==================== pll_lock_rst_seq_flat
pll_lock_rst_seq_flat, M2 wires:
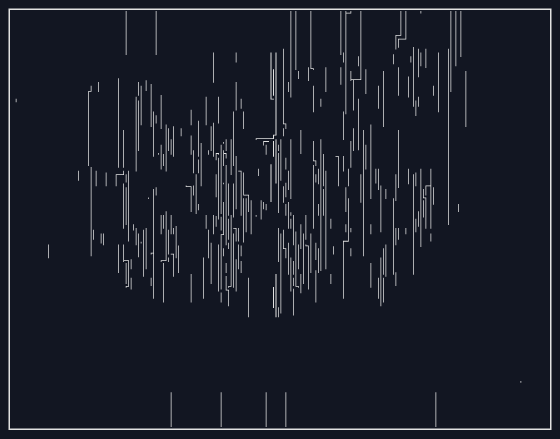

`config.mk`:
```
export PLATFORM = sky130hd
export DESIGN_NAME = pll_lock_rst_seq_flat
export DESIGN_NICKNAME = d
export VERILOG_FILES = /design/src/rtl/pll_lock_rst_seq_if.sv /design/src/rtl/pll_lock_rst_seq.sv /design/src/flat_wrapper.sv
export SDC_FILE = /design/constraint.sdc
export NUM_CORES = 1
export LEC_CHECK = 0
export CAP_MARGIN = 5
export CORE_ASPECT_RATIO = 0.75
export CORE_MARGIN = 5
export CORE_UTILIZATION = 30
export CTS_BUF_LIST = sky130_fd_sc_hd__clkbuf_4 sky130_fd_sc_hd__clkbuf_8
export DETAILED_ROUTE_END_ITERATION = 8
export DONT_BUFFER_PORTS = 1
export SYNTH_ARGS = -nofsm -noshare
export SYNTH_HDL_FRONTEND = slang
export SYNTH_SLANG_ARGS = --single-unit
```
`constraint.sdc`:
```
create_clock -name clk -period 2.5 [get_ports clk]
set_input_delay 0.375 -clock clk [delete_from_list [all_inputs] [get_ports clk]]
set_output_delay 0.375 -clock clk [all_outputs]
set_load 0.01 [all_outputs]
```
`src/rtl/pll_lock_rst_seq_if.sv`:
```
// rtl/pll_lock_rst_seq_if.sv - PLL lock/reset sequencer signal bundle (PLL side and SoC reset side)
interface pll_lock_rst_seq_if #(
    parameter int LOSS_W = 8
);
    logic              pll_locked;
    logic              pll_rst;
    logic              sys_rst_n;
    logic              lock_ok;
    logic [LOSS_W-1:0] loss_count;
    logic [LOSS_W-1:0] timeouts;

    modport master (
        input  pll_locked,
        output pll_rst,
        output sys_rst_n,
        output lock_ok,
        output loss_count,
        output timeouts
    );

    modport slave (
        output pll_locked,
        input  pll_rst,
        input  sys_rst_n,
        input  lock_ok,
        input  loss_count,
        input  timeouts
    );
endinterface

```
`src/rtl/pll_lock_rst_seq.sv`:
```
// rtl/pll_lock_rst_seq.sv - PLL reset/lock sequencer; lock watchdog enabled by PLL_LOCK_WATCHDOG_EN
module pll_lock_rst_seq #(
    parameter int SYNC_STAGES        = 2,
    parameter int PLL_RST_CYCLES     = 16,
    parameter int LOCK_STABLE_CYCLES = 1024,
    parameter int LOCK_TIMEOUT       = 65536,
    parameter int CNT_W              = 17,
    parameter int LOSS_W             = 8
) (
    input  logic                 clk,
    input  logic                 rst_n,
    pll_lock_rst_seq_if.master   bus
);

    typedef enum logic [1:0] {
        S_PLL_RST   = 2'd0,
        S_WAIT_LOCK = 2'd1,
        S_STABLE    = 2'd2,
        S_RUN       = 2'd3
    } state_t;

    localparam logic [CNT_W-1:0] PLL_RST_LAST = CNT_W'(PLL_RST_CYCLES - 1);
    localparam logic [CNT_W-1:0] STABLE_LAST  = CNT_W'(LOCK_STABLE_CYCLES - 1);
`ifdef PLL_LOCK_WATCHDOG_EN
    localparam logic [CNT_W-1:0] TIMEOUT_LAST = CNT_W'(LOCK_TIMEOUT - 1);
`endif

    if (SYNC_STAGES < 2 || PLL_RST_CYCLES < 1 || LOCK_STABLE_CYCLES < 1 || LOCK_TIMEOUT < 1 ||
        longint'(PLL_RST_CYCLES) > (longint'(1) << CNT_W) ||
        longint'(LOCK_STABLE_CYCLES) > (longint'(1) << CNT_W) ||
        longint'(LOCK_TIMEOUT) > (longint'(1) << CNT_W)) begin : g_bad_cfg
        $error("pll_lock_rst_seq: parameter out of range");
    end

    state_t                  state, state_nx;
    logic [CNT_W-1:0]        cnt, cnt_nx;
    logic [SYNC_STAGES-1:0]  sync_q;
    logic                    lk;
    logic                    pll_rst_q, pll_rst_nx;
    logic                    sys_rst_q, sys_rst_nx;
    logic                    lock_ok_q, lock_ok_nx;
    logic [LOSS_W-1:0]       loss_q, loss_nx;
    logic [LOSS_W-1:0]       to_q, to_nx;

    // LOCK is asynchronous to clk; only the last stage is ever looked at.
    assign lk = sync_q[SYNC_STAGES-1];

    always_ff @(posedge clk or negedge rst_n) begin
        if (!rst_n) begin
            state     <= S_PLL_RST;
            cnt       <= '0;
            sync_q    <= '0;
            pll_rst_q <= 1'b1;
            sys_rst_q <= 1'b0;
            lock_ok_q <= 1'b0;
            loss_q    <= '0;
            to_q      <= '0;
        end else begin
            state     <= state_nx;
            cnt       <= cnt_nx;
            sync_q    <= {sync_q[SYNC_STAGES-2:0], bus.pll_locked};
            pll_rst_q <= pll_rst_nx;
            sys_rst_q <= sys_rst_nx;
            lock_ok_q <= lock_ok_nx;
            loss_q    <= loss_nx;
            to_q      <= to_nx;
        end
    end

    always_comb begin
        state_nx   = state;
        cnt_nx     = cnt;
        pll_rst_nx = 1'b0;
        sys_rst_nx = 1'b0;
        lock_ok_nx = 1'b0;
        loss_nx    = loss_q;
        to_nx      = to_q;
        case (state)
            S_PLL_RST: begin
                pll_rst_nx = 1'b1;
                cnt_nx     = cnt + 1'b1;
                if (cnt == PLL_RST_LAST) begin
                    cnt_nx     = '0;
                    pll_rst_nx = 1'b0;
                    state_nx   = S_WAIT_LOCK;
                end
            end
            S_WAIT_LOCK: begin
                if (lk) begin
                    cnt_nx   = '0;
                    state_nx = S_STABLE;
                end
`ifdef PLL_LOCK_WATCHDOG_EN
                else if (cnt == TIMEOUT_LAST) begin
                    // PLL never locked: pulse its reset again and log the expiry.
                    to_nx      = (to_q == '1) ? to_q : to_q + 1'b1;
                    cnt_nx     = '0;
                    pll_rst_nx = 1'b1;
                    state_nx   = S_PLL_RST;
                end else begin
                    cnt_nx = cnt + 1'b1;
                end
`endif
            end
            S_STABLE: begin
                if (!lk) begin
                    cnt_nx   = '0;
                    state_nx = S_WAIT_LOCK;
                end else if (cnt == STABLE_LAST) begin
                    cnt_nx     = '0;
                    sys_rst_nx = 1'b1;
                    lock_ok_nx = 1'b1;
                    state_nx   = S_RUN;
                end else begin
                    cnt_nx = cnt + 1'b1;
                end
            end
            S_RUN: begin
                if (!lk) begin
                    // Lock lost: hold the SoC in reset but leave the PLL alone.
                    loss_nx  = (loss_q == '1) ? loss_q : loss_q + 1'b1;
                    cnt_nx   = '0;
                    state_nx = S_WAIT_LOCK;
                end else begin
                    sys_rst_nx = 1'b1;
                    lock_ok_nx = 1'b1;
                end
            end
            default: begin
                pll_rst_nx = 1'b1;
                cnt_nx     = '0;
                state_nx   = S_PLL_RST;
            end
        endcase
    end

    assign bus.pll_rst    = pll_rst_q;
    assign bus.sys_rst_n  = sys_rst_q;
    assign bus.lock_ok    = lock_ok_q;
    assign bus.loss_count = loss_q;
`ifdef PLL_LOCK_WATCHDOG_EN
    assign bus.timeouts   = to_q;
`else
    assign bus.timeouts   = '0;
`endif

endmodule
```
`src/flat_wrapper.sv`:
```
// flat-port wrapper written by rule: the top's interface ports become plain ports
module pll_lock_rst_seq_flat 
#(
    parameter int SYNC_STAGES        = 2,
    parameter int PLL_RST_CYCLES     = 16,
    parameter int LOCK_STABLE_CYCLES = 1024,
    parameter int LOCK_TIMEOUT       = 65536,
    parameter int CNT_W              = 17,
    parameter int LOSS_W             = 8
)
  (clk, rst_n, bus_pll_locked, bus_pll_rst, bus_sys_rst_n, bus_lock_ok, bus_loss_count, bus_timeouts);
  pll_lock_rst_seq_if #(.LOSS_W(LOSS_W)) bus_i ();
  input  logic clk;
  input  logic rst_n;
  input wire logic [$bits(bus_i.pll_locked)-1:0] bus_pll_locked;
  output wire logic [$bits(bus_i.pll_rst)-1:0] bus_pll_rst;
  output wire logic [$bits(bus_i.sys_rst_n)-1:0] bus_sys_rst_n;
  output wire logic [$bits(bus_i.lock_ok)-1:0] bus_lock_ok;
  output wire logic [$bits(bus_i.loss_count)-1:0] bus_loss_count;
  output wire logic [$bits(bus_i.timeouts)-1:0] bus_timeouts;
  assign bus_i.pll_locked = bus_pll_locked;
  assign bus_pll_rst = bus_i.pll_rst;
  assign bus_sys_rst_n = bus_i.sys_rst_n;
  assign bus_lock_ok = bus_i.lock_ok;
  assign bus_loss_count = bus_i.loss_count;
  assign bus_timeouts = bus_i.timeouts;
  pll_lock_rst_seq #(.SYNC_STAGES(SYNC_STAGES), .PLL_RST_CYCLES(PLL_RST_CYCLES), .LOCK_STABLE_CYCLES(LOCK_STABLE_CYCLES), .LOCK_TIMEOUT(LOCK_TIMEOUT), .CNT_W(CNT_W), .LOSS_W(LOSS_W)) u_core (.clk(clk), .rst_n(rst_n), .bus(bus_i));
endmodule
```
==================== nios2_ls_sysid_timeout_ctr
File: src/rtl/nios2_ls_sysid_timeout_ctr.sv
// Per-read wait counter: load clears it, enable counts up, expire flags the limit.
module nios2_ls_sysid_timeout_ctr #(
   parameter int LIMIT = 255
) (
   input  logic clock,
   input  logic reset,
   input  logic load_i,
   input  logic en_i,
   output logic expire_o
);

   localparam int            W       = $clog2(LIMIT + 1);
   localparam logic [W-1:0]  LIMIT_W = W'(LIMIT);

   logic [W-1:0] cnt_q;
   logic [W-1:0] cnt_d;

   always_comb begin
      // NOTE: default assignment first so the combinational block never infers a latch.
      cnt_d = cnt_q;
      if (load_i) begin
         cnt_d = '0;
      end else if (en_i && !expire_o) begin
         cnt_d = cnt_q + W'(1);
      end
   end

   always_ff @(posedge clock or posedge reset) begin
      if (reset) begin
         cnt_q <= '0;
      end else begin
         cnt_q <= cnt_d;
      end
   end

   assign expire_o = (cnt_q == LIMIT_W);

endmodule

File: config.mk
export PLATFORM = sky130hd
export DESIGN_NAME = nios2_ls_sysid_timeout_ctr
export DESIGN_NICKNAME = d
export VERILOG_FILES = /design/src/rtl/nios2_ls_sysid_timeout_ctr.sv
export SDC_FILE = /design/constraint.sdc
export NUM_CORES = 1
export LEC_CHECK = 0
export CORE_AREA = 2 2 39 41
export DETAILED_ROUTE_END_ITERATION = 10
export DIE_AREA = 0 0 41 43
export GPL_TIMING_DRIVEN = 1
export MAX_ROUTING_LAYER = met4
export PLACE_DENSITY = 0.54
export SYNTH_ARGS = -nofsm -noshare
export SYNTH_HDL_FRONTEND = slang
export SYNTH_SLANG_ARGS = --single-unit
File: constraint.sdc
create_clock -name clock -period 2.1 [get_ports clock]
set_clock_uncertainty 0.2 [all_clocks]
set_input_delay 0.42 -clock clock [delete_from_list [all_inputs] [get_ports clock]]
set_output_delay 0.42 -clock clock [all_outputs]
set_load 0.005 [all_outputs]
==================== mem_access_unit
**src/rtl/mem_access_unit_pkg.sv**
```systemverilog
// mem_access_unit_pkg: TileLink opcodes, access sizes and FSM states shared by the memory-access stage.
package mem_access_unit_pkg;
  localparam logic [2:0] TL_GET         = 3'd4;
  localparam logic [2:0] TL_PUT_FULL    = 3'd0;
  localparam logic [2:0] TL_PUT_PARTIAL = 3'd1;
  localparam logic [2:0] TL_ACK         = 3'd0;
  localparam logic [2:0] TL_ACK_DATA    = 3'd1;
  typedef enum logic [1:0] {SZ_B, SZ_H, SZ_W, SZ_D} sz_e;
  typedef enum logic [1:0] {ST_IDLE, ST_REQ, ST_RESP, ST_DONE} st_e;
  function automatic logic misaligned(logic [1:0] s, logic [2:0] a);
    return s == SZ_H ? a[0] : s == SZ_W ? |a[1:0] : s == SZ_D ? |a : 1'b0;
  endfunction
endpackage

```
**src/rtl/mem_lane_align.sv**
```systemverilog
// mem_lane_align: byte-lane mask and store replication, plus load extraction and sign/zero extension.
module mem_lane_align
  import mem_access_unit_pkg::*;
(
  input  logic [1:0]  size,
  input  logic [2:0]  offset,
  input  logic [63:0] st_data,
  input  logic [63:0] ld_data,
  input  logic        ld_unsigned,
  output logic [7:0]  mask,
  output logic [63:0] st_lanes,
  output logic [63:0] ld_result
);
  logic [63:0] sh;
  always_comb begin
    mask = (size == SZ_B ? 8'h01 : size == SZ_H ? 8'h03 : size == SZ_W ? 8'h0f : 8'hff) << offset;
    st_lanes = size == SZ_B ? {8{st_data[7:0]}} :
               size == SZ_H ? {4{st_data[15:0]}} :
               size == SZ_W ? {2{st_data[31:0]}} : st_data;
    sh = ld_data >> {offset, 3'b000};
    ld_result = size == SZ_B ? {{56{~ld_unsigned & sh[7]}}, sh[7:0]} :
                size == SZ_H ? {{48{~ld_unsigned & sh[15]}}, sh[15:0]} :
                size == SZ_W ? {{32{~ld_unsigned & sh[31]}}, sh[31:0]} : sh;
  end
endmodule

```
**src/rtl/mem_access_unit.sv**
```systemverilog
// mem_access_unit: RV64 memory stage, single-outstanding TileLink-UL master with writeback pass-through.
// Define MEM_ACCESS_TIMEOUT_EN to enable the D-channel watchdog (TIMEOUT_CYCLES).
module mem_access_unit
  import mem_access_unit_pkg::*;
#(
  parameter int XLEN           = 64,
  parameter int TIMEOUT_CYCLES = 1024
) (
  input  logic            clk,
  input  logic            rst_n,
  input  logic            in_valid,
  output logic            in_ready,
  input  logic [XLEN-1:0] in_pc,
  input  logic [4:0]      in_rd,
  input  logic [XLEN-1:0] in_addr,
  input  logic [XLEN-1:0] in_data,
  input  logic            in_load,
  input  logic            in_store,
  input  logic [1:0]      in_size,
  input  logic            in_unsigned,
  output logic            stall,
  output logic            request,
  output logic            a_valid,
  input  logic            a_ready,
  output logic [2:0]      a_opcode,
  output logic [2:0]      a_size,
  output logic [XLEN-1:0] a_address,
  output logic [7:0]      a_mask,
  output logic [XLEN-1:0] a_data,
  input  logic            d_valid,
  output logic            d_ready,
  input  logic [2:0]      d_opcode,
  input  logic [1:0]      d_param,
  input  logic            d_denied,
  input  logic [XLEN-1:0] d_data,
  output logic            wb_valid,
  output logic [XLEN-1:0] wb_pc,
  output logic [4:0]      wb_rd,
  output logic [XLEN-1:0] wb_data,
  output logic            wb_fault,
  output logic            wb_misaligned
);
  st_e state, state_n;
  logic [XLEN-1:0] pc_q, addr_q, data_q;
  logic [4:0] rd_q;
  logic [1:0] size_q;
  logic load_q, uns_q;
  logic [7:0] mask;
  logic [63:0] st_lanes, ld_result;
  logic accept, is_mem, mis, d_bad, tmo, resp_end, fault;
  logic unused;
  assign unused = ^{d_param, TIMEOUT_CYCLES[0]};
  assign accept = in_valid && state == ST_IDLE;
  assign is_mem = in_load || in_store;
  assign mis = is_mem && misaligned(in_size, in_addr[2:0]);
  assign d_bad = d_denied || (load_q ? d_opcode != TL_ACK_DATA : d_opcode != TL_ACK);
  assign resp_end = state == ST_RESP && (d_valid || tmo);
  assign fault = tmo || d_bad;
`ifdef MEM_ACCESS_TIMEOUT_EN
  localparam int CW = $clog2(TIMEOUT_CYCLES + 1);
  logic [CW-1:0] cnt;
  always_ff @(posedge clk or negedge rst_n)
    if (!rst_n) cnt <= '0;
    else cnt <= state != ST_RESP ? '0 : cnt + CW'(!d_valid);
  assign tmo = state == ST_RESP && !d_valid && cnt == CW'(TIMEOUT_CYCLES - 1);
`else
  assign tmo = 1'b0;
`endif
  always_ff @(posedge clk or negedge rst_n)
    if (!rst_n) state <= ST_IDLE;
    else state <= state_n;
  always_comb begin
    state_n = state;
    case (state)
      ST_IDLE: state_n = accept && is_mem && !mis ? ST_REQ : ST_IDLE;
      ST_REQ:  state_n = a_ready ? ST_RESP : ST_REQ;
      ST_RESP: state_n = d_valid || tmo ? ST_DONE : ST_RESP;
      default: state_n = ST_IDLE;
    endcase
  end
  always_ff @(posedge clk or negedge rst_n)
    if (!rst_n) begin
      pc_q <= '0;
      addr_q <= '0;
      data_q <= '0;
      rd_q <= '0;
      size_q <= '0;
      load_q <= 1'b0;
      uns_q <= 1'b0;
      wb_valid <= 1'b0;
      wb_pc <= '0;
      wb_rd <= '0;
      wb_data <= '0;
      wb_fault <= 1'b0;
      wb_misaligned <= 1'b0;
    end else begin
      wb_valid <= 1'b0;
      if (accept) begin
        pc_q <= in_pc;
        addr_q <= in_addr;
        data_q <= in_data;
        rd_q <= in_rd;
        size_q <= in_size;
        load_q <= in_load;
        uns_q <= in_unsigned;
      end
      if (accept && (!is_mem || mis)) begin
        wb_valid <= 1'b1;
        wb_pc <= in_pc;
        wb_rd <= mis ? 5'd0 : in_rd;
        wb_data <= mis ? '0 : in_addr;
        wb_fault <= 1'b0;
        wb_misaligned <= mis;
      end else if (resp_end) begin
        wb_valid <= 1'b1;
        wb_pc <= pc_q;
        wb_rd <= load_q ? rd_q : 5'd0;
        wb_data <= load_q && !fault ? ld_result : '0;
        wb_fault <= fault;
        wb_misaligned <= 1'b0;
      end
    end
  mem_lane_align u_align (
    .size       (size_q),
    .offset     (addr_q[2:0]),
    .st_data    (data_q),
    .ld_data    (d_data),
    .ld_unsigned(uns_q),
    .mask       (mask),
    .st_lanes   (st_lanes),
    .ld_result  (ld_result)
  );
  // A-channel fields are gated so they read zero outside REQ (including under reset).
  assign in_ready = state == ST_IDLE;
  assign stall = state != ST_IDLE;
  assign request = state == ST_RESP;
  assign d_ready = state == ST_RESP;
  assign a_valid = state == ST_REQ;
  assign a_opcode = !a_valid ? 3'd0 : load_q ? TL_GET : size_q == SZ_D ? TL_PUT_FULL : TL_PUT_PARTIAL;
  assign a_size = a_valid ? {1'b0, size_q} : 3'd0;
  assign a_address = a_valid ? addr_q : '0;
  assign a_mask = a_valid ? mask : 8'd0;
  assign a_data = a_valid && !load_q ? st_lanes : '0;
endmodule
```
**config.mk**
```make
export PLATFORM = sky130hd
export DESIGN_NAME = mem_access_unit
export DESIGN_NICKNAME = d
export VERILOG_FILES = /design/src/rtl/mem_access_unit_pkg.sv /design/src/rtl/mem_lane_align.sv /design/src/rtl/mem_access_unit.sv
export SDC_FILE = /design/constraint.sdc
export NUM_CORES = 1
export LEC_CHECK = 0
export CELL_PAD_IN_SITES_DETAIL_PLACEMENT = 1
export CELL_PAD_IN_SITES_GLOBAL_PLACEMENT = 1
export CORE_ASPECT_RATIO = 0.9
export CORE_UTILIZATION = 39
export DETAILED_ROUTE_END_ITERATION = 10
export PLACE_DENSITY_LB_ADDON = 0.1
export SYNTH_ARGS = -nofsm -noshare
export SYNTH_HDL_FRONTEND = slang
export SYNTH_HIERARCHICAL = 1
export SYNTH_SLANG_ARGS = --single-unit
```
**constraint.sdc**
```tcl
create_clock -name clk -period 5.3 [get_ports clk]
set_input_delay 1.06 -clock clk [delete_from_list [all_inputs] [get_ports clk]]
set_output_delay 1.06 -clock clk [all_outputs]
set_load 0.01 [all_outputs]
```
==================== jackpot_autoplayer
## config.mk

```make
export PLATFORM = sky130hd
export DESIGN_NAME = jackpot_autoplayer
export DESIGN_NICKNAME = d
export VERILOG_FILES = /design/src/rtl/jackpot_autoplayer.sv
export SDC_FILE = /design/constraint.sdc
export NUM_CORES = 1
export LEC_CHECK = 0
export CAP_MARGIN = 20
export CORE_ASPECT_RATIO = 1.1
export CORE_MARGIN = 5
export CORE_UTILIZATION = 50
export CTS_BUF_LIST = sky130_fd_sc_hd__clkbuf_8
export CTS_CLUSTER_SIZE = 10
export DETAILED_ROUTE_END_ITERATION = 10
export PLACE_DENSITY_LB_ADDON = 0.15
export SLEW_MARGIN = 40
export SYNTH_ARGS = -nofsm -noshare
export SYNTH_HDL_FRONTEND = slang
export SYNTH_SLANG_ARGS = --single-unit
```

## constraint.sdc

```tcl
create_clock -name CLOCK -period 3.7 [get_ports CLOCK]
set_clock_uncertainty 0.2 [all_clocks]
set_input_delay 0.555 -clock CLOCK [delete_from_list [all_inputs] [get_ports CLOCK]]
set_output_delay 0.555 -clock CLOCK [all_outputs]
set_load 0.02 [all_outputs]
```

## src/rtl/jackpot_autoplayer.sv

```systemverilog
// jackpot_autoplayer: plays the jackpot game by watching LEDS and pressing the matching SWITCHES bit.
// Define AUTOPLAY_LFSR_EN to draw each target from an internal LFSR instead of the TARGET port.
module jackpot_autoplayer #(
  parameter int unsigned REACT_CYCLES   = 1000,
  parameter int unsigned HOLD_CYCLES    = 14000000,
  parameter int unsigned TIMEOUT_CYCLES = 56000000
) (
  input  logic       CLOCK,
  input  logic       RESET,
  input  logic       START,
  input  logic [3:0] TARGET,
  input  logic [3:0] LEDS,
  output logic [3:0] SWITCHES,
  output logic       BUSY,
  output logic       DONE,
  output logic       WIN,
  output logic       TIMEOUT
);
  typedef enum logic [2:0] {IDLE, WAIT_LED, REACT, PRESS, FINISH} state_t;
  localparam logic [31:0] REACT_LAST   = 32'(REACT_CYCLES - 1);
  localparam logic [31:0] HOLD_LAST    = 32'(HOLD_CYCLES - 1);
  localparam logic [31:0] TIMEOUT_LAST = 32'(TIMEOUT_CYCLES - 1);
  state_t      state;
  logic [31:0] cnt;
  logic [31:0] cnt_inc;
  logic [3:0]  tgt;
  logic [3:0]  pick;
  logic        seen;
  logic        match;
  logic        jackpot;
  logic        accept;
  assign cnt_inc = &cnt ? cnt : cnt + 32'd1;
  assign match   = LEDS == tgt;
  assign jackpot = LEDS == 4'hF;
`ifdef AUTOPLAY_LFSR_EN
  logic [15:0] lfsr;
  logic        unused_target;
  assign unused_target = ^TARGET;
  always_ff @(posedge CLOCK or posedge RESET)
    if (RESET) lfsr <= 16'hACE1;
    else lfsr <= {lfsr[0] ^ lfsr[2] ^ lfsr[3] ^ lfsr[5], lfsr[15:1]};
  assign accept = 1'b1;
  assign pick   = 4'b0001 << lfsr[1:0];
`else
  assign accept = $onehot(TARGET);
  assign pick   = TARGET;
`endif
  // one shared counter: timeout in WAIT_LED, reaction delay in REACT, hold time in PRESS
  always_ff @(posedge CLOCK or posedge RESET)
    if (RESET) begin
      state    <= IDLE;
      cnt      <= '0;
      tgt      <= '0;
      seen     <= 1'b0;
      SWITCHES <= '0;
      BUSY     <= 1'b0;
      DONE     <= 1'b0;
      WIN      <= 1'b0;
      TIMEOUT  <= 1'b0;
    end else begin
      DONE <= 1'b0;
      case (state)
        IDLE:
          if (START && accept) begin
            state   <= WAIT_LED;
            tgt     <= pick;
            cnt     <= '0;
            BUSY    <= 1'b1;
            WIN     <= 1'b0;
            TIMEOUT <= 1'b0;
          end
        WAIT_LED:
          if (match) begin
            cnt <= '0;
            if (REACT_CYCLES == 0) begin
              state    <= PRESS;
              SWITCHES <= tgt;
              seen     <= 1'b0;
            end else state <= REACT;
          end else if (cnt == TIMEOUT_LAST) begin
            state   <= FINISH;
            TIMEOUT <= 1'b1;
            DONE    <= 1'b1;
          end else cnt <= cnt_inc;
        REACT:
          if (!match) begin
            state <= WAIT_LED;
            cnt   <= '0;
          end else if (cnt == REACT_LAST) begin
            state    <= PRESS;
            SWITCHES <= tgt;
            seen     <= 1'b0;
            cnt      <= '0;
          end else cnt <= cnt_inc;
        PRESS:
          if (cnt == HOLD_LAST) begin
            state    <= FINISH;
            SWITCHES <= '0;
            DONE     <= 1'b1;
            WIN      <= seen | jackpot;
            cnt      <= '0;
          end else begin
            cnt  <= cnt_inc;
            seen <= seen | jackpot;
          end
        FINISH: begin
          state <= IDLE;
          BUSY  <= 1'b0;
        end
        default: state <= IDLE;
      endcase
    end
endmodule

```

==================== pipe_adder
`src/rtl/pipe_adder_pkg.sv`:
```
// Shared types and helpers for the pipelined ripple-carry adder.
// Operand records are sized to MaxWidth; WIDTH must not exceed it.
package pipe_adder_pkg;

  localparam int unsigned MaxWidth = 64;

  // One pipeline stage: operand bits still to add, sum bits already finished, carry into next slice.
  typedef struct packed {
    logic                valid;
    logic [MaxWidth-1:0] a_rem;
    logic [MaxWidth-1:0] b_rem;
    logic [MaxWidth-1:0] sum_done;
    logic                carry;
  } stage_t;

  function automatic int unsigned chunk_w(int unsigned width, int unsigned stages);
    return width / stages;
  endfunction

endpackage

```
`src/rtl/pipe_adder_slice.sv`:
```
// One CHUNK-bit slice of the carry chain followed by its stage register.
// With PIPE_ADDER_OVF_EN defined, the last slice also registers the signed-overflow flag.
module pipe_adder_slice
  import pipe_adder_pkg::*;
#(
  parameter int unsigned CHUNK = 8,
  parameter int unsigned IDX   = 0
`ifdef PIPE_ADDER_OVF_EN
  ,
  parameter bit          LAST  = 1'b1
`endif
) (
  input  logic   clk,
  input  logic   rst,
  input  logic   advance,
  input  stage_t prev_stage,
  output stage_t this_stage
`ifdef PIPE_ADDER_OVF_EN
  ,
  output logic   ovf
`endif
);

  logic [CHUNK-1:0] a_chunk;
  logic [CHUNK-1:0] b_chunk;
  logic [CHUNK-1:0] s_chunk;
  logic [CHUNK:0]   total;
  stage_t           stage_d;
  stage_t           stage_q;

  always_comb begin
    a_chunk = prev_stage.a_rem[CHUNK-1:0];
    b_chunk = prev_stage.b_rem[CHUNK-1:0];
    total   = {1'b0, a_chunk} + {1'b0, b_chunk} + {{CHUNK{1'b0}}, prev_stage.carry};
    s_chunk = total[CHUNK-1:0];

    stage_d       = prev_stage;
    // Consumed operand bits shift out so the next slice always reads from bit 0.
    stage_d.a_rem = prev_stage.a_rem >> CHUNK;
    stage_d.b_rem = prev_stage.b_rem >> CHUNK;
    stage_d.sum_done[IDX*CHUNK +: CHUNK] = s_chunk;
    stage_d.carry = total[CHUNK];
  end

  always_ff @(posedge clk or posedge rst) begin
    if (rst) begin
      stage_q <= '0;
    end else if (advance) begin
      stage_q <= stage_d;
    end
  end

  assign this_stage = stage_q;

`ifdef PIPE_ADDER_OVF_EN
  logic ovf_d;
  logic ovf_q;

  assign ovf_d = LAST && (a_chunk[CHUNK-1] == b_chunk[CHUNK-1])
                      && (s_chunk[CHUNK-1] != a_chunk[CHUNK-1]);

  always_ff @(posedge clk or posedge rst) begin
    if (rst) begin
      ovf_q <= 1'b0;
    end else if (advance) begin
      ovf_q <= ovf_d;
    end
  end

  assign ovf = ovf_q;
`endif

endmodule

```
`src/rtl/pipe_adder.sv`:
```
// Pipelined ripple-carry adder with valid/ready handshake; carry chain split into STAGES slices.
// Define PIPE_ADDER_OVF_EN to add the registered signed-overflow output ovf_out.
module pipe_adder
  import pipe_adder_pkg::*;
#(
  parameter int unsigned WIDTH  = 16,
  parameter int unsigned STAGES = 2
) (
  input  logic             clk,
  input  logic             rst,
  input  logic             in_valid,
  output logic             in_ready,
  input  logic [WIDTH-1:0] a_in,
  input  logic [WIDTH-1:0] b_in,
  input  logic             c_in,
  output logic             out_valid,
  input  logic             out_ready,
  output logic [WIDTH-1:0] sum_out,
  output logic             carry_out
`ifdef PIPE_ADDER_OVF_EN
  ,
  output logic             ovf_out
`endif
);

  localparam int unsigned Chunk = chunk_w(WIDTH, STAGES);

  stage_t stage0_d;
  stage_t stage0_q;
  stage_t slice_q [STAGES];
  stage_t last;
  logic   advance;
  logic   unused_last;

  assign last     = slice_q[STAGES-1];
  // Whole pipeline moves in lockstep; a stalled output freezes every stage.
  assign advance  = !last.valid || out_ready;
  assign in_ready = advance;

  always_comb begin
    stage0_d       = '0;
    stage0_d.valid = in_valid;
    stage0_d.a_rem = MaxWidth'(a_in);
    stage0_d.b_rem = MaxWidth'(b_in);
    stage0_d.carry = c_in;
  end

  always_ff @(posedge clk or posedge rst) begin
    if (rst) begin
      stage0_q <= '0;
    end else if (advance) begin
      stage0_q <= stage0_d;
    end
  end

`ifdef PIPE_ADDER_OVF_EN
  // Only the last slice can raise its flag; the others are tied low.
  logic [STAGES-1:0] slice_ovf;
  assign ovf_out = |slice_ovf;
`endif

  for (genvar k = 0; k < STAGES; k++) begin : g_slice
    stage_t prev;
    if (k == 0) begin : g_first
      assign prev = stage0_q;
    end else begin : g_rest
      assign prev = slice_q[k-1];
    end

    pipe_adder_slice #(
      .CHUNK (Chunk),
      .IDX   (k)
`ifdef PIPE_ADDER_OVF_EN
      ,
      .LAST  (k == STAGES - 1)
`endif
    ) u_slice (
      .clk        (clk),
      .rst        (rst),
      .advance    (advance),
      .prev_stage (prev),
      .this_stage (slice_q[k])
`ifdef PIPE_ADDER_OVF_EN
      ,
      .ovf        (slice_ovf[k])
`endif
    );
  end

  assign out_valid   = last.valid;
  assign sum_out     = last.sum_done[WIDTH-1:0];
  assign carry_out   = last.carry;
  assign unused_last = ^{last.a_rem, last.b_rem, last.sum_done};

endmodule
```
`config.mk`:
```
export PLATFORM = sky130hd
export DESIGN_NAME = pipe_adder
export DESIGN_NICKNAME = d
export VERILOG_FILES = /design/src/rtl/pipe_adder_pkg.sv /design/src/rtl/pipe_adder_slice.sv /design/src/rtl/pipe_adder.sv
export SDC_FILE = /design/constraint.sdc
export NUM_CORES = 1
export LEC_CHECK = 0
export ABC_AREA = 1
export CAP_MARGIN = 20
export CORE_MARGIN = 2
export CORE_UTILIZATION = 50
export DETAILED_ROUTE_END_ITERATION = 7
export PLACE_DENSITY_LB_ADDON = 0.08
export SKIP_LAST_GASP = 1
export SLEW_MARGIN = 40
export SYNTH_ARGS = -nofsm -noshare
export SYNTH_HDL_FRONTEND = slang
export SYNTH_SLANG_ARGS = --single-unit
```
`constraint.sdc`:
```
create_clock -name clk -period 4.7 [get_ports clk]
set_clock_uncertainty 0.1 [all_clocks]
set_input_delay 1.175 -clock clk [delete_from_list [all_inputs] [get_ports clk]]
set_output_delay 1.175 -clock clk [all_outputs]
set_load 0.02 [all_outputs]
```

==> layout pictures side by side <==
Track usage over the die.
(a)
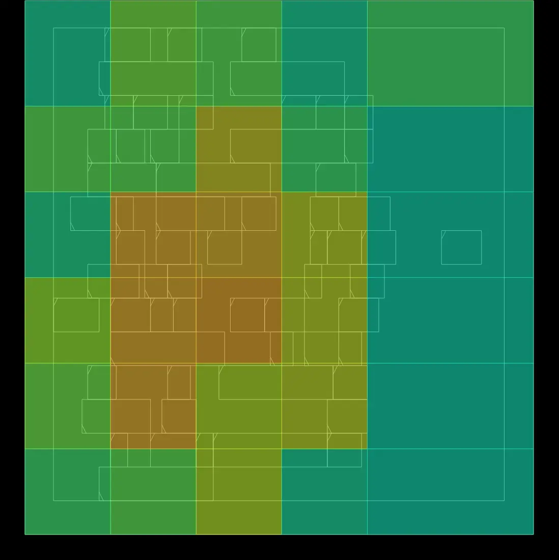
(b)
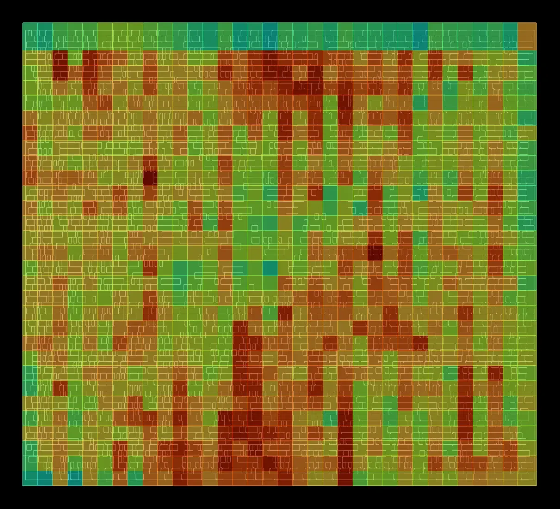
(c)
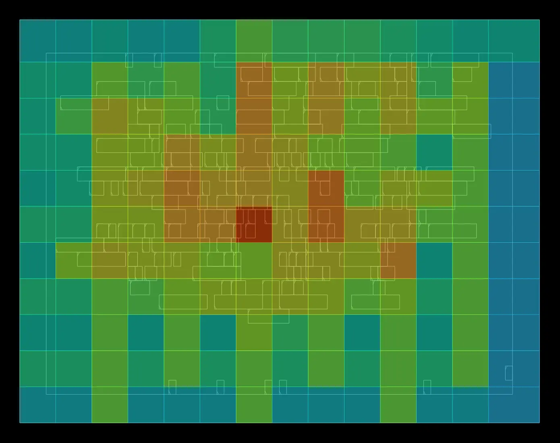
(d)
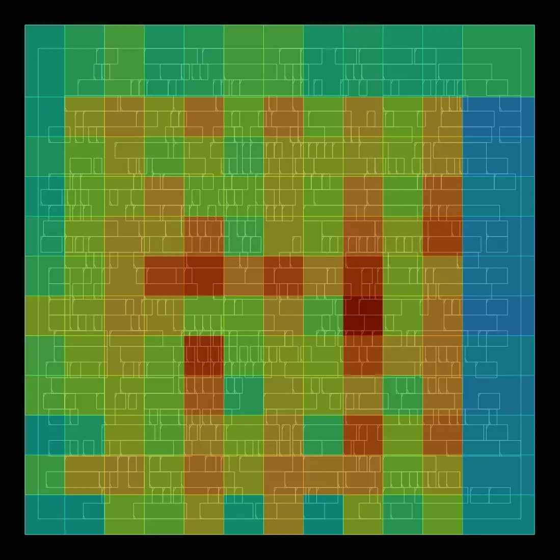
- highest track usage: (b)
- lowest track usage: (c)
| picture | from |
|---|---|
| (d) | pipe_adder |
| (a) | nios2_ls_sysid_timeout_ctr |
| (c) | pll_lock_rst_seq_flat |
| (b) | mem_access_unit |

pll_lock_rst_seq_flat, the metal 1 layer:
Bar = 20 µm.
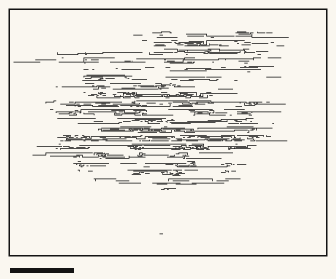
share of all routed wire = 54%
wire length on this layer = 2120 µm
nets with wire on the layer = 186
main direction = horizontal
longest straight run = 23.5 µm
via count: 1348
final WL: 3966 µm

pll_lock_rst_seq_flat, port wiring:
Bar = 20 µm.
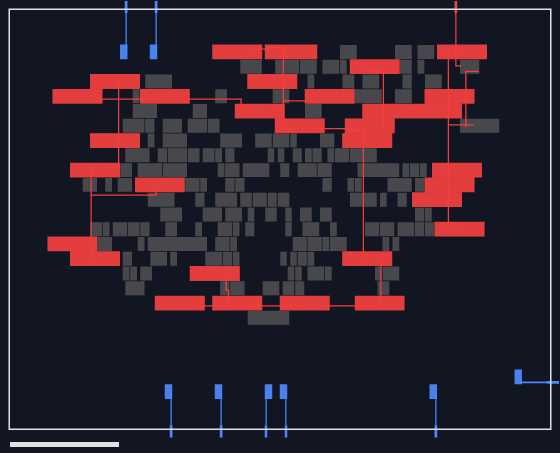
red -> rst_n  # bits 1, direction input, end cells 31, wire 267 µm
blue -> bus_timeouts  # bits 8, direction output, end cells 8, wire 53.4 µm

## Picture notes: 'M2 wires' of pll_lock_rst_seq_flat
longest straight run = 32.3 µm
main direction = vertical
met2 GRT Util: 13.94%

==> out/metrics.csv, pll_lock_rst_seq_flat <==
stage;metric;value;unit
status;outcome;completed;
pwr;IR Drop Worst-Case VDD;0.3178;mV
layout;Largest Register;u_core.cnt;
layout;ANT cells;0;
pwr;sw frac;36.11;%
drt;DRT Pass-1 Iters;4;
layout;number of ordinary inverters in the final layout;5;
clocking;CTS Buf Count;5;
placement;input/output buffers;0;
critical_path;CP Depth;6;
global_routing;vias in the first global route;1323;
critical_path;CP Capture Point;u_core.cnt[11];
pwr;P_comb;0.514;mW
final_timing;fin crit share;81.09;%
layout;comb. cell area;955.9;µm²
synth;Max-area cell share;41.70;%
critical_path;worst reg2reg startpoint;u_core.cnt[0];
critical_path;crit-path max cell delay;0.39;ns
synth;Yosys Chip Area;0.001800;mm²
synth;Post-Syn Area per Cell;9.732;µm²
layout;Buffers excl. clock;4;
job;tally of max-capacitance violations;0;
layout;Final Cell Area;0.002012;mm²
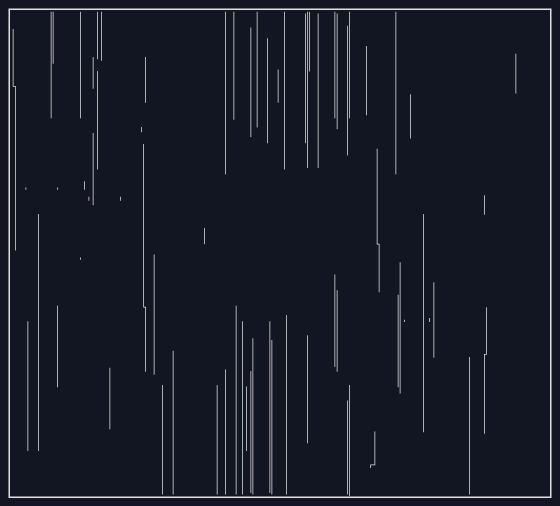
mem_access_unit: met4 routing
share of all routed wire = 4.1%
main direction = vertical

mem_access_unit, met3 routing:
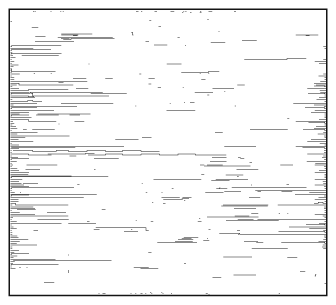
nets with wire on the layer = 319
share of all routed wire = 6.3%
wire length on this layer = 4700 µm
longest straight run = 84.6 µm
main direction = horizontal
via count: 17800
GR Layer Usage met3: 7.136%

==> out/metrics.csv, mem_access_unit <==
stage;metric;value;unit
layout;Multi-In Gates;1513;
floorplanning;full die area;0.05026;mm²
global_routing;layer with the highest usage;met2;
global_routing;initial antenna violation count;18;
synth;async set-reset flop share out of synthesis;100.0;%
drt;DR WL met2;36240;µm
layout;layout cells sized above 1;10.09;%
critical_path;R2R Setup Slk;2.05;ns
final_timing;final worst hold slack;0.4629;ns
final_timing;endpoints failing hold;0;
synth;Synth Warn #;6;
layout;non-filler cells, final;3235;
layout;NonClk Buf Share;22.25;%
floorplanning;Core Region;0.04831;mm²
critical_path;worst reg-to-reg path cell count;8;
floorplanning;Tapcells;624;
global_routing;gr usage total;29.24;%
synth;FA/HA/MAJ Cells, Area Fraction;0;%
synth;cell count after synthesis;2142;
synth;Post-Syn Area per Cell;8.989;µm²
synth;Yosys cell types;58;
status;outcome;completed;
synth;XOR-XNOR Cells, Area Fraction;0.04549;%
critical_path;worst-path cell chain;nand2_1, mux2_2, and2_1, clkdlybuf4s50_1;
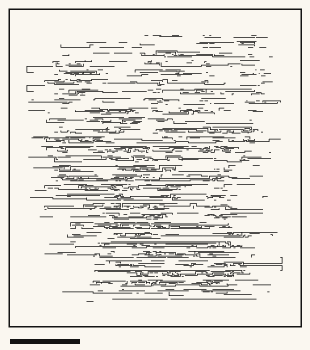
jackpot_autoplayer: the metal 1 layer
Bar = 20 µm.
main direction = horizontal
wire length on this layer = 3410 µm
nets with wire on the layer = 345
longest straight run = 32.7 µm
share of all routed wire = 49%
met1 Usage GRT: 30.83%
final WL: 6981 µm
via count: 2600

jackpot_autoplayer, port wiring:
Bar = 20 µm.
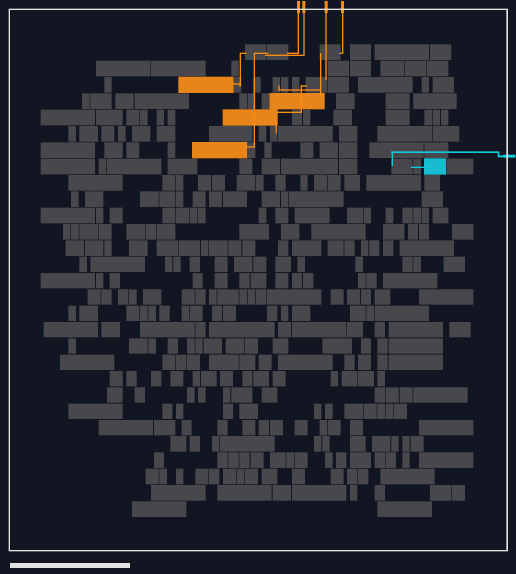
cyan -> START  # bits 1, direction input, end cells 1, wire 24.3 µm
orange -> SWITCHES  # bits 4, direction output, end cells 4, wire 95.1 µm
I/O Pins: 19
input/output buffers: 18

==> out/metrics.csv, jackpot_autoplayer <==
stage;metric;value;unit
status;outcome;completed;
clocking;clk sinks;48;
global_routing;layer with the highest usage;met1;
drt;uppermost routed layer;met4;
global_routing;initial antenna violation count;0;
layout;most numerous logic cell after layout;dfrtp_1;
critical_path;Crit. Startpoint;TARGET[0];
synth;Yosys top cell by area;dfrtp_1;
pwr;sw frac;34.04;%
final_timing;final worst hold slack;0.2779;ns
layout;# clk buffers;5;
clocking;Reg clk slew, reported paths;0.09;ns
pwr;leak pwr;1.391;nW
layout;nets;374;
clocking;clock root buffer;clkbuf_8;
global_routing;remaining global-route overflow;0;
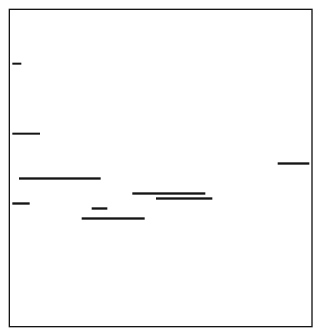
nios2_ls_sysid_timeout_ctr: met3 routing
share of all routed wire = 4.8%
main direction = horizontal
longest straight run = 10.8 µm
wire length on this layer = 48.4 µm
nets with wire on the layer = 8

==> out/metrics.csv, nios2_ls_sysid_timeout_ctr <==
stage;metric;value;unit
clocking;clk sinks;8;
layout;layout cells sized above 1;31.15;%
critical_path;CP max-delay cell;dfrtp_1;
placement;pre-CTS setup slack;0.1038;ns
drt;total length of routed met3 wires;48;µm
clocking;Reg clk slew, reported paths;0.05;ns
final_timing;setup slack after layout;0.05672;ns
synth;Yosys top cell by area;dfrtp_1;
critical_path;CP Depth;4;
global_routing;GR Layer Usage met3;1.571;%
critical_path;worst reg2reg startpoint;cnt_q[1];
floorplanning;die height;43;µm
drt;post-detailed-route count of antenna-violating nets;0;
placement;placed insts;72;
drt;uppermost routed layer;met4;
layout;NonClk Buf Share;17.17;%
synth;yosys simple share;24.94;%
critical_path;worst reg-to-reg path cell count;5;
synth;top cells, area;dfrtp_1 (41%), mux2_4 (6.1%), nor2b_1 (3.8%), a41oi_1 (3.6%), a211oi_1 (3.1%);
final_timing;worst slew pin tran;0.3874;ns
global_routing;layer with the highest usage;met2;
synth;Yosys Chip Area;491.7;µm²
synth;cell count after synthesis;48;
synth;ys flops;8;
placement;Post-DP Area;575.6;µm²
clocking;Max Buffers Root-to-Sink;2;
pwr;IR Drop Worst-Case VDD;0.2230;mV
final_timing;endpoints failing setup;0;
synth;Post-Syn Area per Cell;10.24;µm²
status;outcome;completed;
floorplanning;die width;41;µm
critical_path;CP Class;flop to primary output;
clocking;CTS Buf Count;3;
pipe_adder, M2 wires:
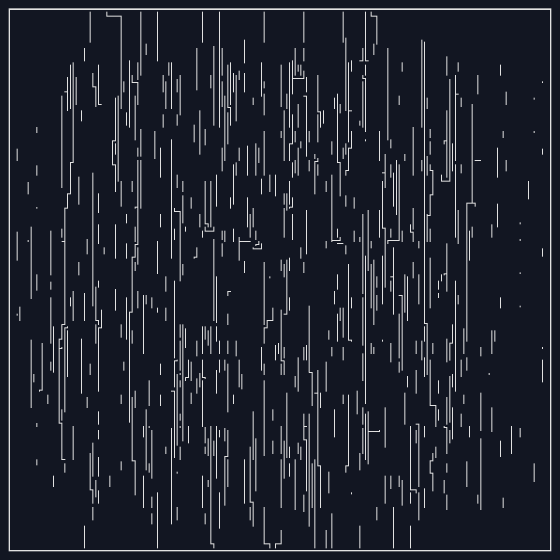
longest straight run = 46.1 µm
nets with wire on the layer = 380
share of all routed wire = 41%
via count: 2658
final WL: 6497 µm
met2 GRT Util: 27.00%

pipe_adder, the metal 1 layer:
Bar = 20 µm.
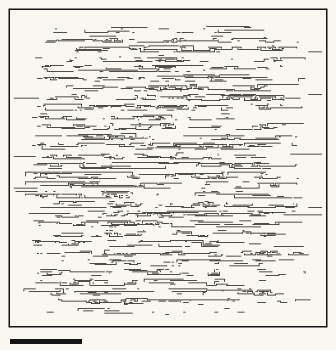
wire length on this layer = 3500 µm
longest straight run = 25.8 µm
share of all routed wire = 54%

==> out/metrics.csv, pipe_adder <==
stage;metric;value;unit
status;outcome;completed;
layout;Area Overhead vs Synth;23.40;%
layout;ClkCell Share;4.698;%
critical_path;Arrival @ worst endpoint;2.41;ns
pwr;Power Density;600.9;mW/mm²
pwr;Internal;1.633;mW
layout;NonClk Buf Share;13.04;%
job;OpenROAD warning count;26;
clocking;Post-CTS Setup Bufs;0;
synth;XOR-XNOR Cells, Area Fraction;0.7379;%
final_timing;max-slew violations;0;
clocking;Max Buffers Root-to-Sink;2;
drt;DR WL/cell;11.36;µm
pwr;P_comb;1.07;mW
pwr;P_sw;1.008;mW
final_timing;final worst hold slack;0.3688;ns
synth;Main logic family;simple AND/OR/NAND/NOR gates;
layout;tally of filler cells in the layout;607;
placement;Post-DP Area;0.004188;mm²
min_path;worst hold path cell count;1;
global_routing;GR Layer Usage met3;4.478;%
synth;FA/HA/MAJ Cells, Area Fraction;7.168;%
critical_path;worst-path cell chain;clkdlybuf4s50_1, nor2_4, inv_2, clkdlybuf4s50_1;
synth;ys flops;78;
synth;ao+oa area frac;7.168;%
pwr;Max power group;combinational cells;

==================== instr_sequencer
==> src/rtl/instr_sequencer.sv <==
// Multi-cycle instruction sequencer: fetch, decode, operand read, execute, writeback.
// RAM accesses use a req/ready handshake guarded by a wait-state timeout.
module instr_sequencer #(
    parameter int TIMEOUT = 16,
    parameter int CNT_W   = 32
) (
    input  logic             clk,
    input  logic             reset,
    input  logic             run,
    input  logic [1:0]       dec_mode,
    input  logic             dec_store,
    input  logic             dec_branch,
    input  logic             dec_halt,
    input  logic             mem_ready,
    output logic             mem_req,
    output logic             mem_we,
    output logic             addr_sel,
    output logic             ir_load,
    output logic             opr_load,
    output logic             pc_inc,
    output logic             pc_load,
    output logic             gpr_we,
    output logic [1:0]       b_sel,
    output logic [1:0]       out_sel,
    output logic             busy,
    output logic             halted,
    output logic             timeout_err,
    output logic [CNT_W-1:0] instr_count
);

    localparam int WAIT_W = (TIMEOUT > 2) ? $clog2(TIMEOUT) : 1;

    typedef enum logic [2:0] {
        IDLE, FETCH, DECODE, OPER, EXEC, WB, HALT, ERROR
    } state_t;

    state_t            state_reg, state_next;
    logic [WAIT_W-1:0] wait_reg;
    logic [1:0]        b_sel_reg, out_sel_reg;
    logic [CNT_W-1:0]  count_reg;
    logic              wait_expired;
    logic              wb_done;

    // A ready arriving on the last allowed wait cycle still completes the access.
    assign wait_expired = (wait_reg == WAIT_W'(TIMEOUT - 1)) && !mem_ready;
    assign wb_done      = (state_reg == WB) && ((out_sel_reg != 2'b10) || mem_ready);

    always_ff @(posedge clk) begin
        if (reset) begin
            state_reg   <= IDLE;
            wait_reg    <= '0;
            b_sel_reg   <= 2'b00;
            out_sel_reg <= 2'b00;
            count_reg   <= '0;
        end else begin
            state_reg <= state_next;
            if (state_next != state_reg)
                wait_reg <= '0;
            else if (mem_req && !mem_ready)
                wait_reg <= wait_reg + WAIT_W'(1);
            if (state_reg == DECODE) begin
                b_sel_reg   <= dec_mode;
                out_sel_reg <= {dec_store, dec_branch};
            end
            if (wb_done)
                count_reg <= count_reg + CNT_W'(1);
        end
    end

    always_comb begin
        state_next = state_reg;
        case (state_reg)
            IDLE:   if (run) state_next = FETCH;
            FETCH:  begin
                if (mem_ready)         state_next = DECODE;
                else if (wait_expired) state_next = ERROR;
            end
            DECODE: begin
                if (dec_halt)               state_next = HALT;
                else if (dec_mode == 2'b01) state_next = OPER;
                else                        state_next = EXEC;
            end
            OPER:   begin
                if (mem_ready)         state_next = EXEC;
                else if (wait_expired) state_next = ERROR;
            end
            EXEC:   state_next = WB;
            WB:     begin
                if (wb_done)           state_next = run ? FETCH : IDLE;
                else if (wait_expired) state_next = ERROR;
            end
            HALT:   state_next = HALT;
            ERROR:  state_next = ERROR;
            default: state_next = IDLE;
        endcase
    end

    always_comb begin
        mem_req  = 1'b0;
        mem_we   = 1'b0;
        addr_sel = 1'b0;
        ir_load  = 1'b0;
        opr_load = 1'b0;
        pc_inc   = 1'b0;
        pc_load  = 1'b0;
        gpr_we   = 1'b0;
        case (state_reg)
            FETCH: begin
                mem_req = 1'b1;
                ir_load = mem_ready;
                pc_inc  = mem_ready;
            end
            OPER: begin
                mem_req  = 1'b1;
                addr_sel = 1'b1;
                opr_load = mem_ready;
            end
            WB: begin
                // 00 and 11 both fall through to the GPR path, like the ALU output mux.
                case (out_sel_reg)
                    2'b01:   pc_load = 1'b1;
                    2'b10: begin
                        mem_req  = 1'b1;
                        mem_we   = 1'b1;
                        addr_sel = 1'b1;
                    end
                    default: gpr_we = 1'b1;
                endcase
            end
            default: ;
        endcase
    end

    assign busy        = (state_reg != IDLE) && (state_reg != HALT) && (state_reg != ERROR);
    assign halted      = (state_reg == HALT);
    assign timeout_err = (state_reg == ERROR);
    assign b_sel       = b_sel_reg;
    assign out_sel     = out_sel_reg;
    assign instr_count = count_reg;

endmodule

==> config.mk <==
export PLATFORM = sky130hd
export DESIGN_NAME = instr_sequencer
export DESIGN_NICKNAME = d
export VERILOG_FILES = /design/src/rtl/instr_sequencer.sv
export SDC_FILE = /design/constraint.sdc
export NUM_CORES = 1
export LEC_CHECK = 0
export ABC_AREA = 1
export CAP_MARGIN = 15
export CORE_MARGIN = 5
export CORE_UTILIZATION = 40
export CTS_CLUSTER_DIAMETER = 120
export CTS_CLUSTER_SIZE = 28
export DETAILED_ROUTE_END_ITERATION = 8
export PLACE_DENSITY = 0.66
export SLEW_MARGIN = 20
export SYNTH_ARGS = -nofsm -noshare
export SYNTH_HDL_FRONTEND = slang
export SYNTH_SLANG_ARGS = --single-unit
==> constraint.sdc <==
create_clock -name clk -period 2.3 [get_ports clk]
set_input_delay 0.23 -clock clk [delete_from_list [all_inputs] [get_ports clk]]
set_output_delay 0.23 -clock clk [all_outputs]
set_load 0.02 [all_outputs]
==================== sdcard_apb_arbiter
==> src/rtl/sd_pkg.sv <==
// Shared SD-card APB definitions: bus widths and the arbiter state encoding.
package sd_pkg;

   localparam int SD_APB_ADDR_W = 5;
   localparam int SD_APB_DATA_W = 32;

   typedef enum logic [2:0] {
      IDLE   = 3'd0,
      SETUP  = 3'd1,
      ACCESS = 3'd2,
      RESP   = 3'd3,
      HOLD   = 3'd4
   } sd_arb_state_t;

endpackage

==> src/rtl/sdcard_apb_arbiter.sv <==
// Two-requester APB arbiter in front of the SD-card controller slave port.
// The downstream APB master is fully registered. A locked owner keeps the grant
// between transfers so that multi-register command sequences stay atomic; an
// optional idle limit stops a stalled owner from holding the port forever.
module sdcard_apb_arbiter
   import sd_pkg::*;
#(
   parameter int ADDR_W     = SD_APB_ADDR_W,
   parameter int DATA_W     = SD_APB_DATA_W,
   parameter int PRIO_FIXED = 0,
   parameter int LOCK_MAX   = 1024
) (
   input  logic              clk,
   input  logic              reset,

   input  logic              m0_psel,
   input  logic              m0_penable,
   input  logic              m0_pwrite,
   input  logic [ADDR_W-1:0] m0_paddr,
   input  logic [DATA_W-1:0] m0_pwdata,
   input  logic              m0_lock,
   output logic              m0_pready,
   output logic [DATA_W-1:0] m0_prdata,

   input  logic              m1_psel,
   input  logic              m1_penable,
   input  logic              m1_pwrite,
   input  logic [ADDR_W-1:0] m1_paddr,
   input  logic [DATA_W-1:0] m1_pwdata,
   input  logic              m1_lock,
   output logic              m1_pready,
   output logic [DATA_W-1:0] m1_prdata,

   output logic              s_psel,
   output logic              s_penable,
   output logic              s_pwrite,
   output logic [ADDR_W-1:0] s_paddr,
   output logic [DATA_W-1:0] s_pwdata,
   input  logic              s_pready,
   input  logic [DATA_W-1:0] s_prdata,

   output logic              owner
);

   // Last idle HOLD cycle before a locked grant is forcibly released.
   localparam logic [31:0] LOCK_LAST = 32'(LOCK_MAX - 1);

   sd_arb_state_t     state;
   logic              lat_lock;
   logic [31:0]       lock_cnt;

   logic              win;
   logic              src;
   logic              owner_psel;
   logic              owner_lock;
   logic              sel_write;
   logic              sel_lock;
   logic [ADDR_W-1:0] sel_addr;
   logic [DATA_W-1:0] sel_wdata;

   // Access-phase strobes carry nothing the arbiter needs: a request is psel
   // alone, and the request fields are sampled once at grant.
   logic unused_penable;
   assign unused_penable = m0_penable ^ m1_penable;

   // Tie-break: fixed priority favours m0, round-robin favours whoever did not
   // win last time. With a single requester that requester wins.
   always_comb begin
      win = 1'b0;
      if (m0_psel && m1_psel) begin
         win = (PRIO_FIXED != 0) ? 1'b0 : ~owner;
      end else if (m1_psel) begin
         win = 1'b1;
      end
   end

   // In HOLD only the current owner may start a transfer, so its fields are the
   // source; elsewhere the arbitration winner is.
   assign src        = (state == HOLD) ? owner : win;
   assign sel_write  = src ? m1_pwrite : m0_pwrite;
   assign sel_lock   = src ? m1_lock   : m0_lock;
   assign sel_addr   = src ? m1_paddr  : m0_paddr;
   assign sel_wdata  = src ? m1_pwdata : m0_pwdata;
   assign owner_psel = owner ? m1_psel : m0_psel;
   assign owner_lock = owner ? m1_lock : m0_lock;

   // Grant FSM, request latch, downstream APB master and lock hold counter.
   always_ff @(posedge clk) begin
      if (reset) begin
         state     <= IDLE;
         owner     <= 1'b0;
         lat_lock  <= 1'b0;
         lock_cnt  <= '0;
         s_psel    <= 1'b0;
         s_penable <= 1'b0;
         s_pwrite  <= 1'b0;
         s_paddr   <= '0;
         s_pwdata  <= '0;
         m0_pready <= 1'b0;
         m1_pready <= 1'b0;
         m0_prdata <= '0;
         m1_prdata <= '0;
      end else begin
         // Ready is a single-cycle pulse; only the ACCESS exit raises it.
         m0_pready <= 1'b0;
         m1_pready <= 1'b0;

         case (state)
            IDLE: begin
               if (m0_psel || m1_psel) begin
                  owner     <= src;
                  s_pwrite  <= sel_write;
                  s_paddr   <= sel_addr;
                  s_pwdata  <= sel_wdata;
                  lat_lock  <= sel_lock;
                  s_psel    <= 1'b1;
                  s_penable <= 1'b0;
                  state     <= SETUP;
               end
            end

            SETUP: begin
               s_penable <= 1'b1;
               state     <= ACCESS;
            end

            ACCESS: begin
               // No timeout: the controller is trusted to finish eventually.
               if (s_pready) begin
                  s_psel    <= 1'b0;
                  s_penable <= 1'b0;
                  if (owner) begin
                     m1_pready <= 1'b1;
                     if (!s_pwrite) m1_prdata <= s_prdata;
                  end else begin
                     m0_pready <= 1'b1;
                     if (!s_pwrite) m0_prdata <= s_prdata;
                  end
                  state <= RESP;
               end
            end

            RESP: begin
               lock_cnt <= '0;
               state    <= lat_lock ? HOLD : IDLE;
            end

            HOLD: begin
               if (owner_psel) begin
                  // Next transfer of a locked sequence: no arbitration, and
                  // the lock request is taken afresh from this transfer.
                  s_pwrite  <= sel_write;
                  s_paddr   <= sel_addr;
                  s_pwdata  <= sel_wdata;
                  lat_lock  <= sel_lock;
                  s_psel    <= 1'b1;
                  s_penable <= 1'b0;
                  lock_cnt  <= '0;
                  state     <= SETUP;
               end else if (!owner_lock) begin
                  lock_cnt <= '0;
                  state    <= IDLE;
               end else if ((LOCK_MAX != 0) && (lock_cnt == LOCK_LAST)) begin
                  // Idle limit reached: release the grant; any waiting
                  // requester is arbitrated from IDLE on the next cycle.
                  lock_cnt <= '0;
                  state    <= IDLE;
               end else begin
                  lock_cnt <= lock_cnt + 32'd1;
               end
            end

            default: begin
               state <= IDLE;
            end
         endcase
      end
   end

endmodule
==> config.mk <==
export PLATFORM = sky130hd
export DESIGN_NAME = sdcard_apb_arbiter
export DESIGN_NICKNAME = d
export VERILOG_FILES = /design/src/rtl/sd_pkg.sv /design/src/rtl/sdcard_apb_arbiter.sv
export SDC_FILE = /design/constraint.sdc
export NUM_CORES = 1
export LEC_CHECK = 0
export ABC_AREA = 1
export CAP_MARGIN = 20
export CORE_MARGIN = 1
export CORE_UTILIZATION = 50
export DETAILED_ROUTE_END_ITERATION = 6
export DONT_BUFFER_PORTS = 1
export PLACE_DENSITY_LB_ADDON = 0.12
export SYNTH_ARGS = -nofsm -noshare
export SYNTH_HDL_FRONTEND = slang
export SYNTH_SLANG_ARGS = --single-unit
==> constraint.sdc <==
create_clock -name clk -period 1.9 [get_ports clk]
set_input_delay 0.38 -clock clk [delete_from_list [all_inputs] [get_ports clk]]
set_output_delay 0.38 -clock clk [all_outputs]
set_load 0.005 [all_outputs]
==================== billiard_match_ctrl
--- config.mk ---
export PLATFORM = sky130hd
export DESIGN_NAME = billiard_match_ctrl
export DESIGN_NICKNAME = d
export VERILOG_FILES = /design/src/rtl/billiard_match_ctrl.sv
export SDC_FILE = /design/constraint.sdc
export NUM_CORES = 1
export LEC_CHECK = 0
export ABC_CLOCK_PERIOD_IN_PS = 5100
export CORE_UTILIZATION = 52
export CTS_BUF_LIST = sky130_fd_sc_hd__clkbuf_8
export CTS_CLUSTER_SIZE = 28
export DETAILED_ROUTE_END_ITERATION = 6
export GPL_ROUTABILITY_DRIVEN = 0
export PLACE_DENSITY_LB_ADDON = 0.08
export REMOVE_ABC_BUFFERS = 1
export SETUP_SLACK_MARGIN = 0.1
export SLEW_MARGIN = 5
export SYNTH_ARGS = -nofsm -noshare
export SYNTH_HDL_FRONTEND = slang
export SYNTH_SLANG_ARGS = --single-unit
export TNS_END_PERCENT = 20
--- constraint.sdc ---
create_clock -name clk -period 5.1 [get_ports clk]
set_input_delay 1.275 -clock clk [delete_from_list [all_inputs] [get_ports clk]]
set_output_delay 1.275 -clock clk [all_outputs]
set_load 0.005 [all_outputs]
--- src/rtl/billiard_match_ctrl.sv ---
`default_nettype none
// ============================================================================
// billiard_match_ctrl : shot sequencer, pocket target, score and attempts for the table.
// Optional: BILLIARD_STREAK_BONUS_EN doubles the sink value while a clean-shot streak is live.
// Rev 1.0
// ============================================================================
module billiard_match_ctrl #(
   parameter int NUM_BALLS     = 3,
   parameter int NUM_HOLES     = 6,
   parameter int ATTEMPTS      = 10,
   parameter int HIT_SCORE     = 16,
   parameter int FOUL_SCORE    = 8,
   parameter int SCORE_W       = 8,
   parameter int SETTLE_CYCLES = 4
) (
   input  logic                                          clk,
   input  logic                                          resetN,
   input  logic                                          enterPressed,
   input  logic [NUM_BALLS:0]                            ballStopped,
   input  logic [NUM_BALLS:0]                            ballHoleHit,
   input  logic [(NUM_BALLS+1)*$clog2(NUM_HOLES+1)-1:0]  ballHoleNum,
   output logic [NUM_BALLS:0]                            ballShow,
   output logic                                          drawLine,
   output logic [$clog2(NUM_HOLES+1)-1:0]                holeNumToHit,
   output logic [SCORE_W-1:0]                            score,
   output logic [$clog2(ATTEMPTS+1)-1:0]                 attemptsLeft,
   output logic                                          resetShotN,
   output logic                                          gameOver,
   output logic                                          gameWon
);

   localparam int NB = NUM_BALLS + 1;
   localparam int HW = $clog2(NUM_HOLES + 1);
   localparam int AW = $clog2(ATTEMPTS + 1);
   localparam int CW = $clog2(SETTLE_CYCLES + 1);
   localparam int KW = $clog2(NUM_BALLS + 1);
   localparam int DW = SCORE_W + 3;

   typedef enum logic [2:0] {
      AIM     = 3'd0,
      ROLL    = 3'd1,
      RESOLVE = 3'd2,
      OVER    = 3'd3,
      WON     = 3'd4
   } stateT;

   stateT               state;
   stateT               stateNext;
   logic [CW-1:0]       settleCnt;
   logic                cueSunk;
   logic [NB-1:0]       sinkValid;
   logic [NB-1:0]       correctSink;
   logic [NB-1:0]       showNext;
   logic [KW-1:0]       numCorrect;
   logic                cueHit;
   logic                anyCorrect;
   logic                allStopped;
   logic                restartReq;
   logic [HW-1:0]       targetNext;
   logic [DW-1:0]       hitValue;
   logic [DW-1:0]       scoreSum;
   logic [SCORE_W-1:0]  scoreNext;
   logic                unusedCueHole;

   // Sinks only matter while balls are moving; already-hidden balls cannot sink again.
   assign sinkValid     = (state == ROLL || state == RESOLVE) ? (ballHoleHit & ballShow) : '0;
   assign showNext      = ballShow & ~sinkValid;
   assign cueHit        = sinkValid[0];
   assign allStopped    = &(ballStopped | ~ballShow);
   assign restartReq    = (state == OVER || state == WON) && enterPressed;
   assign unusedCueHole = ^ballHoleNum[HW-1:0];

   assign correctSink[0] = 1'b0;
   for (genvar i = 1; i < NB; i++) begin : g_correct
      assign correctSink[i] = sinkValid[i] &&
                              ((holeNumToHit == '0) || (ballHoleNum[i*HW +: HW] == holeNumToHit));
   end

   assign anyCorrect = |correctSink;

   always_comb begin
      numCorrect = '0;
      for (int i = 1; i < NB; i++) begin
         numCorrect = numCorrect + KW'(correctSink[i]);
      end
   end

   // Three guard bits: the MSB flags underflow, the middle bits flag overflow.
   always_comb begin
      scoreSum = {3'b000, score} + DW'(numCorrect) * hitValue;
      if (cueHit) begin
         scoreSum = scoreSum - DW'(FOUL_SCORE);
      end
      if (scoreSum[DW-1]) begin
         scoreNext = '0;
      end else if (|scoreSum[DW-2:SCORE_W]) begin
         scoreNext = '1;
      end else begin
         scoreNext = scoreSum[SCORE_W-1:0];
      end
   end

   always_comb begin
      targetNext = holeNumToHit;
      if (anyCorrect && holeNumToHit != '0) begin
         targetNext = (holeNumToHit == HW'(NUM_HOLES)) ? '0 : holeNumToHit + HW'(1);
      end
   end

`ifdef BILLIARD_STREAK_BONUS_EN
   logic [1:0] streak;
   logic       shotGood;

   always_ff @(posedge clk or negedge resetN) begin
      if (!resetN) begin
         streak   <= 2'd0;
         shotGood <= 1'b0;
      end else if (restartReq) begin
         streak   <= 2'd0;
         shotGood <= 1'b0;
      end else if (state == AIM && enterPressed) begin
         shotGood <= 1'b0;
      end else if (state == ROLL) begin
         if (anyCorrect) begin
            shotGood <= 1'b1;
         end
      end else if (state == RESOLVE) begin
         if ((shotGood || anyCorrect) && !(cueSunk || cueHit)) begin
            streak <= (streak == 2'd3) ? streak : streak + 2'd1;
         end else begin
            streak <= 2'd0;
         end
      end
   end

   assign hitValue = (streak != 2'd0) ? DW'(2 * HIT_SCORE) : DW'(HIT_SCORE);
`else
   assign hitValue = DW'(HIT_SCORE);
`endif

   always_ff @(posedge clk or negedge resetN) begin
      if (!resetN) begin
         state <= AIM;
      end else begin
         state <= stateNext;
      end
   end

   always_comb begin
      stateNext = state;
      case (state)
         AIM: begin
            if (enterPressed) begin
               stateNext = ROLL;
            end
         end
         ROLL: begin
            if (allStopped && settleCnt == CW'(SETTLE_CYCLES - 1)) begin
               stateNext = RESOLVE;
            end
         end
         RESOLVE: begin
            if (showNext[NB-1:1] == '0) begin
               stateNext = WON;
            end else if (attemptsLeft == '0) begin
               stateNext = OVER;
            end else begin
               stateNext = AIM;
            end
         end
         OVER, WON: begin
            if (enterPressed) begin
               stateNext = AIM;
            end
         end
         default: stateNext = AIM;
      endcase
   end

   assign drawLine = (state == AIM);
   assign gameOver = (state == OVER);
   assign gameWon  = (state == WON);

   always_ff @(posedge clk or negedge resetN) begin
      if (!resetN) begin
         score        <= '0;
         attemptsLeft <= AW'(ATTEMPTS);
         holeNumToHit <= HW'(1);
         ballShow     <= '1;
         settleCnt    <= '0;
         cueSunk      <= 1'b0;
         resetShotN   <= 1'b1;
      end else begin
         resetShotN <= !((stateNext == RESOLVE) || restartReq);
         case (state)
            AIM: begin
               if (enterPressed) begin
                  attemptsLeft <= attemptsLeft - AW'(1);
                  settleCnt    <= '0;
                  cueSunk      <= 1'b0;
               end
            end
            ROLL, RESOLVE: begin
               ballShow     <= showNext;
               score        <= scoreNext;
               holeNumToHit <= targetNext;
               if (cueHit) begin
                  cueSunk <= 1'b1;
               end
               if (state == ROLL) begin
                  settleCnt <= (allStopped && stateNext == ROLL) ? settleCnt + CW'(1) : '0;
               end else if (stateNext == OVER) begin
                  ballShow     <= '0;
                  holeNumToHit <= '0;
               end else if (cueSunk || cueHit) begin
                  ballShow[0] <= 1'b1;
               end
            end
            OVER, WON: begin
               if (enterPressed) begin
                  score        <= '0;
                  attemptsLeft <= AW'(ATTEMPTS);
                  holeNumToHit <= HW'(1);
                  ballShow     <= '1;
                  settleCnt    <= '0;
                  cueSunk      <= 1'b0;
               end
            end
            default: ;
         endcase
      end
   end

endmodule
`default_nettype wire

==================== hydra_pkt_gen
$ cat src/rtl/hydra_pkt_gen.sv
// hydra_pkt_gen -- packet source for one hydra write port.
//
// Emits pkt_total packets per run. Each packet is a sop beat, a header beat
// carrying {len, prior, dest}, len body beats carrying the body index, and an
// eop beat. pause stalls body beats only. Length, priority and destination
// come from the fixed_* inputs, a 32-bit Galois LFSR, or an incrementing
// sequence, selected by mode.
//
// Ports
//   clk, rst        clock, synchronous active-high reset
//   start           pulse: begin a run (ignored while busy)
//   mode            0/3 fixed, 1 random, 2 incrementing
//   fixed_len/prior/dest  packet fields in fixed mode (len 0 -> 1)
//   pkt_total       packets per run, sampled when start is accepted
//   pause           backpressure, stalls body beats
//   wr_sop/eop/vld/data   write-side beat interface
//   busy, done      run status
//   pkt_sent        packets whose eop has been emitted this run
//   beat_sent       body beats emitted with wr_vld=1 this run
module hydra_pkt_gen #(
  parameter int          DATA_W  = 16,
  parameter int          LEN_W   = 9,
  parameter int          PRI_W   = 3,
  parameter int          PORT_W  = 4,
  parameter int          MIN_LEN = 31,
  parameter int          MAX_LEN = 511,
  parameter int          CNT_W   = 32,
  parameter logic [31:0] SEED    = 32'h1ACE_B00C
) (
  input  logic              clk,
  input  logic              rst,
  input  logic              start,
  input  logic [1:0]        mode,
  input  logic [LEN_W-1:0]  fixed_len,
  input  logic [PRI_W-1:0]  fixed_prior,
  input  logic [PORT_W-1:0] fixed_dest,
  input  logic [CNT_W-1:0]  pkt_total,
  input  logic              pause,
  output logic              wr_sop,
  output logic              wr_eop,
  output logic              wr_vld,
  output logic [DATA_W-1:0] wr_data,
  output logic              busy,
  output logic              done,
  output logic [CNT_W-1:0]  pkt_sent,
  output logic [CNT_W-1:0]  beat_sent
);

  typedef enum logic [2:0] {S_IDLE, S_SOP, S_HDR, S_BODY, S_EOP, S_DONE} state_t;

  localparam logic [31:0]      SEED_EFF  = (SEED == 32'd0) ? 32'd1 : SEED;
  // Right-shifting Galois form of x^32 + x^22 + x^2 + x + 1.
  localparam logic [31:0]      LFSR_MASK = 32'h8020_0003;
  localparam logic [LEN_W-1:0] MIN_L     = LEN_W'(MIN_LEN);
  localparam logic [LEN_W-1:0] MAX_L     = LEN_W'(MAX_LEN);

  state_t              state, next_state;
  logic [31:0]         lfsr, lfsr_next;
  logic [LEN_W-1:0]    cur_len, sel_len, raw, idx;
  logic [PRI_W-1:0]    cur_prior, sel_prior;
  logic [PORT_W-1:0]   cur_dest, sel_dest;
  logic [CNT_W-1:0]    total_q;
  logic                accept, first_pkt;
  logic                sop_d, eop_d, vld_d, beat_d, busy_d, done_d;
  logic [DATA_W-1:0]   data_d;

  assign accept    = start && (state == S_IDLE || state == S_DONE);
  assign first_pkt = (state == S_IDLE || state == S_DONE);
  assign lfsr_next = {1'b0, lfsr[31:1]} ^ (lfsr[0] ? LFSR_MASK : 32'd0);
  assign raw       = lfsr[LEN_W-1:0];

  // State register.
  always_ff @(posedge clk) begin
    // NOTE: sequential state always uses non-blocking assignment so every
    // flop samples pre-edge values regardless of statement order.
    if (rst) state <= S_IDLE;
    else     state <= next_state;
  end

  // Next-state logic. pkt_sent already counts the current eop while in EOP.
  always_comb begin
    // NOTE: default assignment first so no path through the case infers a latch.
    next_state = state;
    case (state)
      S_IDLE, S_DONE: if (start) next_state = (pkt_total == '0) ? S_DONE : S_SOP;
      S_SOP:          next_state = S_HDR;
      S_HDR:          next_state = (cur_len == '0) ? S_EOP : S_BODY;
      S_BODY:         if (idx == cur_len) next_state = S_EOP;
      S_EOP:          next_state = (pkt_sent < total_q) ? S_SOP : S_DONE;
      default:        next_state = S_IDLE;
    endcase
  end

  // Packet field selection, captured on entry to SOP.
  always_comb begin
    sel_len   = (fixed_len == '0) ? LEN_W'(1) : fixed_len;
    sel_prior = fixed_prior;
    sel_dest  = fixed_dest;
    case (mode)
      2'd1: begin
        sel_len   = (raw < MIN_L) ? MIN_L : ((raw > MAX_L) ? MAX_L : raw);
        sel_prior = lfsr[LEN_W +: PRI_W];
        sel_dest  = lfsr[LEN_W+PRI_W +: PORT_W];
      end
      2'd2: begin
        if (first_pkt) begin
          sel_len   = MIN_L;
          sel_prior = '0;
          sel_dest  = '0;
        end else begin
          sel_len   = (cur_len >= MAX_L) ? MIN_L : cur_len + LEN_W'(1);
          sel_prior = cur_prior + PRI_W'(1);
          sel_dest  = cur_dest + PORT_W'(1);
        end
      end
      default: ;
    endcase
  end

  // Output decode for the state being entered; registered below so every
  // output changes only at the clock edge.
  always_comb begin
    sop_d  = (next_state == S_SOP);
    eop_d  = (next_state == S_EOP);
    beat_d = (next_state == S_BODY) && !pause;
    vld_d  = (next_state == S_HDR) || beat_d;
    busy_d = (next_state == S_SOP) || (next_state == S_HDR) ||
             (next_state == S_BODY) || (next_state == S_EOP);
    done_d = (next_state == S_DONE);
    data_d = '0;
    if (next_state == S_HDR) data_d = DATA_W'({cur_len, cur_prior, cur_dest});
    else if (beat_d)         data_d = DATA_W'(idx);
  end

  // Datapath and output registers.
  always_ff @(posedge clk) begin
    if (rst) begin
      lfsr      <= SEED_EFF;
      cur_len   <= '0;
      cur_prior <= '0;
      cur_dest  <= '0;
      idx       <= '0;
      total_q   <= '0;
      pkt_sent  <= '0;
      beat_sent <= '0;
      wr_sop    <= 1'b0;
      wr_eop    <= 1'b0;
      wr_vld    <= 1'b0;
      wr_data   <= '0;
      busy      <= 1'b0;
      done      <= 1'b0;
    end else begin
      if (accept) begin
        total_q   <= pkt_total;
        pkt_sent  <= '0;
        beat_sent <= '0;
      end
      if (next_state == S_SOP) begin
        cur_len   <= sel_len;
        cur_prior <= sel_prior;
        cur_dest  <= sel_dest;
        idx       <= '0;
        if (mode == 2'd1) lfsr <= lfsr_next;
      end
      if (beat_d) begin
        idx       <= idx + LEN_W'(1);
        beat_sent <= beat_sent + CNT_W'(1);
      end
      if (next_state == S_EOP) pkt_sent <= pkt_sent + CNT_W'(1);
      wr_sop  <= sop_d;
      wr_eop  <= eop_d;
      wr_vld  <= vld_d;
      wr_data <= data_d;
      busy    <= busy_d;
      done    <= done_d;
    end
  end

endmodule

$ cat config.mk
export PLATFORM = sky130hd
export DESIGN_NAME = hydra_pkt_gen
export DESIGN_NICKNAME = d
export VERILOG_FILES = /design/src/rtl/hydra_pkt_gen.sv
export SDC_FILE = /design/constraint.sdc
export NUM_CORES = 1
export LEC_CHECK = 0
export CORE_ASPECT_RATIO = 1.25
export CORE_MARGIN = 2
export CORE_UTILIZATION = 35
export DETAILED_ROUTE_END_ITERATION = 8
export PLACE_DENSITY_LB_ADDON = 0.3
export SLEW_MARGIN = 10
export SYNTH_ARGS = -nofsm -noshare
export SYNTH_HDL_FRONTEND = slang
export SYNTH_SLANG_ARGS = --single-unit
$ cat constraint.sdc
create_clock -name clk -period 2.8 [get_ports clk]
set_input_delay 0.56 -clock clk [delete_from_list [all_inputs] [get_ports clk]]
set_output_delay 0.56 -clock clk [all_outputs]
set_load 0.1 [all_outputs]
sdcard_apb_arbiter, track usage over the die:
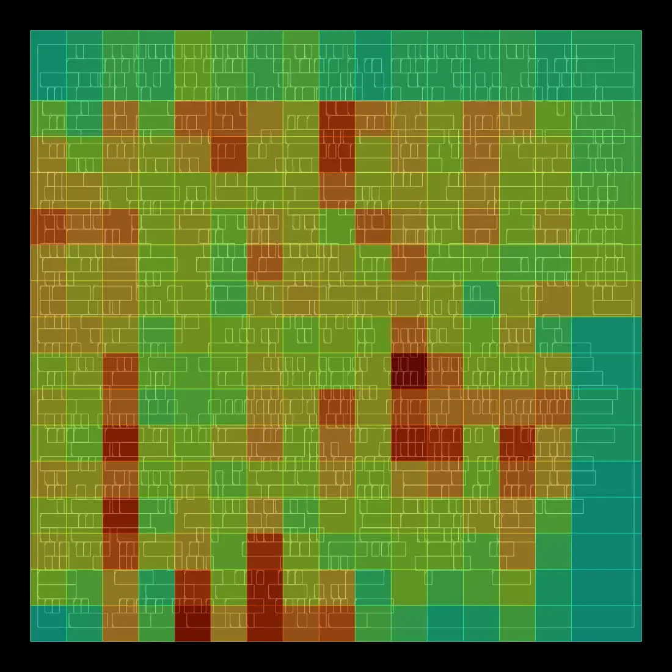
gr usage total: 23.04%
met1 Usage GRT: 28.34%
Final Util: 57.44%
met2 GRT Util: 35.82%
layer with the highest usage: met2

==> out/metrics.csv, sdcard_apb_arbiter <==
stage;metric;value;unit
pwr;Power Density;1101;mW/mm²
clocking;clk ins delay skew pair;0.43;ns
synth;Post-Syn Area per Cell;6.924;µm²
pwr;P_comb;1.26;mW
layout;FF/Latch Area;0.002863;mm²
layout;most numerous logic cell after layout;nor2_1;
pwr;P_seq;3.57;mW
final_timing;fmax;0.5703;GHz
layout;number of ordinary inverters in the final layout;93;
placement;Post-DP Area;0.006740;mm²
layout;multi-input combinational area share;42.84;%
critical_path;worst reg2reg startpoint;state[0];
critical_path;Arrival @ worst endpoint;2.05;ns
synth;Yosys top cell by area;dfxtp_1;
placement;input/output buffers;0;
synth;XOR-XNOR Cells, Area Fraction;2.124;%
pwr;sequential fraction of design power;44.4;%
critical_path;CP max-delay cell;dfxtp_1;
layout;Area Overhead vs Synth;10.75;%
drt;final WL;15720;µm
drt;Met1 Wirelength;6890;µm
critical_path;worst reg-to-reg path cell count;7;
pwr;clock power share;39.9;%
layout;Buffers excl. clock;21;
critical_path;WP data required;2.19;ns
layout;Final Cell Area;0.007308;mm²
pwr;IR Drop Worst-Case VDD;0.6933;mV
drt;Vias/cell;5.044;
min_path;Hold Crit Class;primary input to flop;
floorplanning;I/O Pins;224;
final_timing;setup slack after layout;0.1465;ns
status;outcome;completed;
pwr;sw frac;28.09;%
synth;Synth Warn #;0;
drt;post-detailed-route count of antenna-violating nets;0;
drt;total length of routed met3 wires;1435;µm
layout;Multi-In Gates;670;
critical_path;CP Capture Point;lock_cnt[18];
layout;nets;1064;
synth;cell count after synthesis;953;
placement;Routability Congestion;0.8620;
synth;Yosys Chip Area;0.006599;mm²
placement;pre-CTS setup slack;0.1785;ns
clocking;CTS tree;done;
job;tally of max-capacitance violations;0;
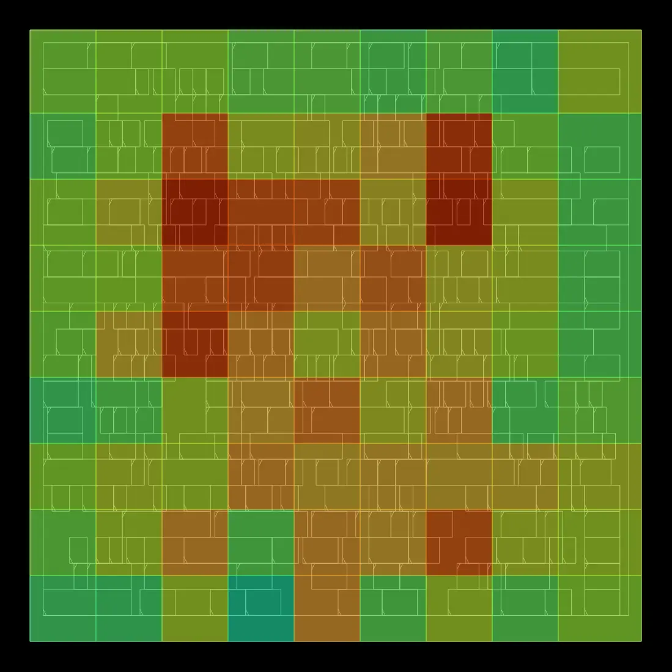
billiard_match_ctrl: track usage over the die
layer with the highest usage: met2
met1 Usage GRT: 33.15%

==> out/metrics.csv, billiard_match_ctrl <==
stage;metric;value;unit
status;outcome;completed;
pwr;leak pwr;1.187;nW
critical_path;worst reg2reg startpoint;state[2];
layout;most numerous logic cell after layout;clkdlybuf4s50_1;
layout;largest registers;score x6, attemptsLeft x4, ballShow x4;
layout;FF/Latch Area;635.6;µm²
layout;Largest Register;score;
layout;comb. cell area;0.001260;mm²
pwr;Max power group;combinational cells;
final_timing;TNS Setup;0;ns
critical_path;WP data required;5.26;ns
layout;layout cells sized above 1;15.67;%
floorplanning;die height;63.89;µm
drt;DR WL met2;2395;µm
synth;yosys simple share;24.75;%
final_timing;fin crit share;93.24;%
drt;Vias/cell;5.767;
floorplanning;I/O Pins;46;
synth;Yosys top cell by area;dfrtp_1;
critical_path;FF-to-FF End;score[3];
pwr;sw frac;43.45;%
drt;DRC viols;0;
synth;FA/HA/MAJ Cells, Area Fraction;5.779;%
layout;dominant class by area;multi-input combinational cells;
clocking;Max Buffers Root-to-Sink;2;
layout;Seq Cell Count;25;
critical_path;Arrival @ worst endpoint;4.91;ns
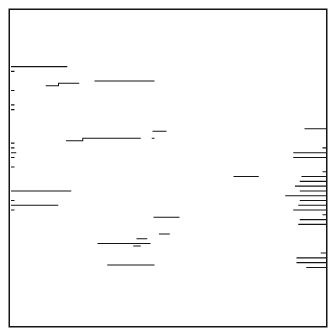
instr_sequencer: met3 routing
nets with wire on the layer = 41
main direction = horizontal
share of all routed wire = 4.4%
longest straight run = 16.8 µm
final WL: 6408 µm
via count: 2615
GR Layer Usage met3: 4.007%

==> out/metrics.csv, instr_sequencer <==
stage;metric;value;unit
pwr;P_seq;0.776;mW
layout;NonClk Buf Share;17.54;%
layout;ANT cells;0;
layout;Buffers excl. clock;57;
layout;Seq Cell Count;43;
job;OpenROAD warning count;27;
critical_path;WP data required;2.07;ns
final_timing;fmax;0.4589;GHz
final_timing;setup slack after layout;0.1207;ns
min_path;Hold Crit Class;flop to flop;
layout;FF/Latch Area;863.3;µm²
global_routing;met2 GRT Util;28.78;%
final_timing;endpoints failing setup;0;
global_routing;remaining global-route overflow;0;
pwr;Pwr Total;1.435;mW
final_timing;minimum clock period;2.179;ns
synth;Synth Warn #;0;
critical_path;crit start category;flop;
pwr;P_comb;0.196;mW
floorplanning;die width;89.88;µm
pwr;sequential fraction of design power;54.1;%
final_timing;endpoints failing hold;0;
critical_path;worst-path cell chain;nand2_1, o21ai_4, clkdlybuf4s50_1;
layout;dominant class by area;multi-input combinational cells;
pwr;P_sw;0.3869;mW
floorplanning;Core Region;0.006277;mm²
drt;DRT Pass-1 Iters;4;
placement;Routability Congestion;0.8354;
layout;tally of filler cells in the layout;688;
synth;ao+oa area frac;9.853;%
floorplanning;I/O Pins;56;
layout;ClkCell Share;2.500;%
drt;total length of routed met3 wires;282;µm
layout;Multi-In Gates;304;
synth;syn_nets;418;
status;outcome;completed;
synth;most frequent cell after synthesis;nand2_1;
floorplanning;Initial Util;40.66;%
critical_path;CP Capture Point;mem_req;
pwr;leak pwr;1.227;nW
pwr;Power Density;441.2;mW/mm²
drt;DRC viols;0;
hydra_pkt_gen, track usage over the die:
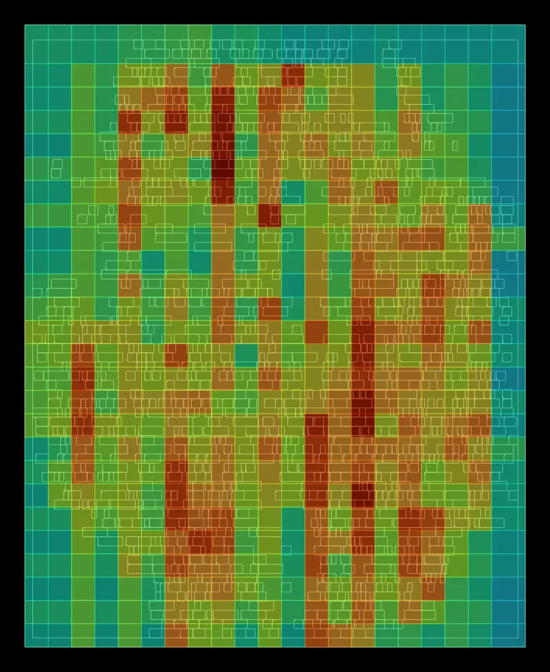
layer with the highest usage: met2
DR WL/cell: 15.87 µm
met1 Usage GRT: 21.65%
gr usage total: 18.27%

==> out/metrics.csv, hydra_pkt_gen <==
stage;metric;value;unit
status;outcome;completed;
synth;MUX area fraction;5.091;%
drt;via count;8671;
global_routing;maximum number of pins on one net before global-route repair;54;
layout;Final Util;47.73;%
synth;Seq share, synth;39.07;%
clocking;clock root buffer;clkbuf_16;
floorplanning;Initial Util;35.74;%
layout;Buffers excl. clock;230;
layout;most numerous logic cell after layout;buf_4;
layout;fraction of area in registers;29.72;%
min_path;worst hold path cell count;2;
global_routing;first-pass GRT wire length;40450;µm
synth;XOR-XNOR Cells, Area Fraction;3.091;%
layout;# clk buffers;18;
pwr;Power Density;547.7;mW/mm²
final_timing;final worst hold slack;0.4545;ns
critical_path;worst-path cell chain;inv_2, ha_4, nand4_1, nor4_2, buf_4, nand4_1, a31oi_2, buf_4, o311ai_4, buf_12, buf_12, or3_1, o221ai_1;
layout;tally of filler cells in the layout;2510;
layout;dominant class by area;multi-input combinational cells;
synth;syn_nets;1203;
placement;Post-DP Area;0.01115;mm²
synth;Yosys top cell by area;dfxtp_1;
final_timing;fmax;0.3624;GHz
synth;Main logic family;simple AND/OR/NAND/NOR gates;
global_routing;met2 GRT Util;33.09;%
synth;most frequent cell after synthesis;dfxtp_1;
critical_path;FF-to-FF End;pkt_sent[4];
drt;Met1 Wirelength;11040;µm
placement;placed insts;1598;
critical_path;CP Capture Point;pkt_sent[4];
pwr;P_sw;2.061;mW
pwr;combinational share of power;21.2;%
pwr;P_clk;2.49;mW
placement;DP Wirelength;18330;µm
drt;DRC viols;0;
global_routing;remaining global-route overflow;0;
global_routing;vias in the first global route;8177;
critical_path;worst reg2reg startpoint;total_q[31];
layout;Final Cell Area;0.01211;mm²
synth;Synth Warn #;0;
critical_path;WP buf/inv;5;
layout;NonClk Buf Share;16.65;%
floorplanning;Tapcells;335;
final_timing;minimum clock period;2.760;ns
placement;input/output buffers;138;
drt;DRT Pass-1 Iters;5;
synth;Max-area cell share;39.07;%
drt;Detailed Route Iter0 Violations;443;
clocking;Max Buffers Root-to-Sink;2;
clocking;CTS tree;done;


==> notes/layouts.md <==
Pictures saved along the way, in no particular order.

Port wiring.
panel A
Bar = 20 µm.
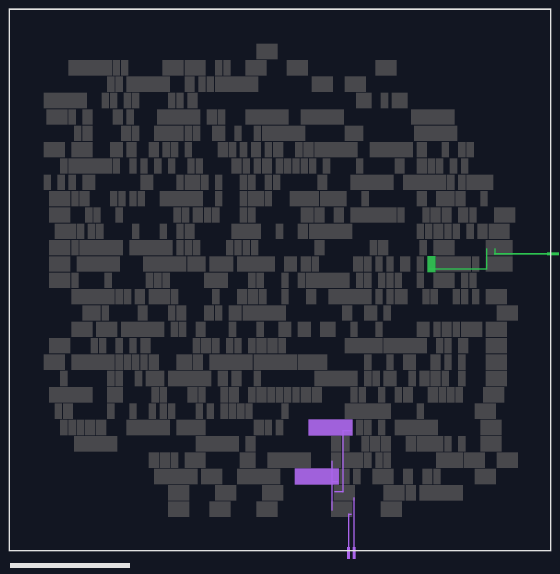
panel B
Bar = 20 µm.
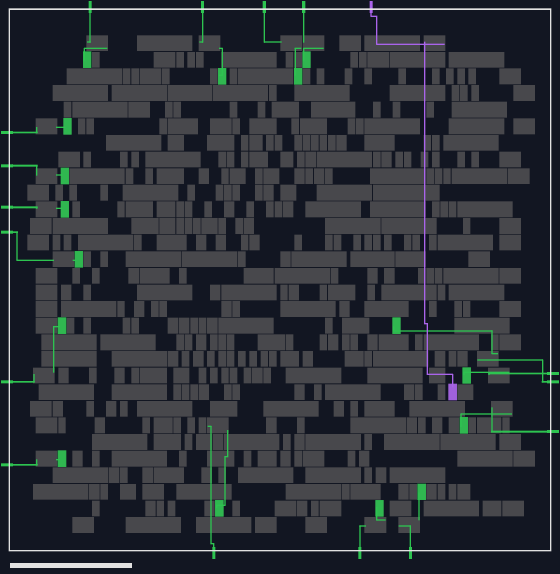
panel C
Bar = 10 µm.
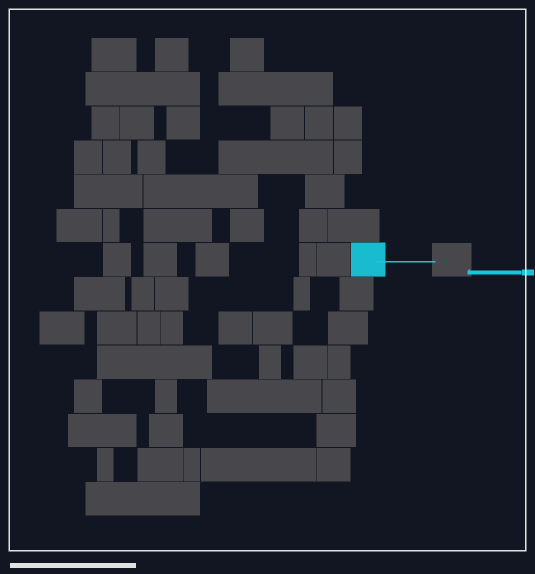
panel D
Bar = 20 µm.
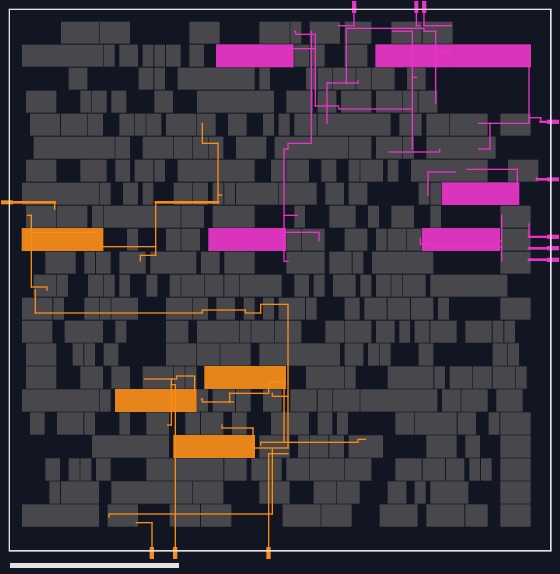
panel A -> instr_sequencer
panel C -> nios2_ls_sysid_timeout_ctr
panel B -> pipe_adder
panel D -> billiard_match_ctrl

Key to panel D:
orange -> ballShow  # bits 4, direction output, end cells 4, wire 236 µm
magenta -> score  # bits 8, direction output, end cells 6, wire 194 µm


==> gallery <==
The metal 1 layer.
image #1
Bar = 10 µm.
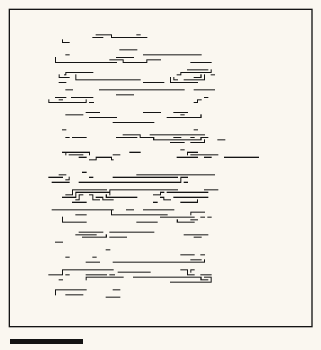
image #2
Bar = 20 µm.
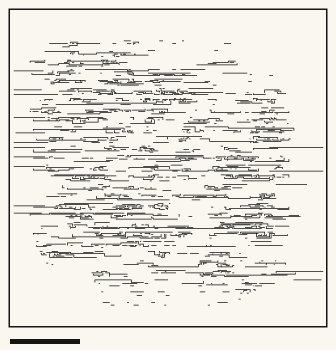
image #3
Bar = 50 µm.
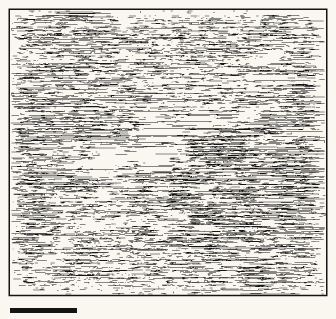
image #4
Bar = 50 µm.
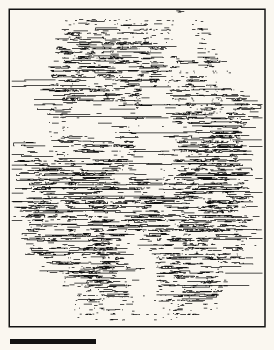
image #5
Bar = 20 µm.
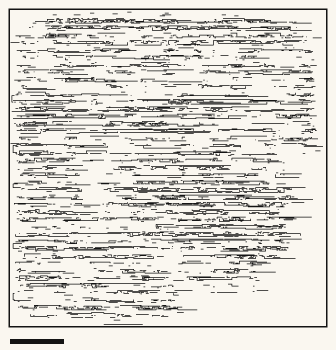
image #6
Bar = 20 µm.
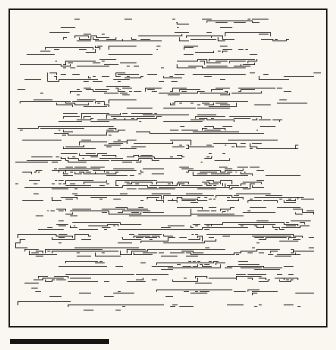
image #2: instr_sequencer
image #5: sdcard_apb_arbiter
image #3: mem_access_unit
image #1: nios2_ls_sysid_timeout_ctr
image #6: billiard_match_ctrl
image #4: hydra_pkt_gen
Of these, smallest die: image #1
Of these, largest die: image #3

No activity file was given, so power comes from the tool's default toggle rates.
